==================== seven_segment_arbiter
==> seven_segment_arbiter/met2.png <==
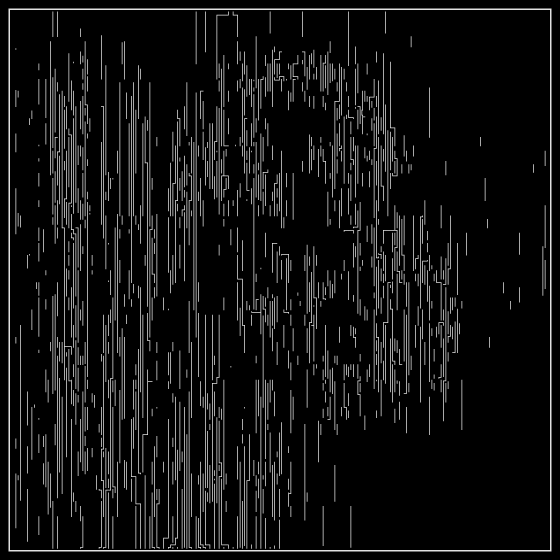

===== src/rtl/seven_segment_arbiter.sv =====
// seven_segment_arbiter
// Round-robin owner selection for a shared six-digit seven-segment display.
// A source keeps the display for DWELL cycles before the pointer moves on,
// or until it drops its own request. All outputs are registered and derived
// from the same next-state decision, so they always agree within a cycle.
module seven_segment_arbiter #(
    parameter int          NUM_REQ  = 4,
    parameter int          NUM      = 6,
    parameter int          CLOCK_HZ = 50000000,
    parameter int          DWELL_HZ = 1,
    parameter logic [3:0]  BLANK    = 4'hF,
    localparam int         IW       = ($clog2(NUM_REQ) > 1) ? $clog2(NUM_REQ) : 1
) (
    input  logic                              clock,
    input  logic                              reset,
    input  logic [NUM_REQ-1:0]                req,
    input  logic [NUM_REQ-1:0][NUM-1:0][3:0]  req_digits,
    output logic [NUM_REQ-1:0]                grant,
    output logic [IW-1:0]                     owner,
    output logic                              owner_valid,
    output logic [NUM-1:0][3:0]               digit_out,
    output logic                              switch_pulse
);

    // Dwell length in clock cycles and the counter sized to hold DWELL-1.
    localparam int DWELL = CLOCK_HZ / DWELL_HZ;
    localparam int CW    = ($clog2(DWELL) > 1) ? $clog2(DWELL) : 1;

    localparam logic [CW-1:0] CNT_ZERO = {CW{1'b0}};
    localparam logic [CW-1:0] CNT_ONE  = CW'(1);
    localparam logic [CW-1:0] CNT_LAST = CW'(DWELL - 1);

    localparam logic [IW-1:0]        IDX_ZERO   = {IW{1'b0}};
    localparam logic [NUM_REQ-1:0]   GRANT_NONE = {NUM_REQ{1'b0}};
    localparam logic [NUM-1:0][3:0]  BLANK_WORD = {NUM{BLANK}};

    // Arbiter states: nobody owns the display, or one source owns it.
    localparam logic [0:0] ST_IDLE = 1'b0;
    localparam logic [0:0] ST_OWN  = 1'b1;

    // Index one past idx, wrapping at NUM_REQ (NUM_REQ need not be a power of two).
    function automatic logic [IW-1:0] inc_mod(input logic [IW-1:0] idx);
        if (int'(idx) >= NUM_REQ - 1) begin
            return IDX_ZERO;
        end else begin
            return idx + IW'(1);
        end
    endfunction

    // Circular search: first requesting index from start onward, optionally
    // skipping one index. Result is {hit, index}.
    function automatic logic [IW:0] rr_search(
        input logic [NUM_REQ-1:0] r,
        input logic [IW-1:0]      start,
        input logic               excl_en,
        input logic [IW-1:0]      excl
    );
        logic          found;
        logic [IW-1:0] pick;
        int            pos;
        found = 1'b0;
        pick  = IDX_ZERO;
        for (int k = 0; k < NUM_REQ; k++) begin
            pos = (int'(start) + k) % NUM_REQ;
            if (!found && r[pos] && !(excl_en && (pos == int'(excl)))) begin
                found = 1'b1;
                pick  = IW'(pos);
            end
        end
        return {found, pick};
    endfunction

    // One-hot grant vector for an owner index.
    function automatic logic [NUM_REQ-1:0] onehot(input logic [IW-1:0] idx);
        logic [NUM_REQ-1:0] v;
        v = GRANT_NONE;
        v[idx] = 1'b1;
        return v;
    endfunction

    logic [0:0]     state_r;
    logic [0:0]     state_s;
    logic [IW-1:0]  owner_r;
    logic [IW-1:0]  owner_s;
    logic [IW-1:0]  rr_r;
    logic [IW-1:0]  rr_s;
    logic [CW-1:0]  cnt_r;
    logic [CW-1:0]  cnt_s;
    logic           pulse_s;

    logic [IW:0]    idle_pick_s;
    logic [IW:0]    own_pick_s;
    logic [IW-1:0]  after_owner_s;

    // While owning, both release and expiry look from the slot after the
    // owner and never pick the owner itself; from idle the search uses rr.
    assign after_owner_s = inc_mod(owner_r);
    assign idle_pick_s   = rr_search(req, rr_r, 1'b0, IDX_ZERO);
    assign own_pick_s    = rr_search(req, after_owner_s, 1'b1, owner_r);

    // Next-state decision: acquisition, release, dwell expiry, dwell count.
    always_comb begin
        state_s = state_r;
        owner_s = owner_r;
        rr_s    = rr_r;
        cnt_s   = cnt_r;
        pulse_s = 1'b0;
        case (state_r)
            ST_IDLE: begin
                if (idle_pick_s[IW]) begin
                    state_s = ST_OWN;
                    owner_s = idle_pick_s[IW-1:0];
                    rr_s    = inc_mod(idle_pick_s[IW-1:0]);
                    cnt_s   = CNT_ZERO;
                    pulse_s = 1'b1;
                end else begin
                    state_s = ST_IDLE;
                    owner_s = IDX_ZERO;
                    cnt_s   = CNT_ZERO;
                end
            end
            ST_OWN: begin
                if (!req[owner_r]) begin
                    // Release wins over expiry when both happen together.
                    if (own_pick_s[IW]) begin
                        owner_s = own_pick_s[IW-1:0];
                        rr_s    = inc_mod(own_pick_s[IW-1:0]);
                        cnt_s   = CNT_ZERO;
                        pulse_s = 1'b1;
                    end else begin
                        // Going idle keeps rr where the last owner left it.
                        state_s = ST_IDLE;
                        owner_s = IDX_ZERO;
                        cnt_s   = CNT_ZERO;
                    end
                end else if (cnt_r == CNT_LAST) begin
                    if (own_pick_s[IW]) begin
                        owner_s = own_pick_s[IW-1:0];
                        rr_s    = inc_mod(own_pick_s[IW-1:0]);
                        cnt_s   = CNT_ZERO;
                        pulse_s = 1'b1;
                    end else begin
                        // Nobody else waiting: owner starts a fresh dwell quietly.
                        cnt_s   = CNT_ZERO;
                    end
                end else begin
                    cnt_s = cnt_r + CNT_ONE;
                end
            end
            default: begin
                state_s = ST_IDLE;
                owner_s = IDX_ZERO;
                rr_s    = IDX_ZERO;
                cnt_s   = CNT_ZERO;
            end
        endcase
    end

    // Arbiter state registers.
    always_ff @(posedge clock) begin
        if (reset) begin
            state_r <= ST_IDLE;
            owner_r <= IDX_ZERO;
            rr_r    <= IDX_ZERO;
            cnt_r   <= CNT_ZERO;
        end else begin
            state_r <= state_s;
            owner_r <= owner_s;
            rr_r    <= rr_s;
            cnt_r   <= cnt_s;
        end
    end

    // Ownership outputs, all taken from the same next-state decision.
    always_ff @(posedge clock) begin
        if (reset) begin
            grant        <= GRANT_NONE;
            owner        <= IDX_ZERO;
            owner_valid  <= 1'b0;
            switch_pulse <= 1'b0;
        end else begin
            grant        <= (state_s == ST_OWN) ? onehot(owner_s) : GRANT_NONE;
            owner        <= owner_s;
            owner_valid  <= (state_s == ST_OWN);
            switch_pulse <= pulse_s;
        end
    end

    // Display mux one cycle behind the grant; owner digits pass through live.
    always_ff @(posedge clock) begin
        if (reset) begin
            digit_out <= BLANK_WORD;
        end else if (owner_valid) begin
            digit_out <= req_digits[owner];
        end else begin
            digit_out <= BLANK_WORD;
        end
    end

endmodule


===== config.mk =====
export PLATFORM = sky130hd
export DESIGN_NAME = seven_segment_arbiter
export DESIGN_NICKNAME = d
export VERILOG_FILES = /design/src/rtl/seven_segment_arbiter.sv
export SDC_FILE = /design/constraint.sdc
export NUM_CORES = 1
export LEC_CHECK = 0
export ABC_AREA = 1
export ABC_CLOCK_PERIOD_IN_PS = 5100
export CAP_MARGIN = 0
export CORE_MARGIN = 3
export CORE_UTILIZATION = 35
export CTS_CLUSTER_SIZE = 40
export DETAILED_ROUTE_END_ITERATION = 10
export GPL_TIMING_DRIVEN = 0
export HOLD_SLACK_MARGIN = 0.12
export PLACE_DENSITY = 0.7
export SLEW_MARGIN = 20
export SYNTH_ARGS = -nofsm -noshare
export SYNTH_HDL_FRONTEND = slang
export SYNTH_SLANG_ARGS = --single-unit

===== constraint.sdc =====
create_clock -name clock -period 5.1 [get_ports clock]
set_input_delay 1.02 -clock clock [delete_from_list [all_inputs] [get_ports clock]]
set_output_delay 1.02 -clock clock [all_outputs]
set_load 0.01 [all_outputs]

==================== switch_debouncer
File: src/rtl/switch_debouncer_pkg.sv
// Shared LED-block definitions used by the switch debouncer.
//   SW_WIDTH                : default number of DIP-switch bits
//   DEBOUNCE_CYCLES_DEFAULT : default stability window (10 ms at 48 MHz)
//   db_state_t              : per-bit debounce FSM state
package led_pkg;
   localparam int SW_WIDTH                = 4;
   localparam int DEBOUNCE_CYCLES_DEFAULT = 480000;

   typedef enum logic {
      DB_STABLE  = 1'b0,
      DB_PENDING = 1'b1
   } db_state_t;
endpackage

File: src/rtl/switch_debouncer_debounce_bit.sv
// One switch bit: two-flop synchronizer, stability FSM and counter.
// Ports:
//   int_osc  : clock (rising edge)
//   reset_n  : asynchronous active-low reset
//   s_raw    : raw asynchronous switch pin
//   s_db     : debounced level (registered)
//   commit   : high in the cycle before the edge on which s_db flips
module debounce_bit
   import led_pkg::*;
#(
   parameter int STABLE_CYCLES = DEBOUNCE_CYCLES_DEFAULT
) (
   input  logic int_osc,
   input  logic reset_n,
   input  logic s_raw,
   output logic s_db,
   output logic commit
);
   localparam int              CW      = $clog2(STABLE_CYCLES + 1);
   localparam logic [CW-1:0]   CNT_MAX = CW'(STABLE_CYCLES);

   db_state_t     state_q, state_d;
   logic [CW-1:0] cnt_q, cnt_d;
   logic          sync1_q, sync1_d;
   logic          sync2_q, sync2_d;
   logic          s_db_q, s_db_d;
   logic          differ, at_max;

   assign sync1_d = s_raw;
   assign sync2_d = sync1_q;

   // The FSM judges the level sync2 takes on this same edge, so the edge
   // where sync2 picks up a new level already counts as stable cycle 1.
   assign differ = (sync2_d != s_db_q);
   assign at_max = (cnt_q == CNT_MAX);

   always_ff @(posedge int_osc or negedge reset_n) begin
      if (!reset_n) begin
         state_q <= DB_STABLE;
         cnt_q   <= '0;
         sync1_q <= 1'b0;
         sync2_q <= 1'b0;
         s_db_q  <= 1'b0;
      end else begin
         state_q <= state_d;
         cnt_q   <= cnt_d;
         sync1_q <= sync1_d;
         sync2_q <= sync2_d;
         s_db_q  <= s_db_d;
      end
   end

   always_comb begin
      state_d = state_q;
      case (state_q)
         DB_STABLE:  if (differ) state_d = DB_PENDING;
         DB_PENDING: if (!differ || at_max) state_d = DB_STABLE;
         default:    state_d = DB_STABLE;
      endcase
   end

   always_comb begin
      cnt_d  = cnt_q;
      s_db_d = s_db_q;
      commit = 1'b0;
      case (state_q)
         DB_STABLE: cnt_d = differ ? CW'(1) : '0;
         DB_PENDING: begin
            if (!differ) begin
               cnt_d = '0;
            end else if (at_max) begin
               cnt_d  = '0;
               commit = 1'b1;
               // A commit needs at least one earlier pending edge, so sync2_q
               // already holds the new level here.
               s_db_d = sync2_q;
            end else begin
               cnt_d = cnt_q + CW'(1);
            end
         end
         default: cnt_d = '0;
      endcase
   end

   assign s_db = s_db_q;
endmodule

File: src/rtl/switch_debouncer.sv
// Debounces the DIP-switch bus feeding the LED block.
// Ports:
//   int_osc  : clock (rising edge)
//   reset_n  : asynchronous active-low reset
//   s_raw    : raw switch pins
//   s_db     : debounced switch levels (to LED block input s)
//   changed  : one-cycle strobe when any s_db bit commits
//   s_rise   : per-bit one-cycle 0->1 commit pulse
//   s_fall   : per-bit one-cycle 1->0 commit pulse
// Build option: SWITCH_DEBOUNCER_EDGE_PULSE_EN builds s_rise/s_fall; when
// undefined both outputs are tied to 0.
module switch_debouncer
   import led_pkg::*;
#(
   parameter int WIDTH         = SW_WIDTH,
   parameter int STABLE_CYCLES = DEBOUNCE_CYCLES_DEFAULT
) (
   input  logic             int_osc,
   input  logic             reset_n,
   input  logic [WIDTH-1:0] s_raw,
   output logic [WIDTH-1:0] s_db,
   output logic             changed,
   output logic [WIDTH-1:0] s_rise,
   output logic [WIDTH-1:0] s_fall
);
   logic [WIDTH-1:0] commit;
   logic             changed_q, changed_d;

   for (genvar g = 0; g < WIDTH; g++) begin : g_bit
      debounce_bit #(
         .STABLE_CYCLES(STABLE_CYCLES)
      ) u_bit (
         .int_osc (int_osc),
         .reset_n (reset_n),
         .s_raw   (s_raw[g]),
         .s_db    (s_db[g]),
         .commit  (commit[g])
      );
   end

   assign changed_d = |commit;

   always_ff @(posedge int_osc or negedge reset_n) begin
      if (!reset_n) changed_q <= 1'b0;
      else          changed_q <= changed_d;
   end

   assign changed = changed_q;

`ifdef SWITCH_DEBOUNCER_EDGE_PULSE_EN
   logic [WIDTH-1:0] s_rise_q, s_rise_d;
   logic [WIDTH-1:0] s_fall_q, s_fall_d;

   // s_db still shows the old level while commit is high.
   assign s_rise_d = commit & ~s_db;
   assign s_fall_d = commit & s_db;

   always_ff @(posedge int_osc or negedge reset_n) begin
      if (!reset_n) begin
         s_rise_q <= '0;
         s_fall_q <= '0;
      end else begin
         s_rise_q <= s_rise_d;
         s_fall_q <= s_fall_d;
      end
   end

   assign s_rise = s_rise_q;
   assign s_fall = s_fall_q;
`else
   assign s_rise = '0;
   assign s_fall = '0;
`endif
endmodule

File: config.mk
export PLATFORM = sky130hd
export DESIGN_NAME = switch_debouncer
export DESIGN_NICKNAME = d
export VERILOG_FILES = /design/src/rtl/switch_debouncer_pkg.sv /design/src/rtl/switch_debouncer_debounce_bit.sv /design/src/rtl/switch_debouncer.sv
export SDC_FILE = /design/constraint.sdc
export NUM_CORES = 1
export LEC_CHECK = 0
export ABC_CLOCK_PERIOD_IN_PS = 4410
export CAP_MARGIN = 25
export CORE_UTILIZATION = 50
export CTS_CLUSTER_DIAMETER = 60
export DETAILED_ROUTE_END_ITERATION = 8
export PLACE_DENSITY = 0.65
export SYNTH_ARGS = -nofsm -noshare
export SYNTH_HDL_FRONTEND = slang
export SYNTH_HIERARCHICAL = 1
export SYNTH_SLANG_ARGS = --single-unit
File: constraint.sdc
create_clock -name int_osc -period 4.41 [get_ports int_osc]
set_clock_uncertainty 0.1 [all_clocks]
set_input_delay 0.441 -clock int_osc [delete_from_list [all_inputs] [get_ports int_osc]]
set_output_delay 0.441 -clock int_osc [all_outputs]
set_load 0.1 [all_outputs]
==================== pc_fetch_unit_flat
## config.mk

```make
export PLATFORM = sky130hd
export DESIGN_NAME = pc_fetch_unit_flat
export DESIGN_NICKNAME = d
export VERILOG_FILES = /design/src/rtl/pc_fetch_unit_pkg.sv /design/src/rtl/pc_fetch_unit_if.sv /design/src/rtl/pc_fetch_unit_pc_next_sel.sv /design/src/rtl/pc_fetch_unit.sv /design/src/flat_wrapper.sv
export SDC_FILE = /design/constraint.sdc
export NUM_CORES = 1
export LEC_CHECK = 0
export ABC_AREA = 1
export CAP_MARGIN = 40
export CORE_ASPECT_RATIO = 1.25
export CORE_MARGIN = 2
export CORE_UTILIZATION = 46
export CTS_CLUSTER_SIZE = 12
export DETAILED_ROUTE_END_ITERATION = 10
export PLACE_DENSITY = 0.82
export SYNTH_ARGS = -nofsm -noshare
export SYNTH_HDL_FRONTEND = slang
export SYNTH_SLANG_ARGS = --single-unit
```

## constraint.sdc

```tcl
create_clock -name clk -period 3.7 [get_ports clk]
set_input_delay 0.555 -clock clk [delete_from_list [all_inputs] [get_ports clk]]
set_output_delay 0.555 -clock clk [all_outputs]
set_load 0.02 [all_outputs]
```

## src/rtl/pc_fetch_unit_pkg.sv

```systemverilog
// Shared definitions for the fetch stage: state encoding, reset/trap vectors
// and the NOP word. Decode and CSR logic import the same defaults.
package pc_fetch_unit_pkg;

  // Fetch sequencer states
  typedef enum logic [1:0] {
    S_BOOT = 2'd0,
    S_RUN  = 2'd1,
    S_HALT = 2'd2
  } fetch_state_e;

  localparam logic [31:0] RESET_VECTOR_DEF = 32'h0000_0000;
  localparam logic [31:0] TRAP_VECTOR_DEF  = 32'h0000_0100;
  localparam logic [31:0] NOP_INSTR_DEF    = 32'h0000_0013; // addi x0,x0,0

  // A fetch target must be word aligned
  function automatic logic is_misaligned(input logic [31:0] addr);
    return addr[1:0] != 2'b00;
  endfunction

endpackage : pc_fetch_unit_pkg

```

## src/rtl/pc_fetch_unit_if.sv

```systemverilog
// Instruction-memory fetch bus: request/address out, ack/data back.
// imem_ack is only meaningful while imem_req is high.
interface pc_fetch_unit_if;

  logic        imem_req;
  logic [31:0] imem_addr;
  logic        imem_ack;
  logic [31:0] imem_rdata;

  // Fetch unit side
  modport master (
    output imem_req,
    output imem_addr,
    input  imem_ack,
    input  imem_rdata
  );

  // Instruction memory side
  modport slave (
    input  imem_req,
    input  imem_addr,
    output imem_ack,
    output imem_rdata
  );

endinterface : pc_fetch_unit_if

```

## src/rtl/pc_fetch_unit_pc_next_sel.sv

```systemverilog
// Next-PC selection for the fetch unit. Purely combinational.
// Priority: live redirect > deferred (killed) redirect > sequential advance.
// Any loaded target is alignment-checked here; a misaligned one is replaced
// by the trap vector and flagged.
module pc_fetch_unit_pc_next_sel
  import pc_fetch_unit_pkg::*;
#(
  parameter logic [31:0] TRAP_VECTOR = TRAP_VECTOR_DEF
) (
  input  logic [31:0] i_pc,
  input  logic [31:0] i_pc_plus4,
  input  logic        i_redirect_valid,
  input  logic [31:0] i_redirect_target,
  input  logic [31:0] i_redir_reg,
  input  logic        i_kill,
  input  logic        i_ack,
  input  logic        i_req,
  output logic [31:0] o_pc_next,
  output logic        o_trap
);

  logic        w_load;
  logic [31:0] w_target;

  // Choose between hold, advance and a target load, then vet the target
  always_comb begin
    // NOTE: every output gets a default first so no path leaves it unassigned (no latch).
    w_load    = 1'b0;
    w_target  = i_redirect_target;
    o_pc_next = i_pc;
    o_trap    = 1'b0;

    if (i_ack) begin
      if (i_redirect_valid) begin
        // Redirect arriving with the ack wins; the acked word is dropped
        w_load   = 1'b1;
        w_target = i_redirect_target;
      end else if (i_kill) begin
        // Outstanding access was killed earlier; go where it was redirected
        w_load   = 1'b1;
        w_target = i_redir_reg;
      end else begin
        o_pc_next = i_pc_plus4;
      end
    end else if (i_redirect_valid && !i_req) begin
      // Nothing on the bus, so the PC can move right away. With a request
      // outstanding the top latches the target instead and the PC holds to
      // keep imem_addr stable.
      w_load   = 1'b1;
      w_target = i_redirect_target;
    end

    if (w_load) begin
      if (is_misaligned(w_target)) begin
        o_pc_next = TRAP_VECTOR;
        o_trap    = 1'b1;
      end else begin
        o_pc_next = w_target;
      end
    end
  end

endmodule : pc_fetch_unit_pc_next_sel

```

## src/rtl/pc_fetch_unit.sv

```systemverilog
// Program-counter register and instruction-fetch sequencer.
// Holds the architectural PC, fetches one word at a time over a req/ack bus
// and hands each instruction with its PC to decode. Redirects taken while an
// access is outstanding are deferred until that access completes.
module pc_fetch_unit
  import pc_fetch_unit_pkg::*;
#(
  parameter logic [31:0] RESET_VECTOR = RESET_VECTOR_DEF,
  parameter logic [31:0] TRAP_VECTOR  = TRAP_VECTOR_DEF,
  parameter logic [31:0] NOP_INSTR    = NOP_INSTR_DEF
) (
  input  logic              clk,
  input  logic              rst,
  input  logic              i_stall,
  input  logic              i_redirect_valid,
  input  logic [31:0]       i_redirect_target,
  input  logic              i_halt,
  pc_fetch_unit_if.master   imem,
  output logic [31:0]       o_pc,
  output logic [31:0]       o_pc_plus4,
  output logic              o_instr_valid,
  output logic [31:0]       o_instr,
  output logic [31:0]       o_instr_pc,
  output logic              o_misalign_trap,
  output logic              o_halted
);

  fetch_state_e r_state;
  logic [31:0]  r_pc;
  logic         r_pending;
  logic         r_kill;
  logic [31:0]  r_redir;
  logic         r_instr_valid;
  logic [31:0]  r_instr;
  logic [31:0]  r_instr_pc;
  logic         r_misalign_trap;
  logic         r_halted;

  logic         w_req;
  logic         w_ack;
  logic         w_pending_next;
  logic         w_deliver;
  logic         w_defer_redirect;
  logic [31:0]  w_pc_plus4;
  logic [31:0]  w_pc_next;
  logic         w_trap;

  // Request is held while pending regardless of stall/halt; a new one starts
  // only when the back end can take it and no halt is requested.
  assign w_req            = (r_state == S_RUN) && (r_pending || (!i_stall && !i_halt));
  // Acks outside a request (e.g. late ones after reset) are ignored
  assign w_ack            = w_req && imem.imem_ack;
  assign w_pending_next   = w_req && !imem.imem_ack;
  assign w_deliver        = w_ack && !r_kill && !i_redirect_valid;
  assign w_defer_redirect = i_redirect_valid && w_pending_next;
  assign w_pc_plus4       = r_pc + 32'd4;

  pc_fetch_unit_pc_next_sel #(
    .TRAP_VECTOR (TRAP_VECTOR)
  ) u_pc_next_sel (
    .i_pc              (r_pc),
    .i_pc_plus4        (w_pc_plus4),
    .i_redirect_valid  (i_redirect_valid),
    .i_redirect_target (i_redirect_target),
    .i_redir_reg       (r_redir),
    .i_kill            (r_kill),
    .i_ack             (w_ack),
    .i_req             (w_req),
    .o_pc_next         (w_pc_next),
    .o_trap            (w_trap)
  );

  // Sequencer FSM: BOOT for one cycle, RUN until halt drains, HALT until reset
  always_ff @(posedge clk) begin
    if (rst) begin
      r_state  <= S_BOOT;
      r_halted <= 1'b0;
    end else begin
      // NOTE: sequential state uses <= so every register samples pre-edge values.
      case (r_state)
        S_BOOT: begin
          r_state <= S_RUN;
        end
        S_RUN: begin
          if (i_halt && !w_pending_next) begin
            r_state  <= S_HALT;
            r_halted <= 1'b1;
          end
        end
        S_HALT: begin
          r_state <= S_HALT;
        end
        default: begin
          r_state <= S_BOOT;
        end
      endcase
    end
  end

  // PC, handshake bookkeeping and registered decode-side outputs
  always_ff @(posedge clk) begin
    if (rst) begin
      r_pc            <= RESET_VECTOR;
      r_pending       <= 1'b0;
      r_kill          <= 1'b0;
      r_instr_valid   <= 1'b0;
      r_instr         <= NOP_INSTR;
      r_instr_pc      <= 32'h0000_0000;
      r_misalign_trap <= 1'b0;
    end else begin
      r_pc            <= w_pc_next;
      r_pending       <= w_pending_next;
      r_misalign_trap <= w_trap;
      r_instr_valid   <= w_deliver;
      r_instr         <= w_deliver ? imem.imem_rdata : NOP_INSTR;
      if (w_deliver) begin
        r_instr_pc <= r_pc;
      end
      if (w_ack) begin
        r_kill <= 1'b0;
      end else if (w_defer_redirect) begin
        r_kill <= 1'b1;
      end
    end
  end

  // Deferred redirect target; last redirect before the ack wins
  always_ff @(posedge clk) begin
    // NOTE: no reset here -- r_redir is only consumed while r_kill=1, and reset clears r_kill.
    if (w_defer_redirect) begin
      r_redir <= i_redirect_target;
    end
  end

  assign imem.imem_req   = w_req;
  assign imem.imem_addr  = r_pc;

  assign o_pc            = r_pc;
  assign o_pc_plus4      = w_pc_plus4;
  assign o_instr_valid   = r_instr_valid;
  assign o_instr         = r_instr;
  assign o_instr_pc      = r_instr_pc;
  assign o_misalign_trap = r_misalign_trap;
  assign o_halted        = r_halted;

endmodule : pc_fetch_unit

```

## src/flat_wrapper.sv

```systemverilog
// flat-port wrapper written by rule: the top's interface ports become plain ports
module pc_fetch_unit_flat import pc_fetch_unit_pkg::*;
#(
  parameter logic [31:0] RESET_VECTOR = RESET_VECTOR_DEF,
  parameter logic [31:0] TRAP_VECTOR  = TRAP_VECTOR_DEF,
  parameter logic [31:0] NOP_INSTR    = NOP_INSTR_DEF
)
  (clk, rst, i_stall, i_redirect_valid, i_redirect_target, i_halt, o_pc, o_pc_plus4, o_instr_valid, o_instr, o_instr_pc, o_misalign_trap, o_halted, imem_imem_req, imem_imem_addr, imem_imem_ack, imem_imem_rdata);
  pc_fetch_unit_if imem_i ();
  input  logic clk;
  input  logic rst;
  input  logic i_stall;
  input  logic i_redirect_valid;
  input  logic [31:0] i_redirect_target;
  input  logic i_halt;
  output logic [31:0] o_pc;
  output logic [31:0] o_pc_plus4;
  output logic o_instr_valid;
  output logic [31:0] o_instr;
  output logic [31:0] o_instr_pc;
  output logic o_misalign_trap;
  output logic o_halted;
  output wire logic [$bits(imem_i.imem_req)-1:0] imem_imem_req;
  output wire logic [$bits(imem_i.imem_addr)-1:0] imem_imem_addr;
  input wire logic [$bits(imem_i.imem_ack)-1:0] imem_imem_ack;
  input wire logic [$bits(imem_i.imem_rdata)-1:0] imem_imem_rdata;
  assign imem_imem_req = imem_i.imem_req;
  assign imem_imem_addr = imem_i.imem_addr;
  assign imem_i.imem_ack = imem_imem_ack;
  assign imem_i.imem_rdata = imem_imem_rdata;
  pc_fetch_unit #(.RESET_VECTOR(RESET_VECTOR), .TRAP_VECTOR(TRAP_VECTOR), .NOP_INSTR(NOP_INSTR)) u_core (.clk(clk), .rst(rst), .i_stall(i_stall), .i_redirect_valid(i_redirect_valid), .i_redirect_target(i_redirect_target), .i_halt(i_halt), .imem(imem_i), .o_pc(o_pc), .o_pc_plus4(o_pc_plus4), .o_instr_valid(o_instr_valid), .o_instr(o_instr), .o_instr_pc(o_instr_pc), .o_misalign_trap(o_misalign_trap), .o_halted(o_halted));
endmodule
```


==> gallery <==
Metal 1.
Plate I
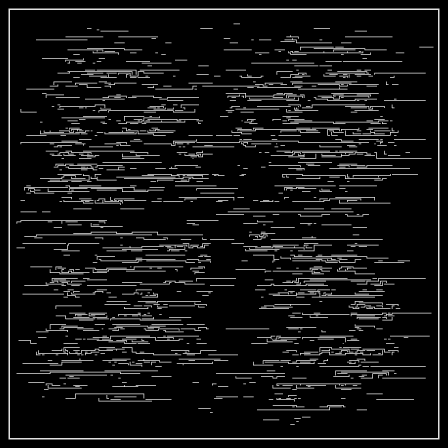
Plate II
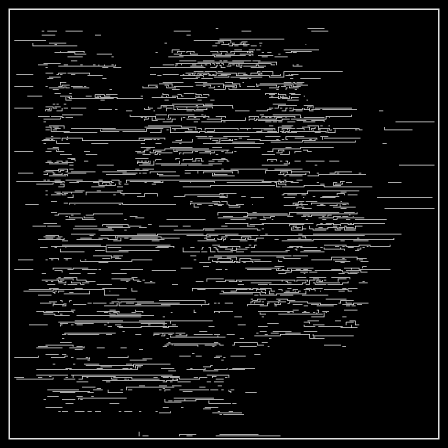
Plate III
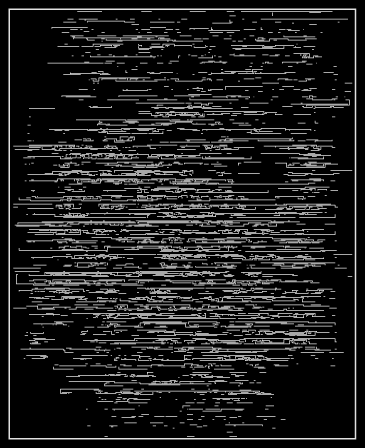
| picture | from |
|---|---|
| Plate II | seven_segment_arbiter |
| Plate I | switch_debouncer |
| Plate III | pc_fetch_unit_flat |

==> switch_debouncer/registers.png <==
The bar under the picture is 20 microns long. Other sequential cells in the stronger grey, the rest of the logic in the fainter grey.
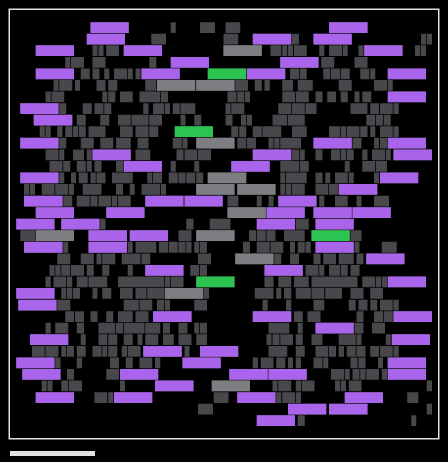
- purple: g_bit.u_bit/cnt_q (flops 76; where widely spread)
- green: g_bit.u_bit/s_db (flops 4)
- not coloured: 13
Util after Layout: 56.6%
sequential cell area share: 44.1%

==> results_slide.txt, switch_debouncer <==
Synthesis and Place & Route Summary

Cells and area
  • # nets final: 534
  • Register area: 2330 sq um
  • Comb gate area: 2400 sq um
  • Non-clock buffers: 11
  • Fillers: 833

Pwr
  • Internal power: 1.20 mW
  • P_seq: 0.879 mW
  • Power density over the cells: 298 nW/um^2
  • Clock share of power: 38.2%
  • Sw Pwr: 0.370 mW

Run
  • Log Warnings: 30
  • Max Cap Violations: 0

Global route
  • Initial antenna violation count: 0
  • First-pass GRT wire length: 16200 microns

Synth
  • Aoi share: 3.70%
  • Share of synthesized registers carrying an async set or reset: 100%
  • Main flop type after synthesis: dfrtp_1

Worst setup path
  • Worst EP required: 3.87 ns
  • R2r startpoint: g_bit[2].u_bit/cnt_q[10]$_DFF_PN0_
  • CP endpoint kind: primary output
  • Worst Path Arrival: 1.94 ns
  • Buf/Inv on CP: 1

Floorplan
  • Row count: 35
  • Tap cells: 129
  • Total core area: 9330 sq um
  • Init Core Util: 52.2%

Routing
  • Initial DRC Count: 156
  • DRT Wirelength: 9030 microns
  • Drt pass-1 iters: 4
  • Post-DRT Antenna Nets: 0
  • Routed length on met2: 4230 microns
  • Met3 wire len: 210 microns

CTS
  • Setup Fix Bufs, Post-CTS: 0
  • Htree depth: 3
  • Clock transition at path regs: 0.09 ns
  • TritonCTS buffer count: 9
  • Max clock buf depth: 2

Timing
  • Final setup margin: 1.93 ns
  • Setup TNS: 0 ns
  • RSZ-0062 raised after global routing: no
  • Period minus WS final: 2.48 ns
  • Part of the cycle the worst path needs: 56.3%
  • Fmax: 403 MHz

Run status
  • Status: finished clean
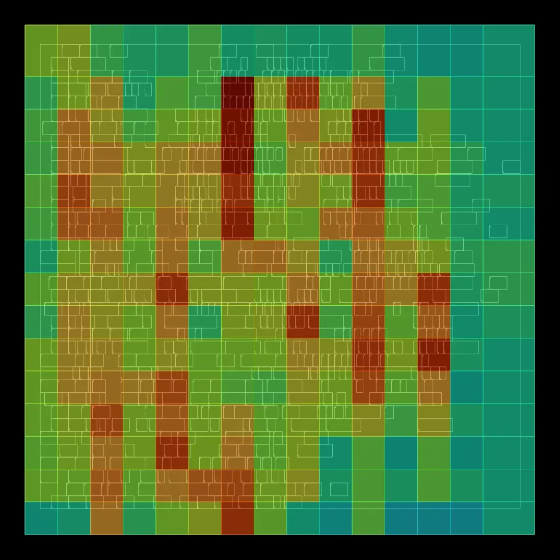
(seven_segment_arbiter/final_congestion.png)
routing usage on met1: 22.6%
aggregate global-route resource usage: 20.0%

==> seven_segment_arbiter/met4.png <==
The bar under the picture is 20 microns long.
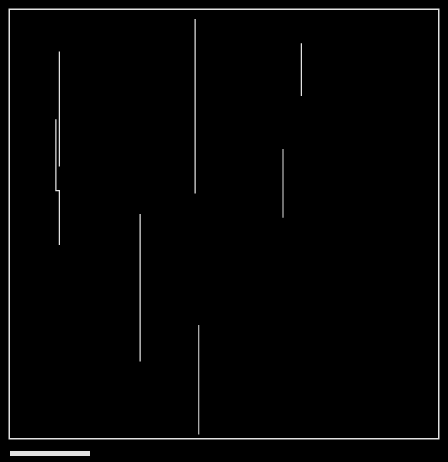
- wire length on this layer: 198 microns
- longest straight run: 43.5 microns
- nets with wire on the layer: 6
- share of all routed wire: 1.7%
via count: 4169
DRT Wirelength: 11500 microns

Notes on seven_segment_arbiter/met2.png above:
- wire length on this layer: 5530 microns
- share of all routed wire: 48%
- longest straight run: 48.6 microns
met2 Resource Use GR: 34.8%

==> results_slide.txt, seven_segment_arbiter <==
Synthesis and Place & Route Summary

Worst setup path
  • Critical Path End: cnt_r[25]$_SDFF_PP0_
  • CP max stage cell: clkdlybuf4s50_1
  • R2r startpoint: owner[1]$_SDFF_PP0_
  • Critical path depth: 12
  • Buf/Inv on CP: 4
  • Setup crit start: req[0]
  • Crit path kind: in -> reg

Synth
  • Ys cells: 548
  • Register area share after synthesis: 33.3%
  • Synth cell count leaders: nand2_1 (127), nor2_1 (69), dfxtp_1 (60)
  • Count leader, synth: nand2_1
  • Simple share: 37.4%
  • Share of synthesized registers carrying an async set or reset: 0%

Placed design
  • PortBufs: 133
  • Dpl ws: 2.14 ns
  • GPL Wtd Cong: 0.949
  • Detail Placement HPWL: 9470 microns

Timing
  • Setup TNS: 0 ns
  • Max Slew Vio Count: 0
  • Clock Skew: 0.0106 ns

Routing
  • Via/cell ratio: 5.02
  • DRC violations left: 0
  • Post-DRT Antenna Nets: 0

Pwr
  • Switching Fraction: 47.4%
  • Sequential power share: 21.9%
  • Internal power: 1.41 mW

Cells and area
  • Logic share of the area: 39.7%
  • Inverter count: 50
  • Non-clock buffers: 156

Global route
  • First-pass GRT wire length: 18500 microns
  • Largest net degree at the start of global routing: 12
  • Initial antenna violation count: 0

Run
  • Log Warnings: 26

Floorplan
  • Tap cells: 133

Run status
  • Status: finished clean
==> pc_fetch_unit_flat/final_congestion.png <==
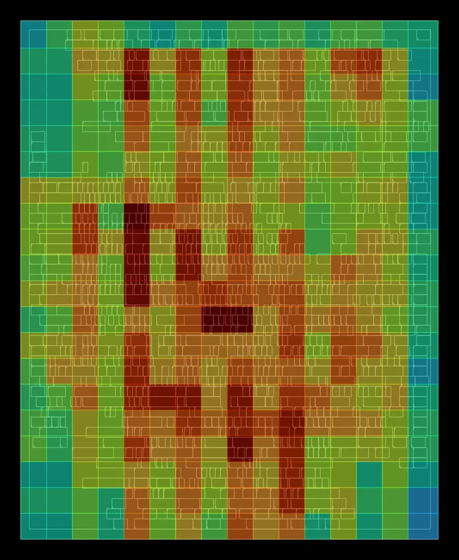
post-DR wirelength/cell: 15.9 microns
routing usage on met1: 34.4%
met2 Resource Use GR: 45.0%

==> pc_fetch_unit_flat/met3.png <==
The bar under the picture is 20 microns long. Cells faint in the background.
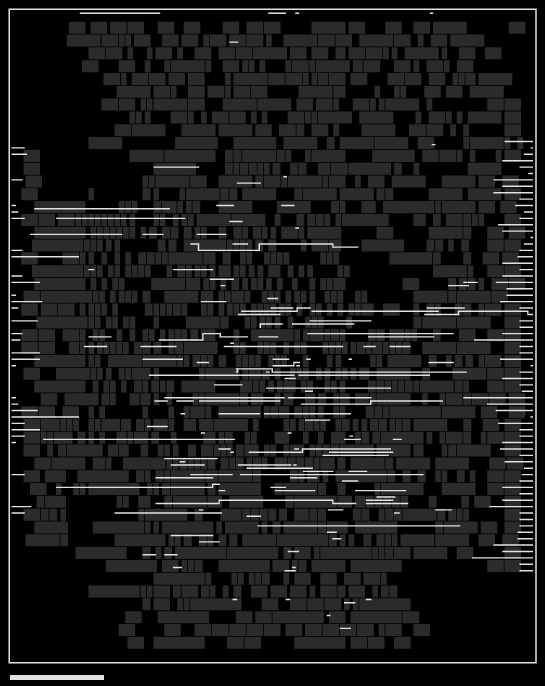
- share of all routed wire: 7.7%
- nets with wire on the layer: 174
via count: 6798
DRT Wirelength: 20900 microns
GR Layer Usage met3: 4.95%

==> results_slide.txt, pc_fetch_unit_flat <==
Synthesis and Place & Route Summary

Timing
  • Part of the cycle the worst path needs: 90.9%
  • Max Slew Vio Count: 0
  • Setup TNS: 0 ns
  • Clock Skew: 0.00691 ns

Synth
  • Synth cell count leaders: nand2_1 (270), nor2_1 (123), dfxtp_1 (103)
  • Avg Inst Size Synth: 7.15 sq um
  • Main logic family: simple AND/OR/NAND/NOR gates
  • Largest area contributor in the netlist: dfxtp_1
  • Share of synthesized registers carrying an async set or reset: 0%

Worst setup path
  • Crit path kind: reg -> out
  • Worst stage delay on the critical path: 0.68 ns
  • R2r startpoint: u_core.r_state[1]$_SDFFE_PP0P_
  • Worst EP required: 3.14 ns
  • CP endpoint kind: primary output
  • Reg2Reg Depth: 10

Cells and area
  • Buffering overhead: 25.8%
  • Non-clock buffers: 244
  • Synth-to-Final Area Change: 42.9%
  • Clock buffer count: 18
  • Commonest Layout Cell: nand2_1
  • Post-layout instance area: 9500 sq um
  • Util after Layout: 66.5%
  • # nets final: 1194
  • Inverter count: 93

CTS
  • Htree depth: 4
  • Max clock buf depth: 2

Run status
  • Status: finished clean

Placed design
  • PortBufs: 233
  • Dpl ws: 0.712 ns

Pwr
  • Clock share of power: 39.1%
  • VDD IR max: 0.303 mV

Routing
  • Via/cell ratio: 5.18
  • Post-DRT Antenna Nets: 0

Floorplan
  • Die Height: 138 microns

Worst hold path
  • Hold_sp: u_core.o_instr_pc[17]$_SDFFE_PP0P_
  • Min-delay worst type: reg -> reg

Global route
  • Largest net degree at the start of global routing: 53
  • Aggregate global-route resource usage: 27.0%

==================== chacha_aead_sequencer
==> chacha_aead_sequencer/met2.png <==
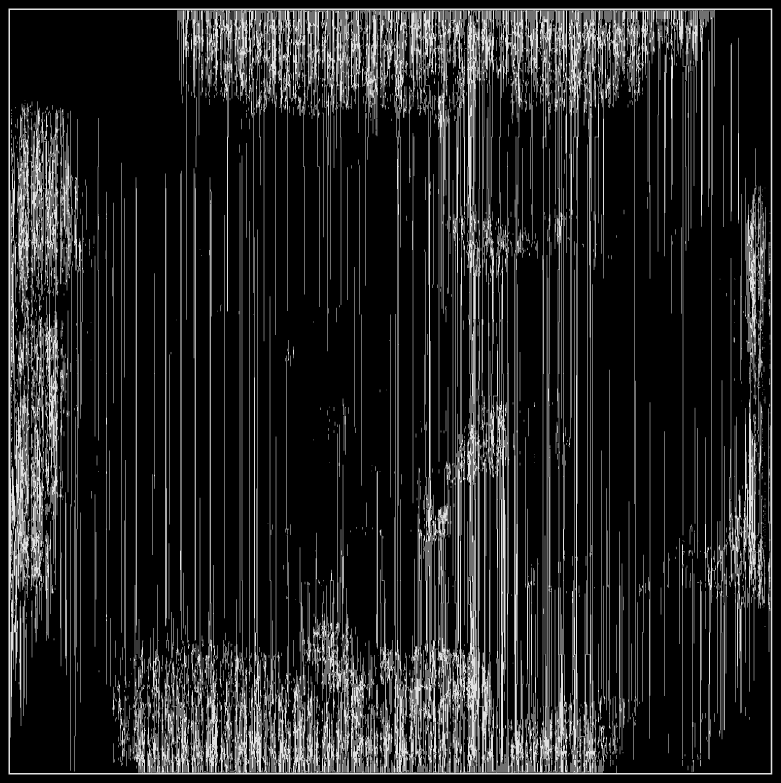

==> src/rtl/chacha_aead_sequencer.sv <==
// chacha_aead_sequencer: drives one ChaCha20-Poly1305 AEAD job (config, AAD, keystream XOR, lengths, tag).
// Optional build macro CHACHA_AEAD_TAGCHK_EN adds the decrypt tag comparator behind tag_ok_o.
module chacha_aead_sequencer #(
  parameter int LEN_W = 32
) (
  input  logic             clk_i,
  input  logic             rst_n_i,
  input  logic             start_i,
  input  logic             encrypt_i,
  input  logic [LEN_W-1:0] aad_bytes_i,
  input  logic [LEN_W-1:0] pld_bytes_i,
  input  logic [127:0]     exp_tag_i,
  output logic             busy_o,
  output logic             done_o,
  output logic [127:0]     tag_o,
  output logic             tag_ok_o,
  input  logic             in_valid_i,
  input  logic [127:0]     in_data_i,
  output logic             in_ready_o,
  output logic             out_valid_o,
  output logic [127:0]     out_data_o,
  output logic [15:0]      out_keep_o,
  input  logic             out_ready_i,
  output logic             cfg_we_o,
  output logic             ks_req_o,
  input  logic             ks_valid_i,
  input  logic [511:0]     ks_data_i,
  output logic             aad_valid_o,
  output logic [127:0]     aad_data_o,
  output logic [15:0]      aad_keep_o,
  input  logic             aad_ready_i,
  output logic             pld_valid_o,
  output logic [127:0]     pld_data_o,
  output logic [15:0]      pld_keep_o,
  input  logic             pld_ready_i,
  output logic             len_valid_o,
  output logic [127:0]     len_block_o,
  input  logic             len_ready_i,
  input  logic             tag_pre_xor_valid_i,
  input  logic [127:0]     tag_pre_xor_i,
  input  logic             tagmask_valid_i,
  input  logic [127:0]     tagmask_i
);
  localparam logic [3:0] S_IDLE = 4'd0, S_CFG = 4'd1, S_AAD = 4'd2, S_KSREQ = 4'd3, S_KSWAIT = 4'd4,
                         S_PLD = 4'd5, S_LEN = 4'd6, S_TAG = 4'd7, S_FIN = 4'd8;
  localparam logic [LEN_W-1:0] BEAT_BYTES = LEN_W'(16);

  logic [3:0]       state_q, state_d;
  logic             enc_q, enc_d;
  logic [LEN_W-1:0] aad_len_q, aad_len_d, pld_len_q, pld_len_d;
  logic [LEN_W-1:0] aad_rem_q, aad_rem_d, pld_rem_q, pld_rem_d;
  logic [1:0]       beat_q, beat_d;
  logic [511:0]     ks_q, ks_d;
  logic [127:0]     tpx_q, tpx_d, tm_q, tm_d, tag_q, tag_d;
  logic             tpx_v_q, tpx_v_d, tm_v_q, tm_v_d;

  function automatic logic [15:0] keep_of(input logic [LEN_W-1:0] rem);
    if (rem >= BEAT_BYTES) return 16'hFFFF;
    return (16'h1 << rem[3:0]) - 16'h1;
  endfunction

  logic [15:0]  aad_keep, pld_keep;
  logic [127:0] pld_mask, ks_beat, ct;
  logic         in_aad, in_pld, in_len, aad_last, pld_last, pld_xfer;

  assign in_aad   = (state_q == S_AAD);
  assign in_pld   = (state_q == S_PLD);
  assign in_len   = (state_q == S_LEN);
  assign aad_keep = keep_of(aad_rem_q);
  assign pld_keep = keep_of(pld_rem_q);
  assign aad_last = (aad_rem_q <= BEAT_BYTES);
  assign pld_last = (pld_rem_q <= BEAT_BYTES);
  assign ks_beat  = ks_q[{beat_q, 7'd0} +: 128];
  assign ct       = (in_data_i ^ ks_beat) & pld_mask;
  // payload moves only when host, core and sink can all take it together
  assign pld_xfer = in_pld & in_valid_i & pld_ready_i & out_ready_i;

  for (genvar i = 0; i < 16; i++) begin : g_mask
    assign pld_mask[8*i +: 8] = {8{pld_keep[i]}};
  end

  assign busy_o      = (state_q != S_IDLE);
  assign done_o      = (state_q == S_FIN);
  assign cfg_we_o    = (state_q == S_CFG);
  assign ks_req_o    = (state_q == S_KSREQ);
  assign in_ready_o  = (in_aad & aad_ready_i) | pld_xfer;
  assign aad_valid_o = in_aad & in_valid_i;
  assign aad_data_o  = in_aad ? in_data_i : '0;
  assign aad_keep_o  = in_aad ? aad_keep : '0;
  assign pld_valid_o = in_pld & in_valid_i;
  assign out_valid_o = in_pld & in_valid_i;
  assign out_data_o  = in_pld ? ct : '0;
  assign pld_data_o  = in_pld ? (enc_q ? ct : (in_data_i & pld_mask)) : '0;
  assign out_keep_o  = in_pld ? pld_keep : '0;
  assign pld_keep_o  = in_pld ? pld_keep : '0;
  assign len_valid_o = in_len;
  assign len_block_o = in_len ? {64'(pld_len_q), 64'(aad_len_q)} : '0;
  assign tag_o       = tag_q;

`ifdef CHACHA_AEAD_TAGCHK_EN
  logic [127:0] exp_tag_q, exp_tag_d;
  logic         tag_ok_q, tag_ok_d;
  assign tag_ok_o = tag_ok_q;
`else
  logic unused_exp_tag;
  assign unused_exp_tag = ^exp_tag_i;
  assign tag_ok_o       = 1'b0;
`endif

  always_comb begin
    state_d   = state_q;
    enc_d     = enc_q;
    aad_len_d = aad_len_q;
    pld_len_d = pld_len_q;
    aad_rem_d = aad_rem_q;
    pld_rem_d = pld_rem_q;
    beat_d    = beat_q;
    ks_d      = ks_q;
    tpx_d     = tpx_q;
    tpx_v_d   = tpx_v_q;
    tm_d      = tm_q;
    tm_v_d    = tm_v_q;
    tag_d     = tag_q;
`ifdef CHACHA_AEAD_TAGCHK_EN
    exp_tag_d = exp_tag_q;
    tag_ok_d  = tag_ok_q;
`endif
    unique case (state_q)
      S_IDLE: if (start_i) begin
        state_d   = S_CFG;
        enc_d     = encrypt_i;
        aad_len_d = aad_bytes_i;
        pld_len_d = pld_bytes_i;
        aad_rem_d = aad_bytes_i;
        pld_rem_d = pld_bytes_i;
        tpx_v_d   = 1'b0;
        tm_v_d    = 1'b0;
`ifdef CHACHA_AEAD_TAGCHK_EN
        exp_tag_d = exp_tag_i;
`endif
      end
      S_CFG: state_d = (aad_len_q != '0) ? S_AAD : (pld_len_q != '0) ? S_KSREQ : S_LEN;
      S_AAD: if (in_valid_i && aad_ready_i) begin
        aad_rem_d = aad_last ? '0 : aad_rem_q - BEAT_BYTES;
        if (aad_last) state_d = (pld_len_q != '0) ? S_KSREQ : S_LEN;
      end
      S_KSREQ: state_d = S_KSWAIT;
      S_KSWAIT: if (ks_valid_i) begin
        ks_d    = ks_data_i;
        beat_d  = 2'd0;
        state_d = S_PLD;
      end
      S_PLD: if (pld_xfer) begin
        pld_rem_d = pld_last ? '0 : pld_rem_q - BEAT_BYTES;
        beat_d    = beat_q + 2'd1;
        if (pld_last) state_d = S_LEN;
        else if (beat_q == 2'd3) state_d = S_KSREQ;
      end
      S_LEN: if (len_ready_i) state_d = S_TAG;
      S_TAG: begin
        if (tag_pre_xor_valid_i) begin
          tpx_d   = tag_pre_xor_i;
          tpx_v_d = 1'b1;
        end
        if (tagmask_valid_i) begin
          tm_d   = tagmask_i;
          tm_v_d = 1'b1;
        end
        if (tpx_v_q && tm_v_q) begin
          tag_d   = tpx_q ^ tm_q;
          state_d = S_FIN;
`ifdef CHACHA_AEAD_TAGCHK_EN
          tag_ok_d = !enc_q && ((tpx_q ^ tm_q) == exp_tag_q);
`endif
        end
      end
      S_FIN:   state_d = S_IDLE;
      default: state_d = S_IDLE;
    endcase
  end

  always_ff @(posedge clk_i) begin
    if (!rst_n_i) begin
      state_q   <= S_IDLE;
      enc_q     <= 1'b0;
      aad_len_q <= '0;
      pld_len_q <= '0;
      aad_rem_q <= '0;
      pld_rem_q <= '0;
      beat_q    <= '0;
      ks_q      <= '0;
      tpx_q     <= '0;
      tpx_v_q   <= 1'b0;
      tm_q      <= '0;
      tm_v_q    <= 1'b0;
      tag_q     <= '0;
`ifdef CHACHA_AEAD_TAGCHK_EN
      exp_tag_q <= '0;
      tag_ok_q  <= 1'b0;
`endif
    end else begin
      state_q   <= state_d;
      enc_q     <= enc_d;
      aad_len_q <= aad_len_d;
      pld_len_q <= pld_len_d;
      aad_rem_q <= aad_rem_d;
      pld_rem_q <= pld_rem_d;
      beat_q    <= beat_d;
      ks_q      <= ks_d;
      tpx_q     <= tpx_d;
      tpx_v_q   <= tpx_v_d;
      tm_q      <= tm_d;
      tm_v_q    <= tm_v_d;
      tag_q     <= tag_d;
`ifdef CHACHA_AEAD_TAGCHK_EN
      exp_tag_q <= exp_tag_d;
      tag_ok_q  <= tag_ok_d;
`endif
    end
  end

endmodule

==> config.mk <==
export PLATFORM = sky130hd
export DESIGN_NAME = chacha_aead_sequencer
export DESIGN_NICKNAME = d
export VERILOG_FILES = /design/src/rtl/chacha_aead_sequencer.sv
export SDC_FILE = /design/constraint.sdc
export NUM_CORES = 2
export LEC_CHECK = 0
export CAP_MARGIN = 20
export CORE_AREA = 5 5 705 707
export CTS_CLUSTER_DIAMETER = 100
export CTS_CLUSTER_SIZE = 40
export DETAILED_ROUTE_END_ITERATION = 10
export DIE_AREA = 0 0 710 712
export HOLD_SLACK_MARGIN = 0.08
export SKIP_LAST_GASP = 1
export SLEW_MARGIN = 25
export SYNTH_ARGS = -nofsm -noshare
export SYNTH_HDL_FRONTEND = slang
export SYNTH_SLANG_ARGS = --single-unit
==> constraint.sdc <==
create_clock -name clk_i -period 5.7 [get_ports clk_i]
set_input_delay 0.855 -clock clk_i [delete_from_list [all_inputs] [get_ports clk_i]]
set_output_delay 0.855 -clock clk_i [all_outputs]
set_load 0.05 [all_outputs]
==================== uart_rx_fsm
--- src/rtl/uart_pkg.sv ---
// Shared types and helpers for the UART receive path.
package uart_pkg;

  typedef enum logic [2:0] {
    IDLE,
    START,
    DATA,
    PARITY,
    STOP
  } uart_state_e;

  localparam int unsigned OVERSAMPLE_DEFAULT = 16;
  localparam int unsigned DATA_BITS_DEFAULT  = 8;

  // Clocks per oversample tick, truncated, never below 1.
  function automatic int unsigned calc_div(input int unsigned clk_hz,
                                           input int unsigned baud,
                                           input int unsigned os);
    int unsigned div;
    div = clk_hz / (baud * os);
    return (div == 0) ? 1 : div;
  endfunction

endpackage

--- src/rtl/uart_rx_tick.sv ---
// Free-running divider producing a one-clock oversample tick every DIV clocks.
module uart_rx_tick #(
  parameter int unsigned DIV = 1
) (
  input  logic clk,
  input  logic rst_n,
  output logic o_tick
);

  localparam int unsigned CW = (DIV > 1) ? $clog2(DIV) : 1;

  logic [CW-1:0] r_cnt_q, r_cnt_d;
  logic          w_tick;

  assign w_tick = (r_cnt_q == CW'(DIV - 1));
  assign o_tick = w_tick;

  always_comb begin
    r_cnt_d = r_cnt_q + CW'(1);
    if (w_tick) r_cnt_d = '0;
  end

  always_ff @(posedge clk or negedge rst_n) begin
    if (!rst_n) r_cnt_q <= '0;
    else        r_cnt_q <= r_cnt_d;
  end

endmodule

--- src/rtl/uart_rx_fsm.sv ---
// Oversampling 8N1 UART receiver; define UART_RX_PARITY_EN for 8E1 frames with even parity check.
module uart_rx_fsm
  import uart_pkg::*;
#(
  parameter int unsigned CLK_FREQ_HZ = 50_000_000,
  parameter int unsigned BAUD        = 9600,
  parameter int unsigned OVERSAMPLE  = OVERSAMPLE_DEFAULT,
  parameter int unsigned DATA_BITS   = DATA_BITS_DEFAULT
) (
  input  logic                 clk,
  input  logic                 rst_n,
  input  logic                 i_rx,
  output logic [DATA_BITS-1:0] o_data_out,
  output logic                 o_data_valid,
  output logic                 o_frame_err,
  output logic                 o_busy
);

  localparam int unsigned DIV = calc_div(CLK_FREQ_HZ, BAUD, OVERSAMPLE);
  localparam int unsigned SW  = $clog2(OVERSAMPLE);
  localparam int unsigned BW  = $clog2(DATA_BITS);

`ifdef UART_RX_PARITY_EN
  localparam uart_state_e AfterData = PARITY;
`else
  localparam uart_state_e AfterData = STOP;
`endif

  logic [1:0]           r_sync_q;
  logic                 r_rxs_prev_q;
  uart_state_e          r_state_q, r_state_d;
  logic [SW-1:0]        r_samp_q, r_samp_d;
  logic [BW-1:0]        r_bit_q, r_bit_d;
  logic [DATA_BITS-1:0] r_shift_q, r_shift_d;
  logic [DATA_BITS-1:0] r_data_q, r_data_d;
  logic                 r_valid_q, r_valid_d;
  logic                 r_ferr_q, r_ferr_d;

  logic w_tick, w_rxs, w_fall, w_half, w_full, w_par_ok;

  uart_rx_tick #(
    .DIV (DIV)
  ) u_tick (
    .clk    (clk),
    .rst_n  (rst_n),
    .o_tick (w_tick)
  );

  assign w_rxs  = r_sync_q[1];
  assign w_fall = r_rxs_prev_q & ~w_rxs;
  assign w_half = (r_samp_q == SW'(OVERSAMPLE / 2 - 1));
  assign w_full = (r_samp_q == SW'(OVERSAMPLE - 1));

  always_ff @(posedge clk or negedge rst_n) begin
    if (!rst_n) begin
      r_sync_q     <= 2'b11;
      r_rxs_prev_q <= 1'b1;
    end else begin
      r_sync_q     <= {r_sync_q[0], i_rx};
      r_rxs_prev_q <= w_rxs;
    end
  end

`ifdef UART_RX_PARITY_EN
  logic r_par_q;

  always_ff @(posedge clk or negedge rst_n) begin
    if (!rst_n)                                       r_par_q <= 1'b0;
    else if (r_state_q == PARITY && w_tick && w_full) r_par_q <= w_rxs;
  end

  assign w_par_ok = ~(^{r_shift_q, r_par_q});
`else
  assign w_par_ok = 1'b1;
`endif

  always_comb begin
    r_state_d = r_state_q;
    r_samp_d  = r_samp_q;
    r_bit_d   = r_bit_q;
    r_shift_d = r_shift_q;
    r_data_d  = r_data_q;
    r_valid_d = 1'b0;
    r_ferr_d  = 1'b0;

    unique case (r_state_q)
      IDLE: begin
        // Only a genuine 1->0 edge starts a frame, so a held-low line cannot retrigger.
        if (w_fall) begin
          r_state_d = START;
          r_samp_d  = '0;
        end
      end
      START: begin
        if (w_tick) begin
          if (w_half) begin
            r_samp_d = '0;
            r_bit_d  = '0;
            r_state_d = w_rxs ? IDLE : DATA;
          end else begin
            r_samp_d = r_samp_q + SW'(1);
          end
        end
      end
      DATA: begin
        if (w_tick) begin
          if (w_full) begin
            r_samp_d  = '0;
            r_shift_d = {w_rxs, r_shift_q[DATA_BITS-1:1]};
            if (r_bit_q == BW'(DATA_BITS - 1)) begin
              r_bit_d   = '0;
              r_state_d = AfterData;
            end else begin
              r_bit_d = r_bit_q + BW'(1);
            end
          end else begin
            r_samp_d = r_samp_q + SW'(1);
          end
        end
      end
      PARITY: begin
        if (w_tick) begin
          if (w_full) begin
            r_samp_d  = '0;
            r_state_d = STOP;
          end else begin
            r_samp_d = r_samp_q + SW'(1);
          end
        end
      end
      STOP: begin
        if (w_tick) begin
          if (w_full) begin
            r_samp_d  = '0;
            r_state_d = IDLE;
            if (w_rxs && w_par_ok) begin
              r_data_d  = r_shift_q;
              r_valid_d = 1'b1;
            end else begin
              r_ferr_d = 1'b1;
            end
          end else begin
            r_samp_d = r_samp_q + SW'(1);
          end
        end
      end
      default: r_state_d = IDLE;
    endcase
  end

  always_ff @(posedge clk or negedge rst_n) begin
    if (!rst_n) begin
      r_state_q <= IDLE;
      r_samp_q  <= '0;
      r_bit_q   <= '0;
      r_shift_q <= '0;
      r_data_q  <= '0;
      r_valid_q <= 1'b0;
      r_ferr_q  <= 1'b0;
    end else begin
      r_state_q <= r_state_d;
      r_samp_q  <= r_samp_d;
      r_bit_q   <= r_bit_d;
      r_shift_q <= r_shift_d;
      r_data_q  <= r_data_d;
      r_valid_q <= r_valid_d;
      r_ferr_q  <= r_ferr_d;
    end
  end

  assign o_data_out   = r_data_q;
  assign o_data_valid = r_valid_q;
  assign o_frame_err  = r_ferr_q;
  assign o_busy       = (r_state_q != IDLE);

endmodule

--- config.mk ---
export PLATFORM = sky130hd
export DESIGN_NAME = uart_rx_fsm
export DESIGN_NICKNAME = d
export VERILOG_FILES = /design/src/rtl/uart_pkg.sv /design/src/rtl/uart_rx_tick.sv /design/src/rtl/uart_rx_fsm.sv
export SDC_FILE = /design/constraint.sdc
export NUM_CORES = 1
export LEC_CHECK = 0
export ABC_AREA = 1
export CAP_MARGIN = 10
export CORE_ASPECT_RATIO = 1.25
export CORE_UTILIZATION = 60
export DETAILED_ROUTE_END_ITERATION = 16
export PLACE_DENSITY = 0.81
export SYNTH_ARGS = -nofsm -noshare
export SYNTH_HDL_FRONTEND = slang
export SYNTH_SLANG_ARGS = --single-unit
--- constraint.sdc ---
create_clock -name clk -period 4.2 [get_ports clk]
set_clock_uncertainty 0.15 [all_clocks]
set_input_delay 1.05 -clock clk [delete_from_list [all_inputs] [get_ports clk]]
set_output_delay 1.05 -clock clk [all_outputs]
set_load 0.01 [all_outputs]
==================== dm_arbiter
## src/rtl/dm_arbiter.sv

```systemverilog
// Two-master round-robin arbiter/sequencer for a single-ported word memory.
// Sub-word stores are done as read-modify-write within one SERVE cycle.
module dm_arbiter #(
  parameter int unsigned ADDR_W  = 10,
  parameter bit          RR_INIT = 1'b0
) (
  input  logic        clk,
  input  logic        reset,
  input  logic        m0_req,
  input  logic        m0_we,
  input  logic [3:0]  m0_be,
  input  logic [31:0] m0_addr,
  input  logic [31:0] m0_wdata,
  output logic [31:0] m0_rdata,
  output logic        m0_ack,
  input  logic        m1_req,
  input  logic        m1_we,
  input  logic [3:0]  m1_be,
  input  logic [31:0] m1_addr,
  input  logic [31:0] m1_wdata,
  output logic [31:0] m1_rdata,
  output logic        m1_ack,
  output logic [31:0] mem_addr,
  output logic        mem_we,
  output logic [31:0] mem_wdata,
  input  logic [31:0] mem_rdata,
  output logic        busy
);

  typedef enum logic [1:0] {StIdle, StServe, StResp} state_e;

  state_e            state_q, state_d;
  logic              ptr_q, ptr_d;
  logic              id_q, id_d;
  logic              we_q, we_d;
  logic [3:0]        be_q, be_d;
  logic [ADDR_W-1:0] addr_q, addr_d;
  logic [31:0]       wdata_q, wdata_d;
  logic [31:0]       rdata0_q, rdata0_d;
  logic [31:0]       rdata1_q, rdata1_d;
  logic [31:0]       merged;
  logic [31:0]       rword;
  logic              gnt;

  always_comb begin
    for (int b = 0; b < 4; b++) begin
      merged[8*b +: 8] = be_q[b] ? wdata_q[8*b +: 8] : mem_rdata[8*b +: 8];
    end
  end

  always_comb begin
    state_d  = state_q;
    ptr_d    = ptr_q;
    id_d     = id_q;
    we_d     = we_q;
    be_d     = be_q;
    addr_d   = addr_q;
    wdata_d  = wdata_q;
    rdata0_d = rdata0_q;
    rdata1_d = rdata1_q;
    gnt      = 1'b0;
    rword    = mem_rdata;
    mem_we   = 1'b0;
    unique case (state_q)
      StIdle: begin
        if (m0_req || m1_req) begin
          // Contention resolved by the pointer; a lone requester always wins.
          gnt     = (m0_req && m1_req) ? ptr_q : m1_req;
          id_d    = gnt;
          we_d    = gnt ? m1_we : m0_we;
          be_d    = gnt ? m1_be : m0_be;
          addr_d  = gnt ? m1_addr[ADDR_W+1:2] : m0_addr[ADDR_W+1:2];
          wdata_d = gnt ? m1_wdata : m0_wdata;
          state_d = StServe;
        end
      end
      StServe: begin
        rword = we_q ? merged : mem_rdata;
        if (id_q) rdata1_d = rword;
        else      rdata0_d = rword;
        mem_we  = we_q && (be_q != 4'h0) && !reset;
        state_d = StResp;
      end
      StResp: begin
        ptr_d   = ~id_q;
        state_d = StIdle;
      end
      default: state_d = StIdle;
    endcase
  end

  always_ff @(posedge clk) begin
    if (reset) begin
      state_q  <= StIdle;
      ptr_q    <= RR_INIT;
      id_q     <= 1'b0;
      we_q     <= 1'b0;
      be_q     <= 4'h0;
      addr_q   <= '0;
      wdata_q  <= '0;
      rdata0_q <= '0;
      rdata1_q <= '0;
    end else begin
      state_q  <= state_d;
      ptr_q    <= ptr_d;
      id_q     <= id_d;
      we_q     <= we_d;
      be_q     <= be_d;
      addr_q   <= addr_d;
      wdata_q  <= wdata_d;
      rdata0_q <= rdata0_d;
      rdata1_q <= rdata1_d;
    end
  end

  always_comb begin
    mem_addr                = '0;
    mem_addr[ADDR_W+1:2]    = addr_q;
  end

  assign mem_wdata = merged;
  assign m0_rdata  = rdata0_q;
  assign m1_rdata  = rdata1_q;
  assign m0_ack    = (state_q == StResp) && !id_q;
  assign m1_ack    = (state_q == StResp) && id_q;
  assign busy      = (state_q != StIdle);

endmodule

```

## config.mk

```make
export PLATFORM = sky130hd
export DESIGN_NAME = dm_arbiter
export DESIGN_NICKNAME = d
export VERILOG_FILES = /design/src/rtl/dm_arbiter.sv
export SDC_FILE = /design/constraint.sdc
export NUM_CORES = 1
export LEC_CHECK = 0
export ABC_CLOCK_PERIOD_IN_PS = 1400
export CAP_MARGIN = 40
export CORE_ASPECT_RATIO = 1.5
export CORE_MARGIN = 2
export CORE_UTILIZATION = 37
export CTS_CLUSTER_SIZE = 30
export DETAILED_ROUTE_END_ITERATION = 8
export PLACE_DENSITY = 0.78
export SYNTH_ARGS = -nofsm -noshare
export SYNTH_HDL_FRONTEND = slang
export SYNTH_SLANG_ARGS = --single-unit
```

## constraint.sdc

```tcl
create_clock -name clk -period 1.4 [get_ports clk]
set_input_delay 0.35 -clock clk [delete_from_list [all_inputs] [get_ports clk]]
set_output_delay 0.35 -clock clk [all_outputs]
set_load 0.1 [all_outputs]
```

==================== register_file
--- src/rtl/register_file_pkg.sv ---
// Shared widths and types for the architectural register file.
package register_file_pkg;
    localparam int DATA_W = 32;
    localparam int IDX_W  = 5;

    typedef logic [DATA_W-1:0] data_t;
    typedef logic [IDX_W-1:0]  idx_t;
endpackage

--- src/rtl/register_file.sv ---
// Architectural register file with per-register ROB rename tags, commit-side
// read bypass, and mispredict flush of all outstanding renames.
module register_file
    import register_file_pkg::*;
#(
    parameter int               REG_NUM  = 32,
    parameter int               TAG_W    = 5,
    parameter logic [TAG_W-1:0] NULL_TAG = 5'd16
) (
    input  logic             clk,
    input  logic             rst,
    input  logic             rdy,
    input  logic             flush,
    input  logic             commit_enable,
    input  idx_t             commit_rd,
    input  data_t            commit_value,
    input  logic [TAG_W-1:0] commit_rename,
    input  logic             issue_enable,
    input  idx_t             issue_rd,
    input  logic [TAG_W-1:0] issue_rename,
    input  idx_t             rs1_index,
    input  idx_t             rs2_index,
    output data_t            rs1_value,
    output data_t            rs2_value,
    output logic [TAG_W-1:0] rs1_rename,
    output logic [TAG_W-1:0] rs2_rename
);

    data_t            value_q [REG_NUM];
    logic [TAG_W-1:0] tag_q   [REG_NUM];

    logic commit_hit;
    logic issue_hit;

    assign commit_hit = commit_enable && (commit_rd != '0);
    assign issue_hit  = issue_enable && (issue_rd != '0) && !flush;

    // Entry 0 is never written, so it holds its reset contents (0 / NULL_TAG).
    always_ff @(posedge clk) begin
        if (rst) begin
            for (int i = 0; i < REG_NUM; i++) begin
                value_q[i] <= '0;
                tag_q[i]   <= NULL_TAG;
            end
        end else if (rdy) begin
            for (int i = 1; i < REG_NUM; i++) begin
                if (commit_hit && (commit_rd == idx_t'(i))) begin
                    value_q[i] <= commit_value;
                end
                // Flush beats issue; issue beats the commit-side tag clear, so
                // a younger rename is never lost.
                if (flush) begin
                    tag_q[i] <= NULL_TAG;
                end else if (issue_hit && (issue_rd == idx_t'(i))) begin
                    tag_q[i] <= issue_rename;
                end else if (commit_hit && (commit_rd == idx_t'(i)) &&
                             (tag_q[i] == commit_rename)) begin
                    tag_q[i] <= NULL_TAG;
                end
            end
        end
    end

    // Returns {value, tag} for one read port; a matching commit is forwarded
    // so the reader does not wait a cycle for the result it depends on.
    function automatic logic [DATA_W+TAG_W-1:0] read_port(input idx_t idx);
        logic [DATA_W+TAG_W-1:0] res;
        res = {data_t'(0), NULL_TAG};
        if (idx != '0) begin
            if (commit_enable && (commit_rd == idx) && (tag_q[idx] == commit_rename)) begin
                res = {commit_value, NULL_TAG};
            end else begin
                res = {value_q[idx], tag_q[idx]};
            end
        end
        return res;
    endfunction

    always_comb begin
        {rs1_value, rs1_rename} = read_port(rs1_index);
        {rs2_value, rs2_rename} = read_port(rs2_index);
    end

endmodule
--- config.mk ---
export PLATFORM = sky130hd
export DESIGN_NAME = register_file
export DESIGN_NICKNAME = d
export VERILOG_FILES = /design/src/rtl/register_file_pkg.sv /design/src/rtl/register_file.sv
export SDC_FILE = /design/constraint.sdc
export NUM_CORES = 2
export LEC_CHECK = 0
export ABC_CLOCK_PERIOD_IN_PS = 8700
export CELL_PAD_IN_SITES_DETAIL_PLACEMENT = 0
export CELL_PAD_IN_SITES_GLOBAL_PLACEMENT = 1
export CORE_ASPECT_RATIO = 0.7
export CORE_MARGIN = 5
export CORE_UTILIZATION = 58
export CTS_BUF_LIST = sky130_fd_sc_hd__clkbuf_16
export DETAILED_ROUTE_END_ITERATION = 6
export PLACE_DENSITY = 0.89
export SETUP_SLACK_MARGIN = 0.15
export SLEW_MARGIN = 0
export SYNTH_ARGS = -nofsm -noshare
export SYNTH_HDL_FRONTEND = slang
export SYNTH_SLANG_ARGS = --single-unit
export TNS_END_PERCENT = 50
--- constraint.sdc ---
create_clock -name clk -period 8.7 [get_ports clk]
set_input_delay 1.74 -clock clk [delete_from_list [all_inputs] [get_ports clk]]
set_output_delay 1.74 -clock clk [all_outputs]
set_load 0.05 [all_outputs]
==> chacha_aead_sequencer/final_congestion.png <==
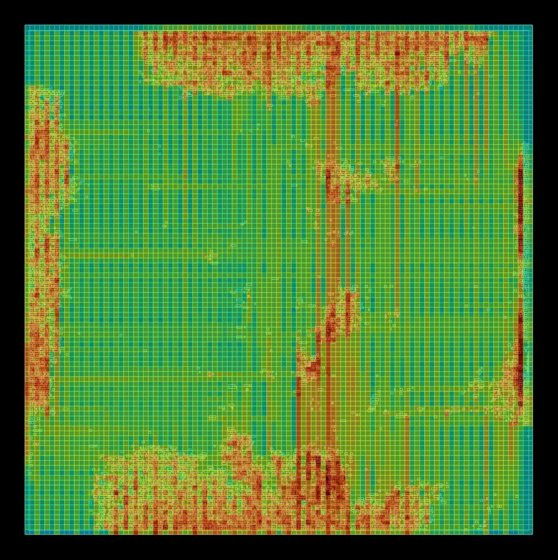
busiest metal layer after global routing: met2
met2 Resource Use GR: 24.4%
routing usage on met1: 16.1%
GR Layer Usage met3: 4.29%

==> chacha_aead_sequencer/met1.png <==
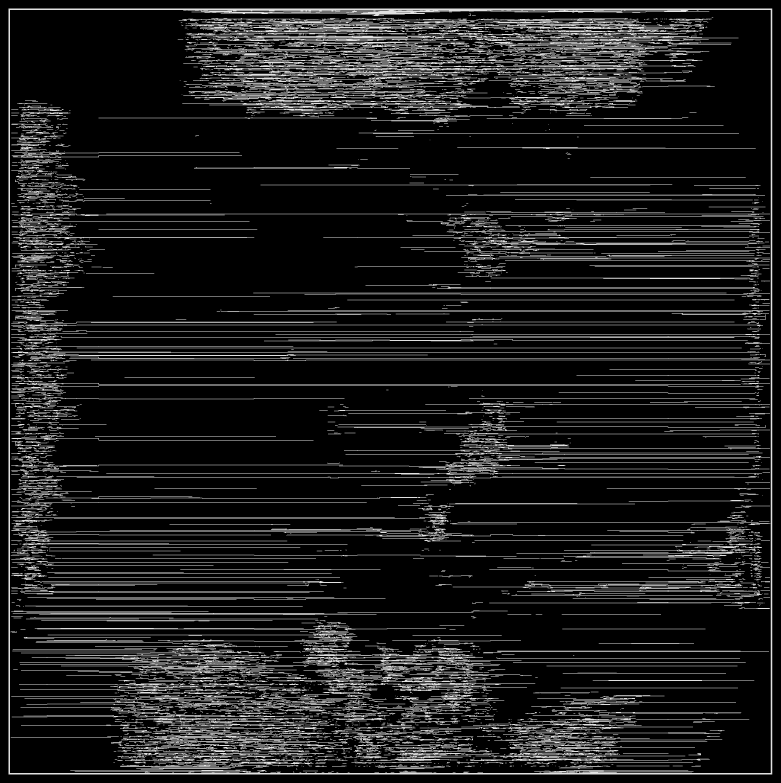
- main direction: horizontal
- wire length on this layer: 144 mm
via count: 48005
DRT Wirelength: 377000 microns

## Picture notes: chacha_aead_sequencer/met2.png
- longest straight run: 594 microns
- nets with wire on the layer: 6820
- main direction: vertical
- wire length on this layer: 183 mm

==> results_slide.txt, chacha_aead_sequencer <==
Synthesis and Place & Route Summary

Run status
  • Status: finished clean

Pwr
  • Switching Fraction: 42.5%
  • Static Leak: 22.7 nW
  • Internal power: 12.9 mW

Timing
  • Hold Violations, Final: 0
  • Period minus WS final: 5.38 ns
  • Relative slew slack: 24.9%
  • Setup TNS: 0 ns

Routing
  • Initial DRC Count: 4123
  • Routed length on met2: 183000 microns
  • M1 wire length: 144000 microns

Worst hold path
  • Worst Hold Endpoint: ks_q[386]$_SDFFE_PN0P_
  • Worst hold stages: 2

Placed design
  • DP Area: 71400 sq um

Floorplan
  • Die X-Extent: 710 microns
  • Tap cells: 6475
  • I/O pin count: 1798

Cells and area
  • Register area: 20700 sq um
  • Buffering overhead: 23.7%
  • Final instance count without filler cells: 14015
  • Reg with most FFs: ks_q

Synth
  • Ys cells: 6033

CTS
  • CTS tree: yes
  • Max clock buf depth: 3

Worst setup path
  • Worst-path maximum fanout: 17
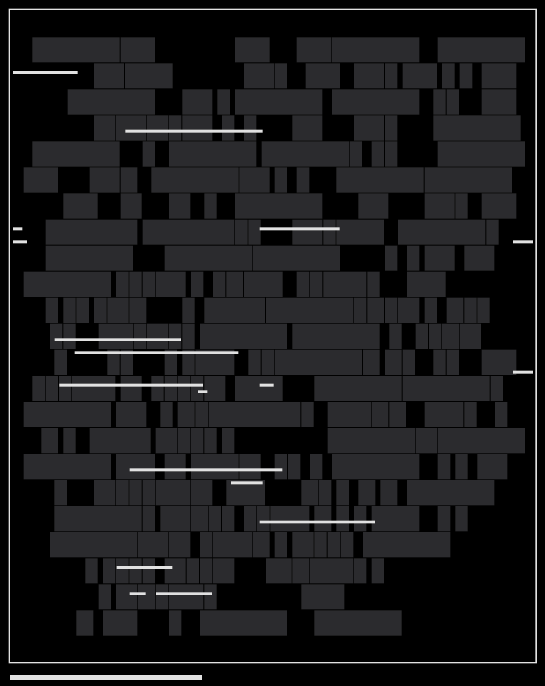
(uart_rx_fsm/met3.png)
The bar under the picture is 20 microns long. Cells faint in the background.
- main direction: horizontal
- share of all routed wire: 3.7%
- nets with wire on the layer: 12
- longest straight run: 16.8 microns
via count: 1493
GR Layer Usage met3: 6.22%
DRT Wirelength: 3350 microns

==> results_slide.txt, uart_rx_fsm <==
Synthesis and Place & Route Summary

Cells and area
  • Clock network area share: 3.78%
  • Fraction of layout cells with a size suffix above 1: 23.9%
  • Non-clock buffers: 13
  • Reg with most FFs: u_tick.r_cnt_q
  • Util after Layout: 70.6%
  • Synth-to-Final Area Change: 10.5%
  • Clock buffer count: 5
  • # nets final: 262

Synth
  • Mapped Area: 2100 sq um
  • Share of synthesized registers carrying an async set or reset: 100%
  • Top-area cell share: 44.2%
  • Main logic family: simple AND/OR/NAND/NOR gates
  • Count leader, synth: nand2_1

CTS
  • Max clock buf depth: 2
  • CTS resizes: 0

Timing
  • Hold Violations, Final: 0

Global route
  • Busiest metal layer after global routing: met2

Worst setup path
  • Worst-path maximum fanout: 8
  • CP endpoint kind: primary output
  • Critical path depth: 3
  • CP Cell Sequence: inv_1, nand2_2, clkdlybuf4s50_1

Floorplan
  • Row count: 23
  • I/O pin count: 14

Run status
  • Status: finished clean

Worst hold path
  • Worst Hold Endpoint: r_sync_q[1]$_DFF_PN1_

Pwr
  • Static Leak: 1.18 nW
  • Combinational power share: 32.1%

Placed design
  • Placed Cells: 284

Run
  • Max Cap Violations: 0
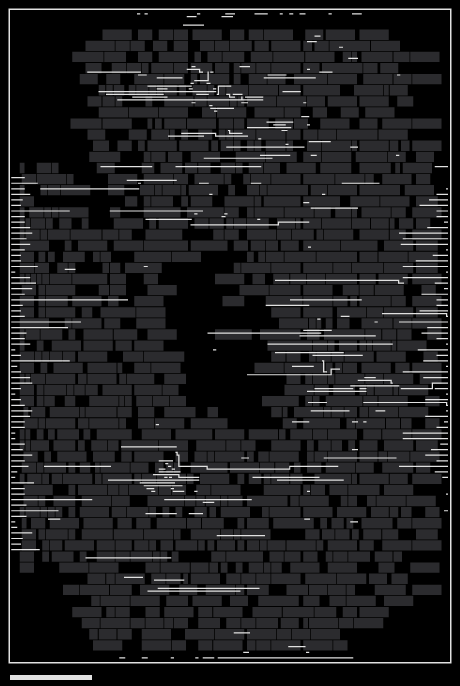
(dm_arbiter/met3.png)
The bar under the picture is 20 microns long. Cells faint in the background.
- wire length on this layer: 1720 microns
- share of all routed wire: 6.5%
- main direction: horizontal
- longest straight run: 35.4 microns
- nets with wire on the layer: 215
GR Layer Usage met3: 5.39%
via count: 6347

==> results_slide.txt, dm_arbiter <==
Synthesis and Place & Route Summary

Floorplan
  • Row count: 56
  • I/O pin count: 306

Routing
  • Via/cell ratio: 5.74
  • Met3 wire len: 1720 microns
  • Max Used Layer: met4

Timing
  • Final setup margin: -0.499 ns
  • Setup Viol. Count Final: 126

Synth
  • Main logic family: AND-OR/OR-AND gates
  • Register area share after synthesis: 38.5%
  • Ys cells: 613
  • Yosys warnings: 0
  • Area contributors post-synth: dfxtp_1 (38%), a211oi_2 (13%), mux2_2 (6.0%), mux2i_1 (5.4%), a311oi_1 (4.5%)

Run status
  • Status: finished with violations
  • Failing checks: negative setup slack

Worst setup path
  • Worst stage delay on the critical path: 0.46 ns
  • CP Cell Sequence: or4_1, and3_4, buf_12
  • Critical R2R Capture: m0_rdata[2]$_SDFFE_PP0P_
  • Reg2Reg Depth: 9

Placed design
  • Detail Placement HPWL: 14800 microns

Cells and area
  • Post-layout instance area: 11800 sq um
  • Most numerous logic cells after layout: buf_12 (139), clkdlybuf4s50_1 (126), dfxtp_1 (85)

Pwr
  • VDD IR max: 0.860 mV

CTS
  • CTS tree: yes
  • Clk sinks: 115

Global route
  • Initial antenna violation count: 2
  • Aggregate global-route resource usage: 28.2%
==> register_file/met1.png <==
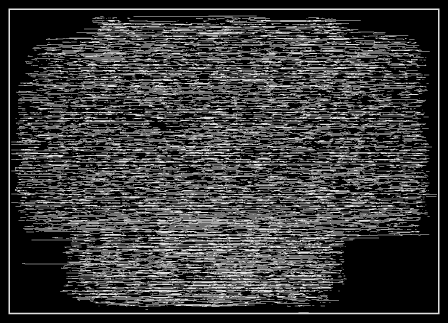
- longest straight run: 92.0 microns
- nets with wire on the layer: 3914
- main direction: horizontal
- share of all routed wire: 35%
routing usage on met1: 51.1%
via count: 41074
DRT Wirelength: 202000 microns

==> results_slide.txt, register_file <==
Synthesis and Place & Route Summary

CTS
  • Max clock buf depth: 3
  • Clock transition at path regs: 0.07 ns

Worst setup path
  • R2r startpoint: tag_q[16][1]$_SDFFCE_PP0P_
  • Worst EP required: 6.96 ns
  • Reg2Reg Setup Slack: 6.34 ns

Placed design
  • DP Area: 63200 sq um

Timing
  • RSZ-0062 raised after global routing: no
  • Max Slew Vio Count: 0

Synth
  • Avg Inst Size Synth: 15.1 sq um
  • Mapped Cells: 4041

Run status
  • Status: finished with violations
  • Failing checks: design-rule violations

Floorplan
  • I/O pin count: 142
  • Init Core Util: 58.4%

Routing
  • Via/cell ratio: 7.47
  • DRC violations left: 9

Global route
  • Met2 Resource Use GR: 50.2%
  • GR Layer Usage met3: 15.0%

Pwr
  • Comb power: 2.13 mW
  • Sw Pwr: 3.67 mW

Worst hold path
  • Worst hold stages: 3

Cells and area
  • Non-clock buffers: 236
  • Largest regs: value_q: 992 flops, tag_q: 155 flops

==================== alu_arbiter
==> alu_arbiter/met4.png <==
The bar under the picture is 50 microns long.
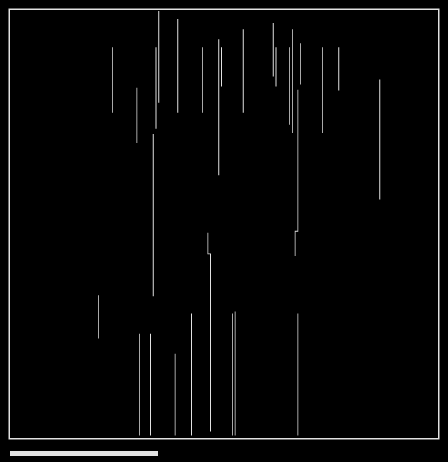

### config.mk
export PLATFORM = sky130hd
export DESIGN_NAME = alu_arbiter
export DESIGN_NICKNAME = d
export VERILOG_FILES = /design/src/rtl/alu_arbiter.sv
export SDC_FILE = /design/constraint.sdc
export NUM_CORES = 1
export LEC_CHECK = 0
export ABC_AREA = 1
export CAP_MARGIN = 20
export CORE_MARGIN = 5
export CORE_UTILIZATION = 35
export CTS_CLUSTER_DIAMETER = 120
export CTS_CLUSTER_SIZE = 16
export DETAILED_ROUTE_END_ITERATION = 7
export HOLD_SLACK_MARGIN = 0.05
export PLACE_DENSITY = 0.81
export SLEW_MARGIN = 30
export SYNTH_ARGS = -nofsm -noshare
export SYNTH_HDL_FRONTEND = slang
export SYNTH_SLANG_ARGS = --single-unit
### constraint.sdc
create_clock -name i_clk -period 1.7 [get_ports i_clk]
set_input_delay 0.17 -clock i_clk [delete_from_list [all_inputs] [get_ports i_clk]]
set_output_delay 0.17 -clock i_clk [all_outputs]
set_load 0.01 [all_outputs]
### src/rtl/alu_arbiter.sv
// alu_arbiter: shares one combinational ALU between two requesters.
// Round-robin grant, registered ALU inputs, per-port held results.
module alu_arbiter #(
    parameter int WIDTH = 32
) (
    input  logic             i_clk,
    input  logic             i_rst_n,
    input  logic             i_req0_valid,
    input  logic [WIDTH-1:0] i_req0_a,
    input  logic [WIDTH-1:0] i_req0_b,
    input  logic [3:0]       i_req0_mode,
    output logic             o_req0_ready,
    input  logic             i_req1_valid,
    input  logic [WIDTH-1:0] i_req1_a,
    input  logic [WIDTH-1:0] i_req1_b,
    input  logic [3:0]       i_req1_mode,
    output logic             o_req1_ready,
    output logic             o_rsp0_valid,
    output logic [WIDTH-1:0] o_rsp0_data,
    input  logic             i_rsp0_ready,
    output logic             o_rsp1_valid,
    output logic [WIDTH-1:0] o_rsp1_data,
    input  logic             i_rsp1_ready,
    output logic [WIDTH-1:0] o_alu_data_1,
    output logic [WIDTH-1:0] o_alu_data_2,
    output logic [3:0]       o_alu_mode,
    input  logic [WIDTH-1:0] i_alu_data,
    output logic             o_busy
);

    logic             busy_q;
    logic             owner_q;
    logic             last_q;
    logic [1:0]       rsp_valid_q;
    logic [1:0]       rsp_valid_d;
    logic [WIDTH-1:0] rsp_data_q [2];
    logic [WIDTH-1:0] alu_a_q;
    logic [WIDTH-1:0] alu_b_q;
    logic [3:0]       alu_mode_q;

    logic             elig0;
    logic             elig1;
    logic             gnt_vld;
    logic             gnt_port;

    // A port may issue only when it has no result held and nothing in flight.
    always_comb begin
        elig0    = i_req0_valid && !rsp_valid_q[0] && !(busy_q && !owner_q);
        elig1    = i_req1_valid && !rsp_valid_q[1] && !(busy_q && owner_q);
        gnt_vld  = elig0 || elig1;
        gnt_port = (elig0 && elig1) ? !last_q : elig1;
    end

    assign o_req0_ready = gnt_vld && !gnt_port;
    assign o_req1_ready = gnt_vld && gnt_port;

    // Result-valid next state: consumer handshake clears, ALU capture sets.
    always_comb begin
        rsp_valid_d = rsp_valid_q;
        if (o_rsp0_valid && i_rsp0_ready) begin
            rsp_valid_d[0] = 1'b0;
        end
        if (o_rsp1_valid && i_rsp1_ready) begin
            rsp_valid_d[1] = 1'b0;
        end
        if (busy_q) begin
            rsp_valid_d[owner_q] = 1'b1;
        end
    end

    // Issue side: latch the granted operation into the ALU input registers.
    always_ff @(posedge i_clk or negedge i_rst_n) begin
        if (!i_rst_n) begin
            busy_q     <= 1'b0;
            owner_q    <= 1'b0;
            last_q     <= 1'b1;
            alu_a_q    <= '0;
            alu_b_q    <= '0;
            alu_mode_q <= '0;
        end else if (gnt_vld) begin
            busy_q     <= 1'b1;
            owner_q    <= gnt_port;
            last_q     <= gnt_port;
            alu_a_q    <= gnt_port ? i_req1_a : i_req0_a;
            alu_b_q    <= gnt_port ? i_req1_b : i_req0_b;
            alu_mode_q <= gnt_port ? i_req1_mode : i_req0_mode;
        end else begin
            busy_q     <= 1'b0;
        end
    end

    // Response side: capture the ALU result for the owner and hold it.
    always_ff @(posedge i_clk or negedge i_rst_n) begin
        if (!i_rst_n) begin
            rsp_valid_q   <= '0;
            rsp_data_q[0] <= '0;
            rsp_data_q[1] <= '0;
        end else begin
            rsp_valid_q <= rsp_valid_d;
            if (busy_q) begin
                rsp_data_q[owner_q] <= i_alu_data;
            end
        end
    end

    assign o_rsp0_valid = rsp_valid_q[0];
    assign o_rsp1_valid = rsp_valid_q[1];
    assign o_rsp0_data  = rsp_data_q[0];
    assign o_rsp1_data  = rsp_data_q[1];
    assign o_alu_data_1 = alu_a_q;
    assign o_alu_data_2 = alu_b_q;
    assign o_alu_mode   = alu_mode_q;
    assign o_busy       = busy_q;

endmodule

==================== level_alarm_controller
===== src/rtl/level_alarm_controller.sv =====
`default_nettype none
// ---------------------------------------------------------------------------
// level_alarm_controller : probe sampling, threshold storage and alarm FSM
// Revision 1.0
// ---------------------------------------------------------------------------
module level_alarm_controller #(
  parameter int SAMPLE_DIV = 1_000_000,
  parameter int DEB_CYCLES = 500_000,
  parameter int PERSIST    = 3,
  parameter int DEF_HIGH   = 6,
  parameter int DEF_LOW    = 2
) (
  input  logic       clk_100MHz,
  input  logic       reset_button,
  input  logic [7:0] sensors_input,
  input  logic [7:0] setup_input,
  input  logic       saveH_button,
  input  logic       saveL_button,
  output logic [3:0] level,
  output logic [3:0] thr_high,
  output logic [3:0] thr_low,
  output logic [2:0] LED,
  output logic       fault,
  output logic       save_err
);

  localparam int         DIV_W     = $clog2(SAMPLE_DIV);
  localparam int         DEB_W     = $clog2(DEB_CYCLES + 1);
  localparam logic [3:0] PERSIST_C = 4'(PERSIST);

  typedef enum logic [1:0] {
    ST_NORMAL = 2'd0,
    ST_HIGH   = 2'd1,
    ST_LOW    = 2'd2,
    ST_FAULT  = 2'd3
  } state_t;

  // Returns {valid, level}; valid only for a contiguous run of ones from bit 0.
  function automatic logic [4:0] therm_decode(input logic [7:0] v);
    logic [4:0] r;
    r = 5'd0;
    for (int n = 0; n <= 8; n++) begin
      if ({1'b0, v} == ((9'd1 << n) - 9'd1)) r = {1'b1, 4'(n)};
    end
    return r;
  endfunction

  function automatic logic [3:0] bump(input logic [3:0] c, input logic cond);
    if (!cond) return 4'd0;
    if (c == PERSIST_C) return c;
    return c + 4'd1;
  endfunction

  logic [7:0] sens_s1, sens_s2, setup_s1, setup_s2;
  logic [1:0] btn_s1, btn_s2;

  always_ff @(posedge clk_100MHz or negedge reset_button) begin
    if (!reset_button) begin
      sens_s1  <= 8'd0;
      sens_s2  <= 8'd0;
      setup_s1 <= 8'd0;
      setup_s2 <= 8'd0;
      btn_s1   <= 2'd0;
      btn_s2   <= 2'd0;
    end else begin
      sens_s1  <= sensors_input;
      sens_s2  <= sens_s1;
      setup_s1 <= setup_input;
      setup_s2 <= setup_s1;
      btn_s1   <= {saveH_button, saveL_button};
      btn_s2   <= btn_s1;
    end
  end

  logic [DIV_W-1:0] div_cnt;
  logic             strobe;

  assign strobe = (div_cnt == DIV_W'(SAMPLE_DIV - 1));

  always_ff @(posedge clk_100MHz or negedge reset_button) begin
    if (!reset_button)  div_cnt <= '0;
    else if (strobe)    div_cnt <= '0;
    else                div_cnt <= div_cnt + DIV_W'(1);
  end

  logic [4:0] sens_dec, setup_dec;
  logic       sens_valid, setup_valid;
  logic [3:0] sens_lvl, setup_lvl;

  assign sens_dec    = therm_decode(sens_s2);
  assign setup_dec   = therm_decode(setup_s2);
  assign sens_valid  = sens_dec[4];
  assign sens_lvl    = sens_dec[3:0];
  assign setup_valid = setup_dec[4];
  assign setup_lvl   = setup_dec[3:0];

  // Index 1 = saveH, index 0 = saveL; rise fires on the accepted 0->1 change.
  logic [1:0] btn_rise;

  genvar b;
  generate
    for (b = 0; b < 2; b++) begin : g_deb
      logic             acc;
      logic [DEB_W-1:0] cnt;
      logic             done;

      assign done        = (cnt == DEB_W'(DEB_CYCLES - 1));
      assign btn_rise[b] = btn_s2[b] & ~acc & done;

      always_ff @(posedge clk_100MHz or negedge reset_button) begin
        if (!reset_button) begin
          acc <= 1'b0;
          cnt <= '0;
        end else if (btn_s2[b] == acc) begin
          cnt <= '0;
        end else if (done) begin
          acc <= btn_s2[b];
          cnt <= '0;
        end else begin
          cnt <= cnt + DEB_W'(1);
        end
      end
    end
  endgenerate

  always_ff @(posedge clk_100MHz or negedge reset_button) begin
    if (!reset_button) begin
      thr_high <= 4'(DEF_HIGH);
      thr_low  <= 4'(DEF_LOW);
      save_err <= 1'b0;
    end else begin
      save_err <= 1'b0;
      // saveH wins a same-cycle collision; the saveL request is silently dropped.
      if (btn_rise[1]) begin
        if (setup_valid && (setup_lvl > thr_low)) thr_high <= setup_lvl;
        else                                      save_err <= 1'b1;
      end else if (btn_rise[0]) begin
        if (setup_valid && (setup_lvl < thr_high)) thr_low <= setup_lvl;
        else                                       save_err <= 1'b1;
      end
    end
  end

  always_ff @(posedge clk_100MHz or negedge reset_button) begin
    if (!reset_button)              level <= 4'd0;
    else if (strobe && sens_valid)  level <= sens_lvl;
  end

  state_t     state, state_nx;
  logic [3:0] c_fault, c_high, c_low, c_norm;
  logic [3:0] c_fault_nx, c_high_nx, c_low_nx, c_norm_nx;
  logic       cond_high, cond_low, cond_norm;

  assign cond_high = sens_valid && (sens_lvl >= thr_high);
  assign cond_low  = sens_valid && (sens_lvl <= thr_low);

  always_ff @(posedge clk_100MHz or negedge reset_button) begin
    if (!reset_button) begin
      state   <= ST_NORMAL;
      c_fault <= 4'd0;
      c_high  <= 4'd0;
      c_low   <= 4'd0;
      c_norm  <= 4'd0;
    end else begin
      state   <= state_nx;
      c_fault <= c_fault_nx;
      c_high  <= c_high_nx;
      c_low   <= c_low_nx;
      c_norm  <= c_norm_nx;
    end
  end

  always_comb begin
    state_nx   = state;
    c_fault_nx = c_fault;
    c_high_nx  = c_high;
    c_low_nx   = c_low;
    c_norm_nx  = c_norm;
    cond_norm  = 1'b0;

    // c_norm tracks the exit condition that belongs to the current state.
    case (state)
      ST_HIGH:  cond_norm = sens_valid && (sens_lvl < thr_high);
      ST_LOW:   cond_norm = sens_valid && (sens_lvl > thr_low);
      ST_FAULT: cond_norm = sens_valid;
      default:  cond_norm = 1'b0;
    endcase

    if (strobe) begin
      c_fault_nx = bump(c_fault, !sens_valid);
      c_high_nx  = bump(c_high, cond_high);
      c_low_nx   = bump(c_low, cond_low);
      c_norm_nx  = bump(c_norm, cond_norm);

      if ((c_fault_nx == PERSIST_C) && (state != ST_FAULT)) begin
        state_nx = ST_FAULT;
      end else begin
        // Direct HIGH<->LOW entry takes precedence over the return to NORMAL.
        case (state)
          ST_NORMAL: begin
            if (c_high_nx == PERSIST_C)     state_nx = ST_HIGH;
            else if (c_low_nx == PERSIST_C) state_nx = ST_LOW;
          end
          ST_HIGH: begin
            if (c_low_nx == PERSIST_C)       state_nx = ST_LOW;
            else if (c_norm_nx == PERSIST_C) state_nx = ST_NORMAL;
          end
          ST_LOW: begin
            if (c_high_nx == PERSIST_C)      state_nx = ST_HIGH;
            else if (c_norm_nx == PERSIST_C) state_nx = ST_NORMAL;
          end
          default: begin
            if (c_norm_nx == PERSIST_C)      state_nx = ST_NORMAL;
          end
        endcase
      end

      if (state_nx != state) begin
        c_fault_nx = 4'd0;
        c_high_nx  = 4'd0;
        c_low_nx   = 4'd0;
        c_norm_nx  = 4'd0;
      end
    end
  end

  always_comb begin
    LED   = 3'b010;
    fault = 1'b0;
    case (state)
      ST_HIGH:  LED = 3'b100;
      ST_LOW:   LED = 3'b001;
      ST_FAULT: begin
        LED   = 3'b111;
        fault = 1'b1;
      end
      default:  LED = 3'b010;
    endcase
  end

endmodule
`default_nettype wire


===== config.mk =====
export PLATFORM = sky130hd
export DESIGN_NAME = level_alarm_controller
export DESIGN_NICKNAME = d
export VERILOG_FILES = /design/src/rtl/level_alarm_controller.sv
export SDC_FILE = /design/constraint.sdc
export NUM_CORES = 1
export LEC_CHECK = 0
export CAP_MARGIN = 5
export CELL_PAD_IN_SITES_DETAIL_PLACEMENT = 2
export CELL_PAD_IN_SITES_GLOBAL_PLACEMENT = 2
export CORE_MARGIN = 10
export CORE_UTILIZATION = 42
export DETAILED_ROUTE_END_ITERATION = 8
export PLACE_DENSITY_LB_ADDON = 0.12
export SYNTH_ARGS = -nofsm -noshare
export SYNTH_HDL_FRONTEND = slang
export SYNTH_SLANG_ARGS = --single-unit

===== constraint.sdc =====
create_clock -name clk_100MHz -period 5.3 [get_ports clk_100MHz]
set_input_delay 1.325 -clock clk_100MHz [delete_from_list [all_inputs] [get_ports clk_100MHz]]
set_output_delay 1.325 -clock clk_100MHz [all_outputs]
set_load 0.02 [all_outputs]

==================== pushbutton_led_counter
File: src/rtl/pushbutton_led_counter.sv
// Pushbutton up/down LED counter: two raw buttons are synchronised,
// debounced and edge-detected; each accepted press steps an 8-bit count.
//
// Ports:
//   CLK     in  1  system clock (12 MHz)
//   BTN     in  1  synchronous active-high reset
//   PB_UP   in  1  raw up button, asynchronous, 1 = pressed
//   PB_DN   in  1  raw down button, asynchronous, 1 = pressed
//   LED_OUT out 8  current count, registered, [7] is MSB
//   STEP    out 1  one-cycle pulse on each edge where LED_OUT changes
//
// Optional macro AUTO_REPEAT_EN: hold-to-repeat after HOLD_CYCLES, then
// every REPEAT_CYCLES while the button stays pressed.

module pushbutton_led_counter #(
  parameter int CLK_FREQ        = 12_000_000,
  parameter int DEBOUNCE_CYCLES = 120_000,
  parameter int HOLD_CYCLES     = 6_000_000,
  parameter int REPEAT_CYCLES   = 1_200_000
) (
  input  logic       CLK,
  input  logic       BTN,
  input  logic       PB_UP,
  input  logic       PB_DN,
  output logic [7:0] LED_OUT,
  output logic       STEP
);

  if (CLK_FREQ < 1 || DEBOUNCE_CYCLES < 2 ||
      HOLD_CYCLES < 1 || REPEAT_CYCLES < 1) begin : g_bad_params
    $error("pushbutton_led_counter: illegal parameter value");
  end

  localparam int DW = $clog2(DEBOUNCE_CYCLES);
  localparam logic [DW-1:0] DC_MAX = DW'(DEBOUNCE_CYCLES - 1);

  // Channel 0 = up, channel 1 = down.
  logic [1:0]         w_raw;
  logic [1:0]         r_s1;
  logic [1:0]         r_s2;
  logic [1:0]         r_st;
  logic [1:0][DW-1:0] r_dc;
  logic [1:0]         w_flip;
  logic [1:0]         w_press;
  logic [1:0]         w_rel;
  logic [1:0]         w_ev;

  assign w_raw = {PB_DN, PB_UP};

`ifdef AUTO_REPEAT_EN
  localparam int MAXC =
    (HOLD_CYCLES > REPEAT_CYCLES) ? HOLD_CYCLES : REPEAT_CYCLES;
  localparam int HW = $clog2(MAXC + 1);
  localparam logic [HW-1:0] HOLD_M1 = HW'(HOLD_CYCLES - 1);
  localparam logic [HW-1:0] REP_M1  = HW'(REPEAT_CYCLES - 1);

  logic [1:0][HW-1:0] r_hc;
  // r_ph: 0 = waiting for the initial hold, 1 = repeating
  logic [1:0]         r_ph;
  logic [1:0]         w_rep;
`endif

  always_comb begin
    w_flip  = '0;
    w_press = '0;
    w_rel   = '0;
    w_ev    = '0;
`ifdef AUTO_REPEAT_EN
    w_rep   = '0;
`endif
    for (int i = 0; i < 2; i++) begin
      w_flip[i]  = (r_s2[i] != r_st[i]) && (r_dc[i] == DC_MAX);
      w_press[i] = w_flip[i] && !r_st[i];
      w_rel[i]   = w_flip[i] &&  r_st[i];
`ifdef AUTO_REPEAT_EN
      w_rep[i]   = r_st[i] && !w_rel[i] &&
                   (r_ph[i] ? (r_hc[i] == REP_M1)
                            : (r_hc[i] == HOLD_M1));
      w_ev[i]    = w_press[i] || w_rep[i];
`else
      w_ev[i]    = w_press[i];
`endif
    end
  end

  always_ff @(posedge CLK) begin
    if (BTN) begin
      r_s1    <= '0;
      r_s2    <= '0;
      r_st    <= '0;
      r_dc    <= '0;
      LED_OUT <= '0;
      STEP    <= 1'b0;
`ifdef AUTO_REPEAT_EN
      r_hc    <= '0;
      r_ph    <= '0;
`endif
    end else begin
      r_s1 <= w_raw;
      r_s2 <= r_s1;
      for (int i = 0; i < 2; i++) begin
        if (r_s2[i] == r_st[i]) begin
          r_dc[i] <= '0;
        end else if (w_flip[i]) begin
          r_st[i] <= r_s2[i];
          r_dc[i] <= '0;
        end else begin
          r_dc[i] <= r_dc[i] + 1'b1;
        end
`ifdef AUTO_REPEAT_EN
        // Counts from the press step; cleared while released.
        if (!r_st[i] || w_rel[i]) begin
          r_hc[i] <= '0;
          r_ph[i] <= 1'b0;
        end else if (w_rep[i]) begin
          r_hc[i] <= '0;
          r_ph[i] <= 1'b1;
        end else begin
          r_hc[i] <= r_hc[i] + 1'b1;
        end
`endif
      end
      // Simultaneous up and down events cancel.
      unique case ({w_ev[1], w_ev[0]})
        2'b01: begin
          LED_OUT <= LED_OUT + 8'd1;
          STEP    <= 1'b1;
        end
        2'b10: begin
          LED_OUT <= LED_OUT - 8'd1;
          STEP    <= 1'b1;
        end
        default: STEP <= 1'b0;
      endcase
    end
  end

endmodule

File: config.mk
export PLATFORM = sky130hd
export DESIGN_NAME = pushbutton_led_counter
export DESIGN_NICKNAME = d
export VERILOG_FILES = /design/src/rtl/pushbutton_led_counter.sv
export SDC_FILE = /design/constraint.sdc
export NUM_CORES = 1
export LEC_CHECK = 0
export ABC_AREA = 0
export CAP_MARGIN = 30
export CELL_PAD_IN_SITES_DETAIL_PLACEMENT = 2
export CELL_PAD_IN_SITES_GLOBAL_PLACEMENT = 2
export CORE_MARGIN = 3
export CORE_UTILIZATION = 25
export CTS_BUF_LIST = sky130_fd_sc_hd__clkbuf_16
export DETAILED_ROUTE_END_ITERATION = 7
export PLACE_DENSITY = 0.66
export SLEW_MARGIN = 10
export SYNTH_ARGS = -nofsm -noshare
export SYNTH_HDL_FRONTEND = slang
export SYNTH_SLANG_ARGS = --single-unit
File: constraint.sdc
create_clock -name CLK -period 4 [get_ports CLK]
set_clock_uncertainty 0.1 [all_clocks]
set_input_delay 0.6 -clock CLK [delete_from_list [all_inputs] [get_ports CLK]]
set_output_delay 0.6 -clock CLK [all_outputs]
set_load 0.005 [all_outputs]
==================== led_fb_scheduler
### config.mk
export PLATFORM = sky130hd
export DESIGN_NAME = led_fb_scheduler
export DESIGN_NICKNAME = d
export VERILOG_FILES = /design/src/rtl/led_fb_scheduler.sv
export SDC_FILE = /design/constraint.sdc
export NUM_CORES = 1
export LEC_CHECK = 0
export CAP_MARGIN = 20
export CORE_UTILIZATION = 55
export DETAILED_ROUTE_END_ITERATION = 10
export DONT_BUFFER_PORTS = 1
export PLACE_DENSITY = 0.73
export SYNTH_ARGS = -nofsm -noshare
export SYNTH_HDL_FRONTEND = slang
export SYNTH_SLANG_ARGS = --single-unit
### constraint.sdc
create_clock -name clk -period 2.35 [get_ports clk]
set_input_delay 0.47 -clock clk [delete_from_list [all_inputs] [get_ports clk]]
set_output_delay 0.47 -clock clk [all_outputs]
set_load 0.1 [all_outputs]
### src/rtl/led_fb_scheduler.sv
// Double-buffered 1-bpp frame store for the LED panel scanner.
// Two writers share the back buffer; swap and clear never disturb the displayed frame.
module led_fb_scheduler #(
  parameter int   COLS     = 16,
  parameter int   ROWS     = 8,
  parameter logic CLR_INIT = 1'b0
) (
  input  logic       clk,
  input  logic       reset,
  input  logic       a_req,
  input  logic [3:0] a_col,
  input  logic [2:0] a_row,
  input  logic       a_data,
  output logic       a_ack,
  input  logic       b_req,
  input  logic [3:0] b_col,
  input  logic [2:0] b_row,
  input  logic       b_data,
  output logic       b_ack,
  input  logic       clr_req,
  input  logic       swap_req,
  input  logic       frame_sync,
  input  logic [3:0] rd_col,
  input  logic [2:0] rd_row,
  output logic       rd_data,
  output logic       swap_pending,
  output logic       swap_done,
  output logic       busy
);

  typedef enum logic {ARB = 1'b0, CLEAR = 1'b1} state_t;

  state_t          state_r;
  logic            fs_r;
  logic            last_grant_r;
  logic            swap_pending_r;
  logic            swap_done_r;
  logic            busy_r;
  logic            rd_data_r;
  logic [3:0]      clr_col_r;
  logic [ROWS-1:0] mem_r [2][COLS];

  logic swap_cycle_s;
  logic grant_a_s;
  logic grant_b_s;
  logic back_s;
  logic a_in_range_s;
  logic b_in_range_s;
  logic rd_in_range_s;

  // Swap detection, address range checks and round-robin grant
  always_comb begin
    swap_cycle_s  = frame_sync & swap_pending_r & (state_r == ARB);
    back_s        = ~fs_r;
    a_in_range_s  = (int'(a_col) < COLS) && (int'(a_row) < ROWS);
    b_in_range_s  = (int'(b_col) < COLS) && (int'(b_row) < ROWS);
    rd_in_range_s = (int'(rd_col) < COLS) && (int'(rd_row) < ROWS);
    grant_a_s     = 1'b0;
    grant_b_s     = 1'b0;
    if ((state_r == ARB) && !swap_cycle_s) begin
      // last_grant_r = 1 means B went last, so A wins a tie
      grant_a_s = a_req & (~b_req | last_grant_r);
      grant_b_s = b_req & (~a_req | ~last_grant_r);
    end else begin
      grant_a_s = 1'b0;
      grant_b_s = 1'b0;
    end
  end

  // Control FSM: clear sequencing, swap scheduling and arbitration history
  always_ff @(posedge clk) begin
    if (reset) begin
      state_r        <= ARB;
      fs_r           <= 1'b0;
      last_grant_r   <= 1'b1;
      swap_pending_r <= 1'b0;
      swap_done_r    <= 1'b0;
      busy_r         <= 1'b0;
      clr_col_r      <= 4'd0;
    end else begin
      swap_done_r <= swap_cycle_s;
      if (swap_cycle_s) begin
        fs_r           <= ~fs_r;
        swap_pending_r <= 1'b0;
      end else if (swap_req) begin
        swap_pending_r <= 1'b1;
      end else begin
        swap_pending_r <= swap_pending_r;
      end

      if (grant_a_s) begin
        last_grant_r <= 1'b0;
      end else if (grant_b_s) begin
        last_grant_r <= 1'b1;
      end else begin
        last_grant_r <= last_grant_r;
      end

      // A clear coinciding with a swap starts here too, so it lands on the new back buffer
      case (state_r)
        ARB: begin
          if (clr_req) begin
            state_r   <= CLEAR;
            busy_r    <= 1'b1;
            clr_col_r <= 4'd0;
          end else begin
            state_r   <= ARB;
            busy_r    <= 1'b0;
          end
        end
        CLEAR: begin
          if (clr_col_r == 4'(COLS - 1)) begin
            state_r <= ARB;
            busy_r  <= 1'b0;
          end else begin
            clr_col_r <= clr_col_r + 4'd1;
          end
        end
        default: begin
          state_r <= ARB;
          busy_r  <= 1'b0;
        end
      endcase
    end
  end

  // Frame storage: back-buffer writes/clears and registered front-buffer read
  always_ff @(posedge clk) begin
    if (reset) begin
      for (int c = 0; c < COLS; c++) begin
        mem_r[0][c] <= '0;
        mem_r[1][c] <= '0;
      end
      rd_data_r <= 1'b0;
    end else begin
      rd_data_r <= rd_in_range_s ? mem_r[fs_r][rd_col][rd_row] : 1'b0;
      if (state_r == CLEAR) begin
        mem_r[back_s][clr_col_r] <= {ROWS{CLR_INIT}};
      end else if (grant_a_s && a_in_range_s) begin
        mem_r[back_s][a_col][a_row] <= a_data;
      end else if (grant_b_s && b_in_range_s) begin
        mem_r[back_s][b_col][b_row] <= b_data;
      end else begin
        rd_data_r <= rd_in_range_s ? mem_r[fs_r][rd_col][rd_row] : 1'b0;
      end
    end
  end

  assign a_ack        = grant_a_s;
  assign b_ack        = grant_b_s;
  assign rd_data      = rd_data_r;
  assign swap_pending = swap_pending_r;
  assign swap_done    = swap_done_r;
  assign busy         = busy_r;

endmodule


==> notes/layouts.md <==
Pictures saved along the way, in no particular order.

Metal 2.
panel A
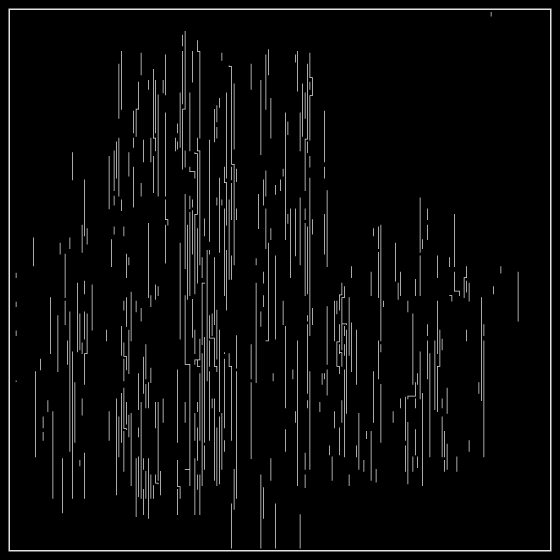
panel B
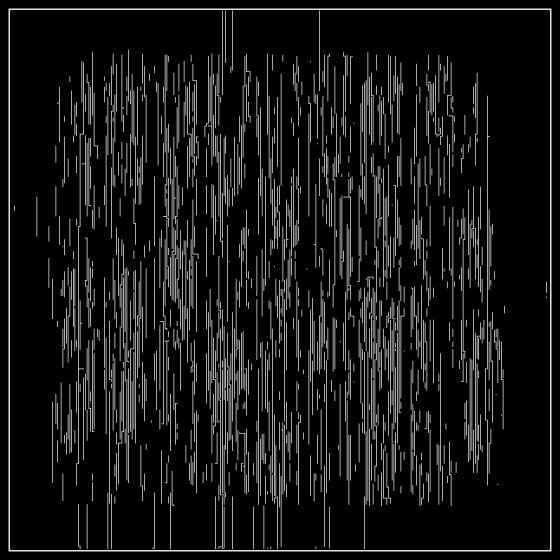
panel C
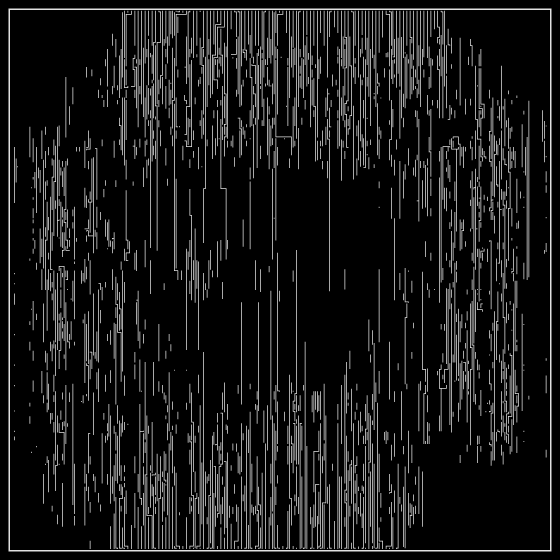
panel D
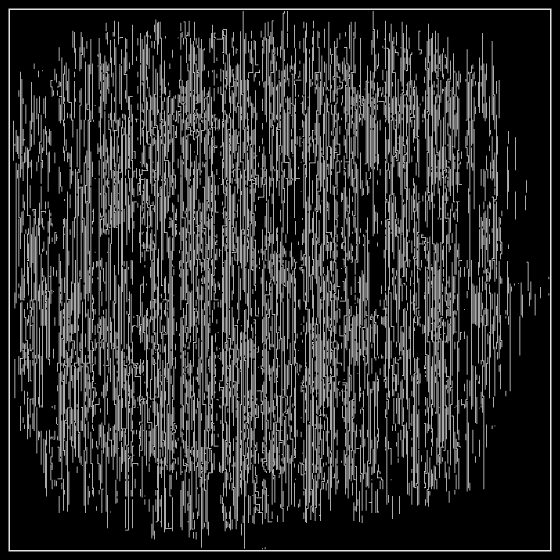
- panel A = pushbutton_led_counter
- panel B = level_alarm_controller
- panel D = led_fb_scheduler
- panel C = alu_arbiter

Key to panel D:
- main direction: vertical
- share of all routed wire: 45%
- wire length on this layer: 26.2 mm
- longest straight run: 78.0 microns
- nets with wire on the layer: 1495

==> pushbutton_led_counter/met3.png <==
The bar under the picture is 20 microns long. Cells faint in the background.
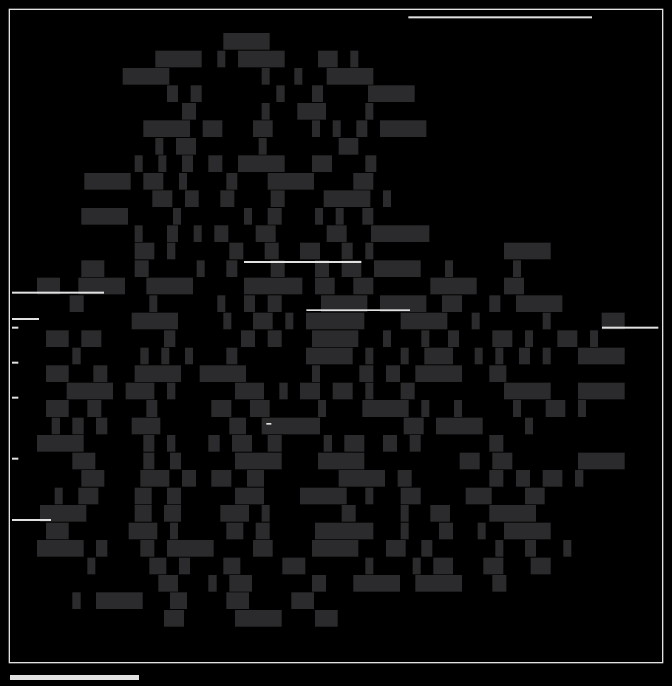
- longest straight run: 28.3 microns
- wire length on this layer: 97.3 microns
via count: 1789
GR Layer Usage met3: 2.82%

==> results_slide.txt, pushbutton_led_counter <==
Synthesis and Place & Route Summary

Run status
  • Status: finished clean

Worst setup path
  • CP Cell Sequence: ha_1, and4_1, nand2_1, or3_1, ha_1, ha_1, a21o_1, a31o_2, o21a_1, o311ai_0, o41ai_1
  • Critical Path Start Type: register
  • Worst-path maximum fanout: 9
  • Setup crit start: r_dc[0]$_SDFF_PP0_
  • Critical R2R Capture: LED_OUT[7]$_SDFFE_PP0P_
  • CP max stage cell: or3_1

Floorplan
  • Tap cells: 108
  • Die X-Extent: 101 microns

Cells and area
  • Buffering overhead: 5.13%
  • Non-clock buffers: 14

Timing
  • Part of the cycle the worst path needs: 87.0%
  • Period minus WS final: 3.48 ns

Placed design
  • Detail Placement HPWL: 3810 microns

Synth
  • Ys cells: 256
  • Synth Register Bits: 49
  • Register area share after synthesis: 43.1%
  • Largest area contributor in the netlist: dfxtp_1

CTS
  • Late-Pin Clk Latency: 0.29 ns
  • Setup Fix Bufs, Post-CTS: 0

Routing
  • M1 wire length: 2510 microns

Worst hold path
  • Hold_sp: r_dc[17]$_SDFF_PP0_

Pwr
  • Sw Pwr: 0.188 mW

Global route
  • Routing usage on met1: 15.3%
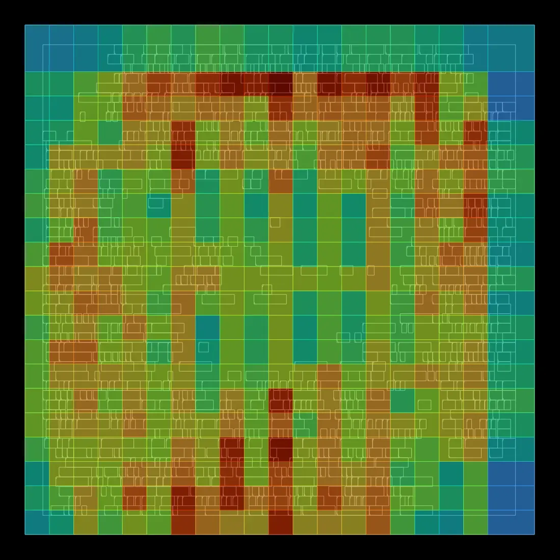
(alu_arbiter/final_congestion.png)
met2 Resource Use GR: 32.0%
post-DR wirelength/cell: 16.5 microns
routing usage on met1: 25.9%
busiest metal layer after global routing: met2

==> alu_arbiter/met3.png <==
The bar under the picture is 50 microns long. Cells faint in the background.
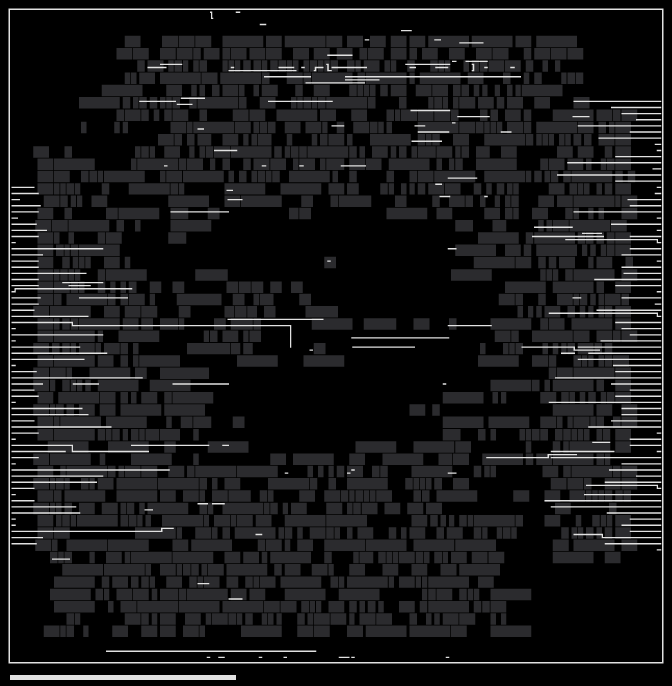
- main direction: horizontal
- longest straight run: 48.3 microns
- nets with wire on the layer: 186
- wire length on this layer: 1970 microns
GR Layer Usage met3: 6.08%
via count: 6363
DRT Wirelength: 22000 microns

## Picture notes: alu_arbiter/met4.png
- nets with wire on the layer: 25
- longest straight run: 59.7 microns
- main direction: vertical
- share of all routed wire: 4.0%

==> results_slide.txt, alu_arbiter <==
Synthesis and Place & Route Summary

Synth
  • Top-area cell share: 53.9%
  • Synth cell types: 19
  • Share of synthesized registers carrying an async set or reset: 100%
  • Number of enable flip-flop cells: 0
  • Yosys warnings: 0

Timing
  • Hold Violations, Final: 0
  • Setup Viol. Count Final: 0
  • Period minus WS final: 1.62 ns

Pwr
  • Sequential power share: 29.4%
  • Combinational power share: 51.8%

Cells and area
  • Flip-flops: 137
  • Commonest Layout Cell: clkdlybuf4s50_1
  • Post-layout instance area: 10400 sq um

Worst setup path
  • Worst Path Arrival: 1.45 ns
  • Crit path kind: reg -> out

Global route
  • Initial antenna violation count: 1

Routing
  • M1 wire length: 8550 microns
  • Initial DRC Count: 367

CTS
  • Late-Pin Clk Latency: 0.42 ns

Floorplan
  • Tap cells: 229
  • Row count: 49

Run status
  • Status: finished clean
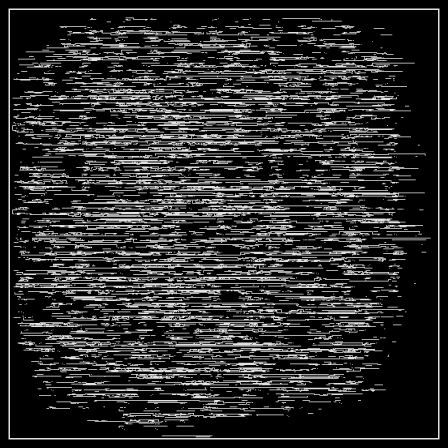
(led_fb_scheduler/met1.png)
- share of all routed wire: 36%
- longest straight run: 52.9 microns
- main direction: horizontal
- nets with wire on the layer: 1624
- wire length on this layer: 20.8 mm
via count: 14962
routing usage on met1: 47.6%
DRT Wirelength: 58200 microns

==> results_slide.txt, led_fb_scheduler <==
Synthesis and Place & Route Summary

Run status
  • Status: finished with violations
  • Failing checks: negative hold slack

Synth
  • Area contributors post-synth: edfxtp_1 (44%), a21o_1 (9.9%), mux4_2 (6.6%), o221ai_1 (6.1%), and2_1 (5.4%)
  • Top-area cell share: 44.3%
  • Yosys warnings: 0
  • Number of enable flip-flop cells: 256
  • Synth Net Count: 1686

Floorplan
  • Die X-Extent: 180 microns
  • Die Height: 180 microns
  • Total core area: 30800 sq um

Cells and area
  • Logic share of the area: 44.5%
  • Register area: 7940 sq um
  • Clock buffer count: 39

Timing
  • Clock Skew: 0.0182 ns
  • Final setup margin: 0.0880 ns
  • Hold Violations, Final: 1
  • Setup TNS: 0 ns
  • Minimum hold slack: -0.0109 ns

Worst setup path
  • Worst EP required: 2.84 ns
  • Worst-path maximum fanout: 5
  • Top cell family by delay on the critical path: AND-OR/OR-AND gates
  • Reg2Reg Setup Slack: 0.09 ns

Worst hold path
  • Worst Hold Endpoint: swap_pending$_SDFFE_PP0P_
  • Min-delay worst type: in -> reg
  • Hold_sp: reset

Run
  • Log Warnings: 33

Global route
  • GR Layer Usage met3: 7.74%
  • First-pass GRT wire length: 87500 microns
  • Vias in the first global route: 14527

Placed design
  • DP Area: 18300 sq um

Pwr
  • Overall power: 11.3 mW
  • P_seq: 5.45 mW
  • Comb power: 1.36 mW

Routing
  • Post-DRT Antenna Nets: 0
  • Initial DRC Count: 2557
  • Max Used Layer: met4

CTS
  • Max clock buf depth: 3
==> level_alarm_controller/final_congestion.png <==
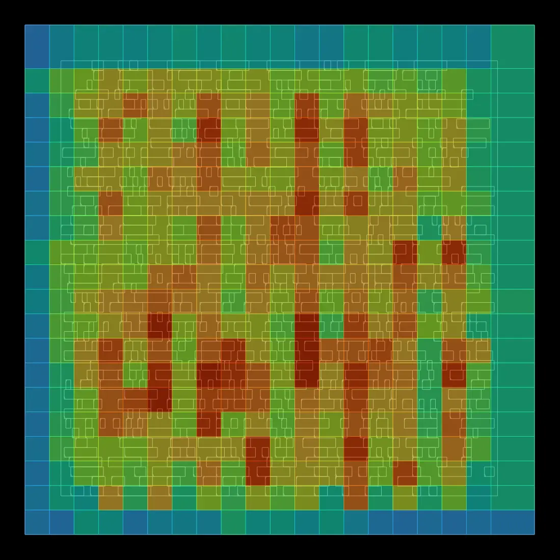
routing usage on met1: 21.8%
GR Layer Usage met3: 3.93%
met2 Resource Use GR: 34.6%
post-DR wirelength/cell: 20.4 microns

==> results_slide.txt, level_alarm_controller <==
Synthesis and Place & Route Summary

CTS
  • Setup Fix Bufs, Post-CTS: 0

Synth
  • Largest area contributor in the netlist: dfrtp_1
  • Area contributors post-synth: dfrtp_1 (49%), ha_1 (5.5%), nor2_1 (4.8%), xor2_1 (4.1%), nand2_1 (3.6%)
  • Mux area share: 1.90%

Cells and area
  • Clock buffer count: 21
  • Most numerous logic cells after layout: dfrtp_1 (124), nor2_1 (82), nand2_1 (62)
  • Non-clock buffers: 39
  • Util after Layout: 49.8%
  • # nets final: 738
  • Fillers: 1538

Pwr
  • Internal power: 1.62 mW
  • Overall power: 2.12 mW

Timing
  • Clock Skew: 0.00768 ns
  • Hold Violations, Final: 0

Worst setup path
  • Reg2Reg Depth: 12
  • CP endpoint kind: register
  • CP dominant cell by count: nand4_1
  • Crit path kind: reg -> reg

Routing
  • Drt pass-1 iters: 4
  • Routed length on met2: 9660 microns
  • DRT Wirelength: 18200 microns

Global route
  • Aggregate global-route resource usage: 19.1%

Run status
  • Status: finished clean

Run
  • Log Warnings: 29


==> layout pictures side by side <==
Metal 2.
(a)
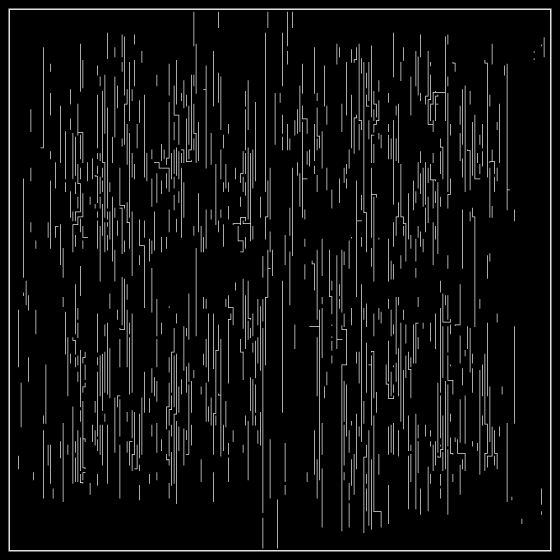
(b)
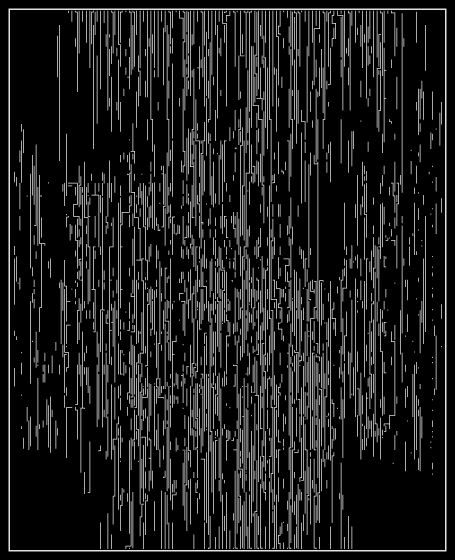
(c)
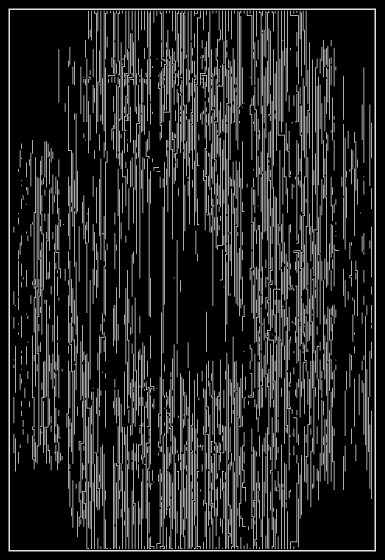
(d)
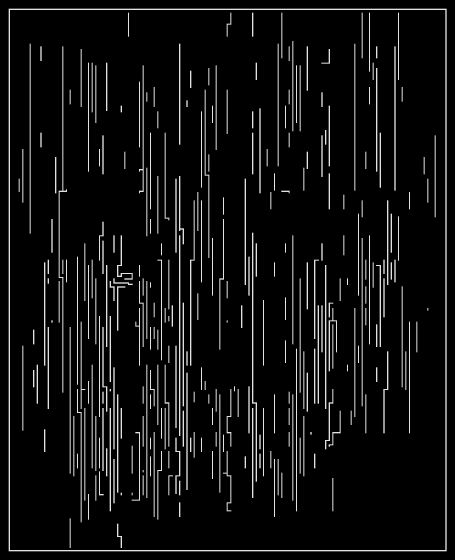
(e)
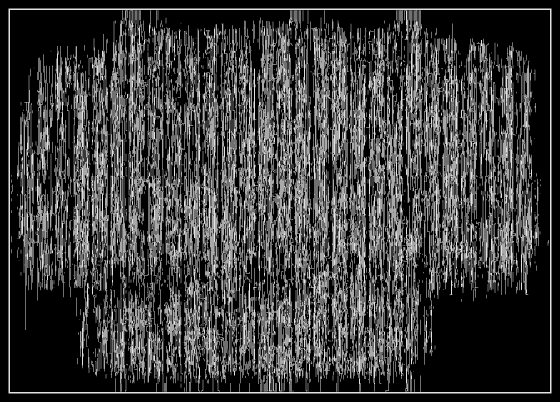
pc_fetch_unit_flat: (b)
dm_arbiter: (c)
register_file: (e)
uart_rx_fsm: (d)
switch_debouncer: (a)


==> layout pictures side by side <==
M4 wires.
picture 1
The bar under the picture is 50 microns long.
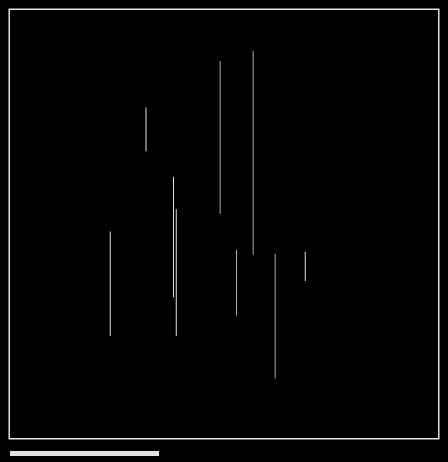
picture 2
The bar under the picture is 20 microns long.
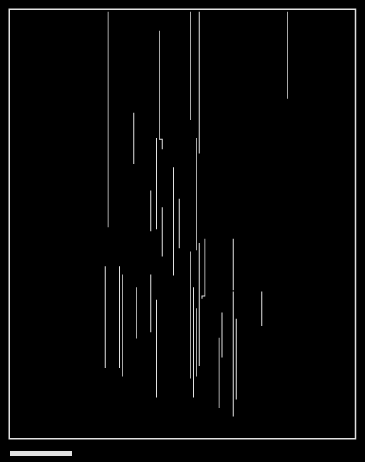
picture 3
The bar under the picture is 200 microns long.
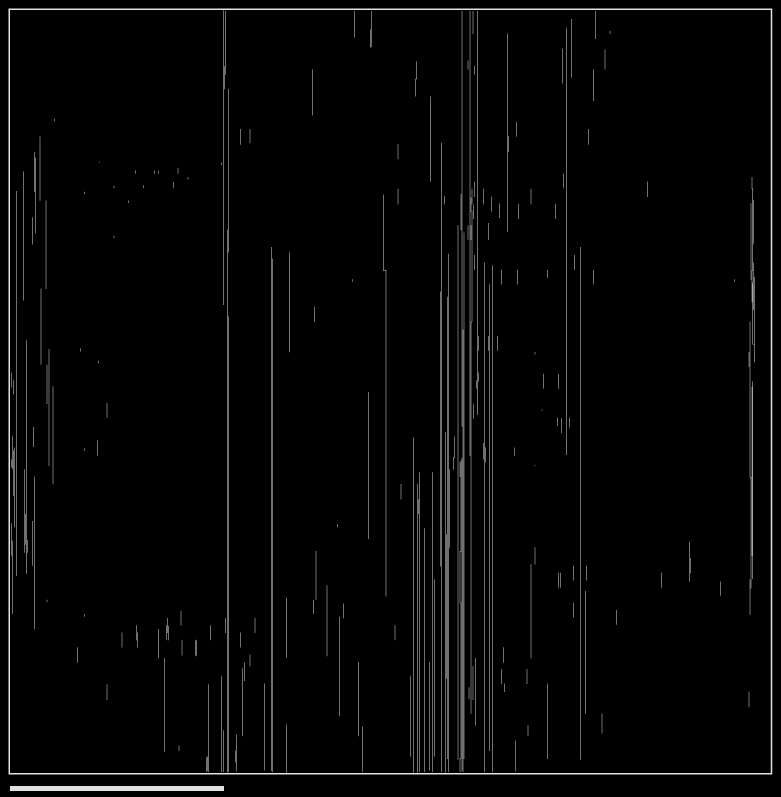
picture 4
The bar under the picture is 100 microns long.
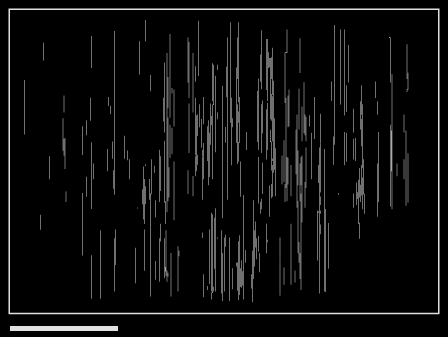
picture 5
The bar under the picture is 20 microns long.
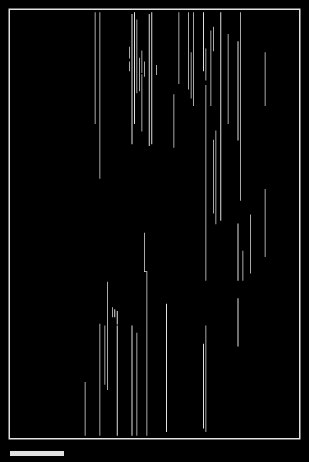
picture 6
The bar under the picture is 50 microns long.
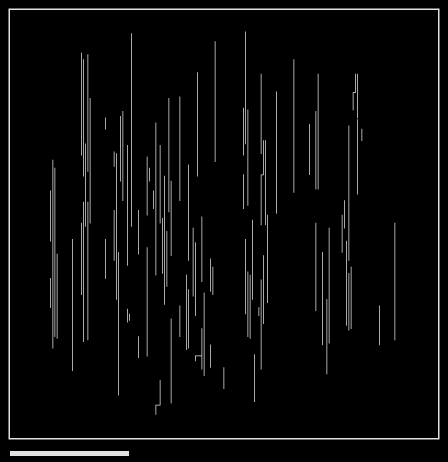
| picture | from |
|---|---|
| picture 4 | register_file |
| picture 3 | chacha_aead_sequencer |
| picture 5 | dm_arbiter |
| picture 1 | level_alarm_controller |
| picture 6 | led_fb_scheduler |
| picture 2 | pc_fetch_unit_flat |
The one with the largest die is picture 3.

Power figures rest on the tool's default switching activity, not on a simulated workload.
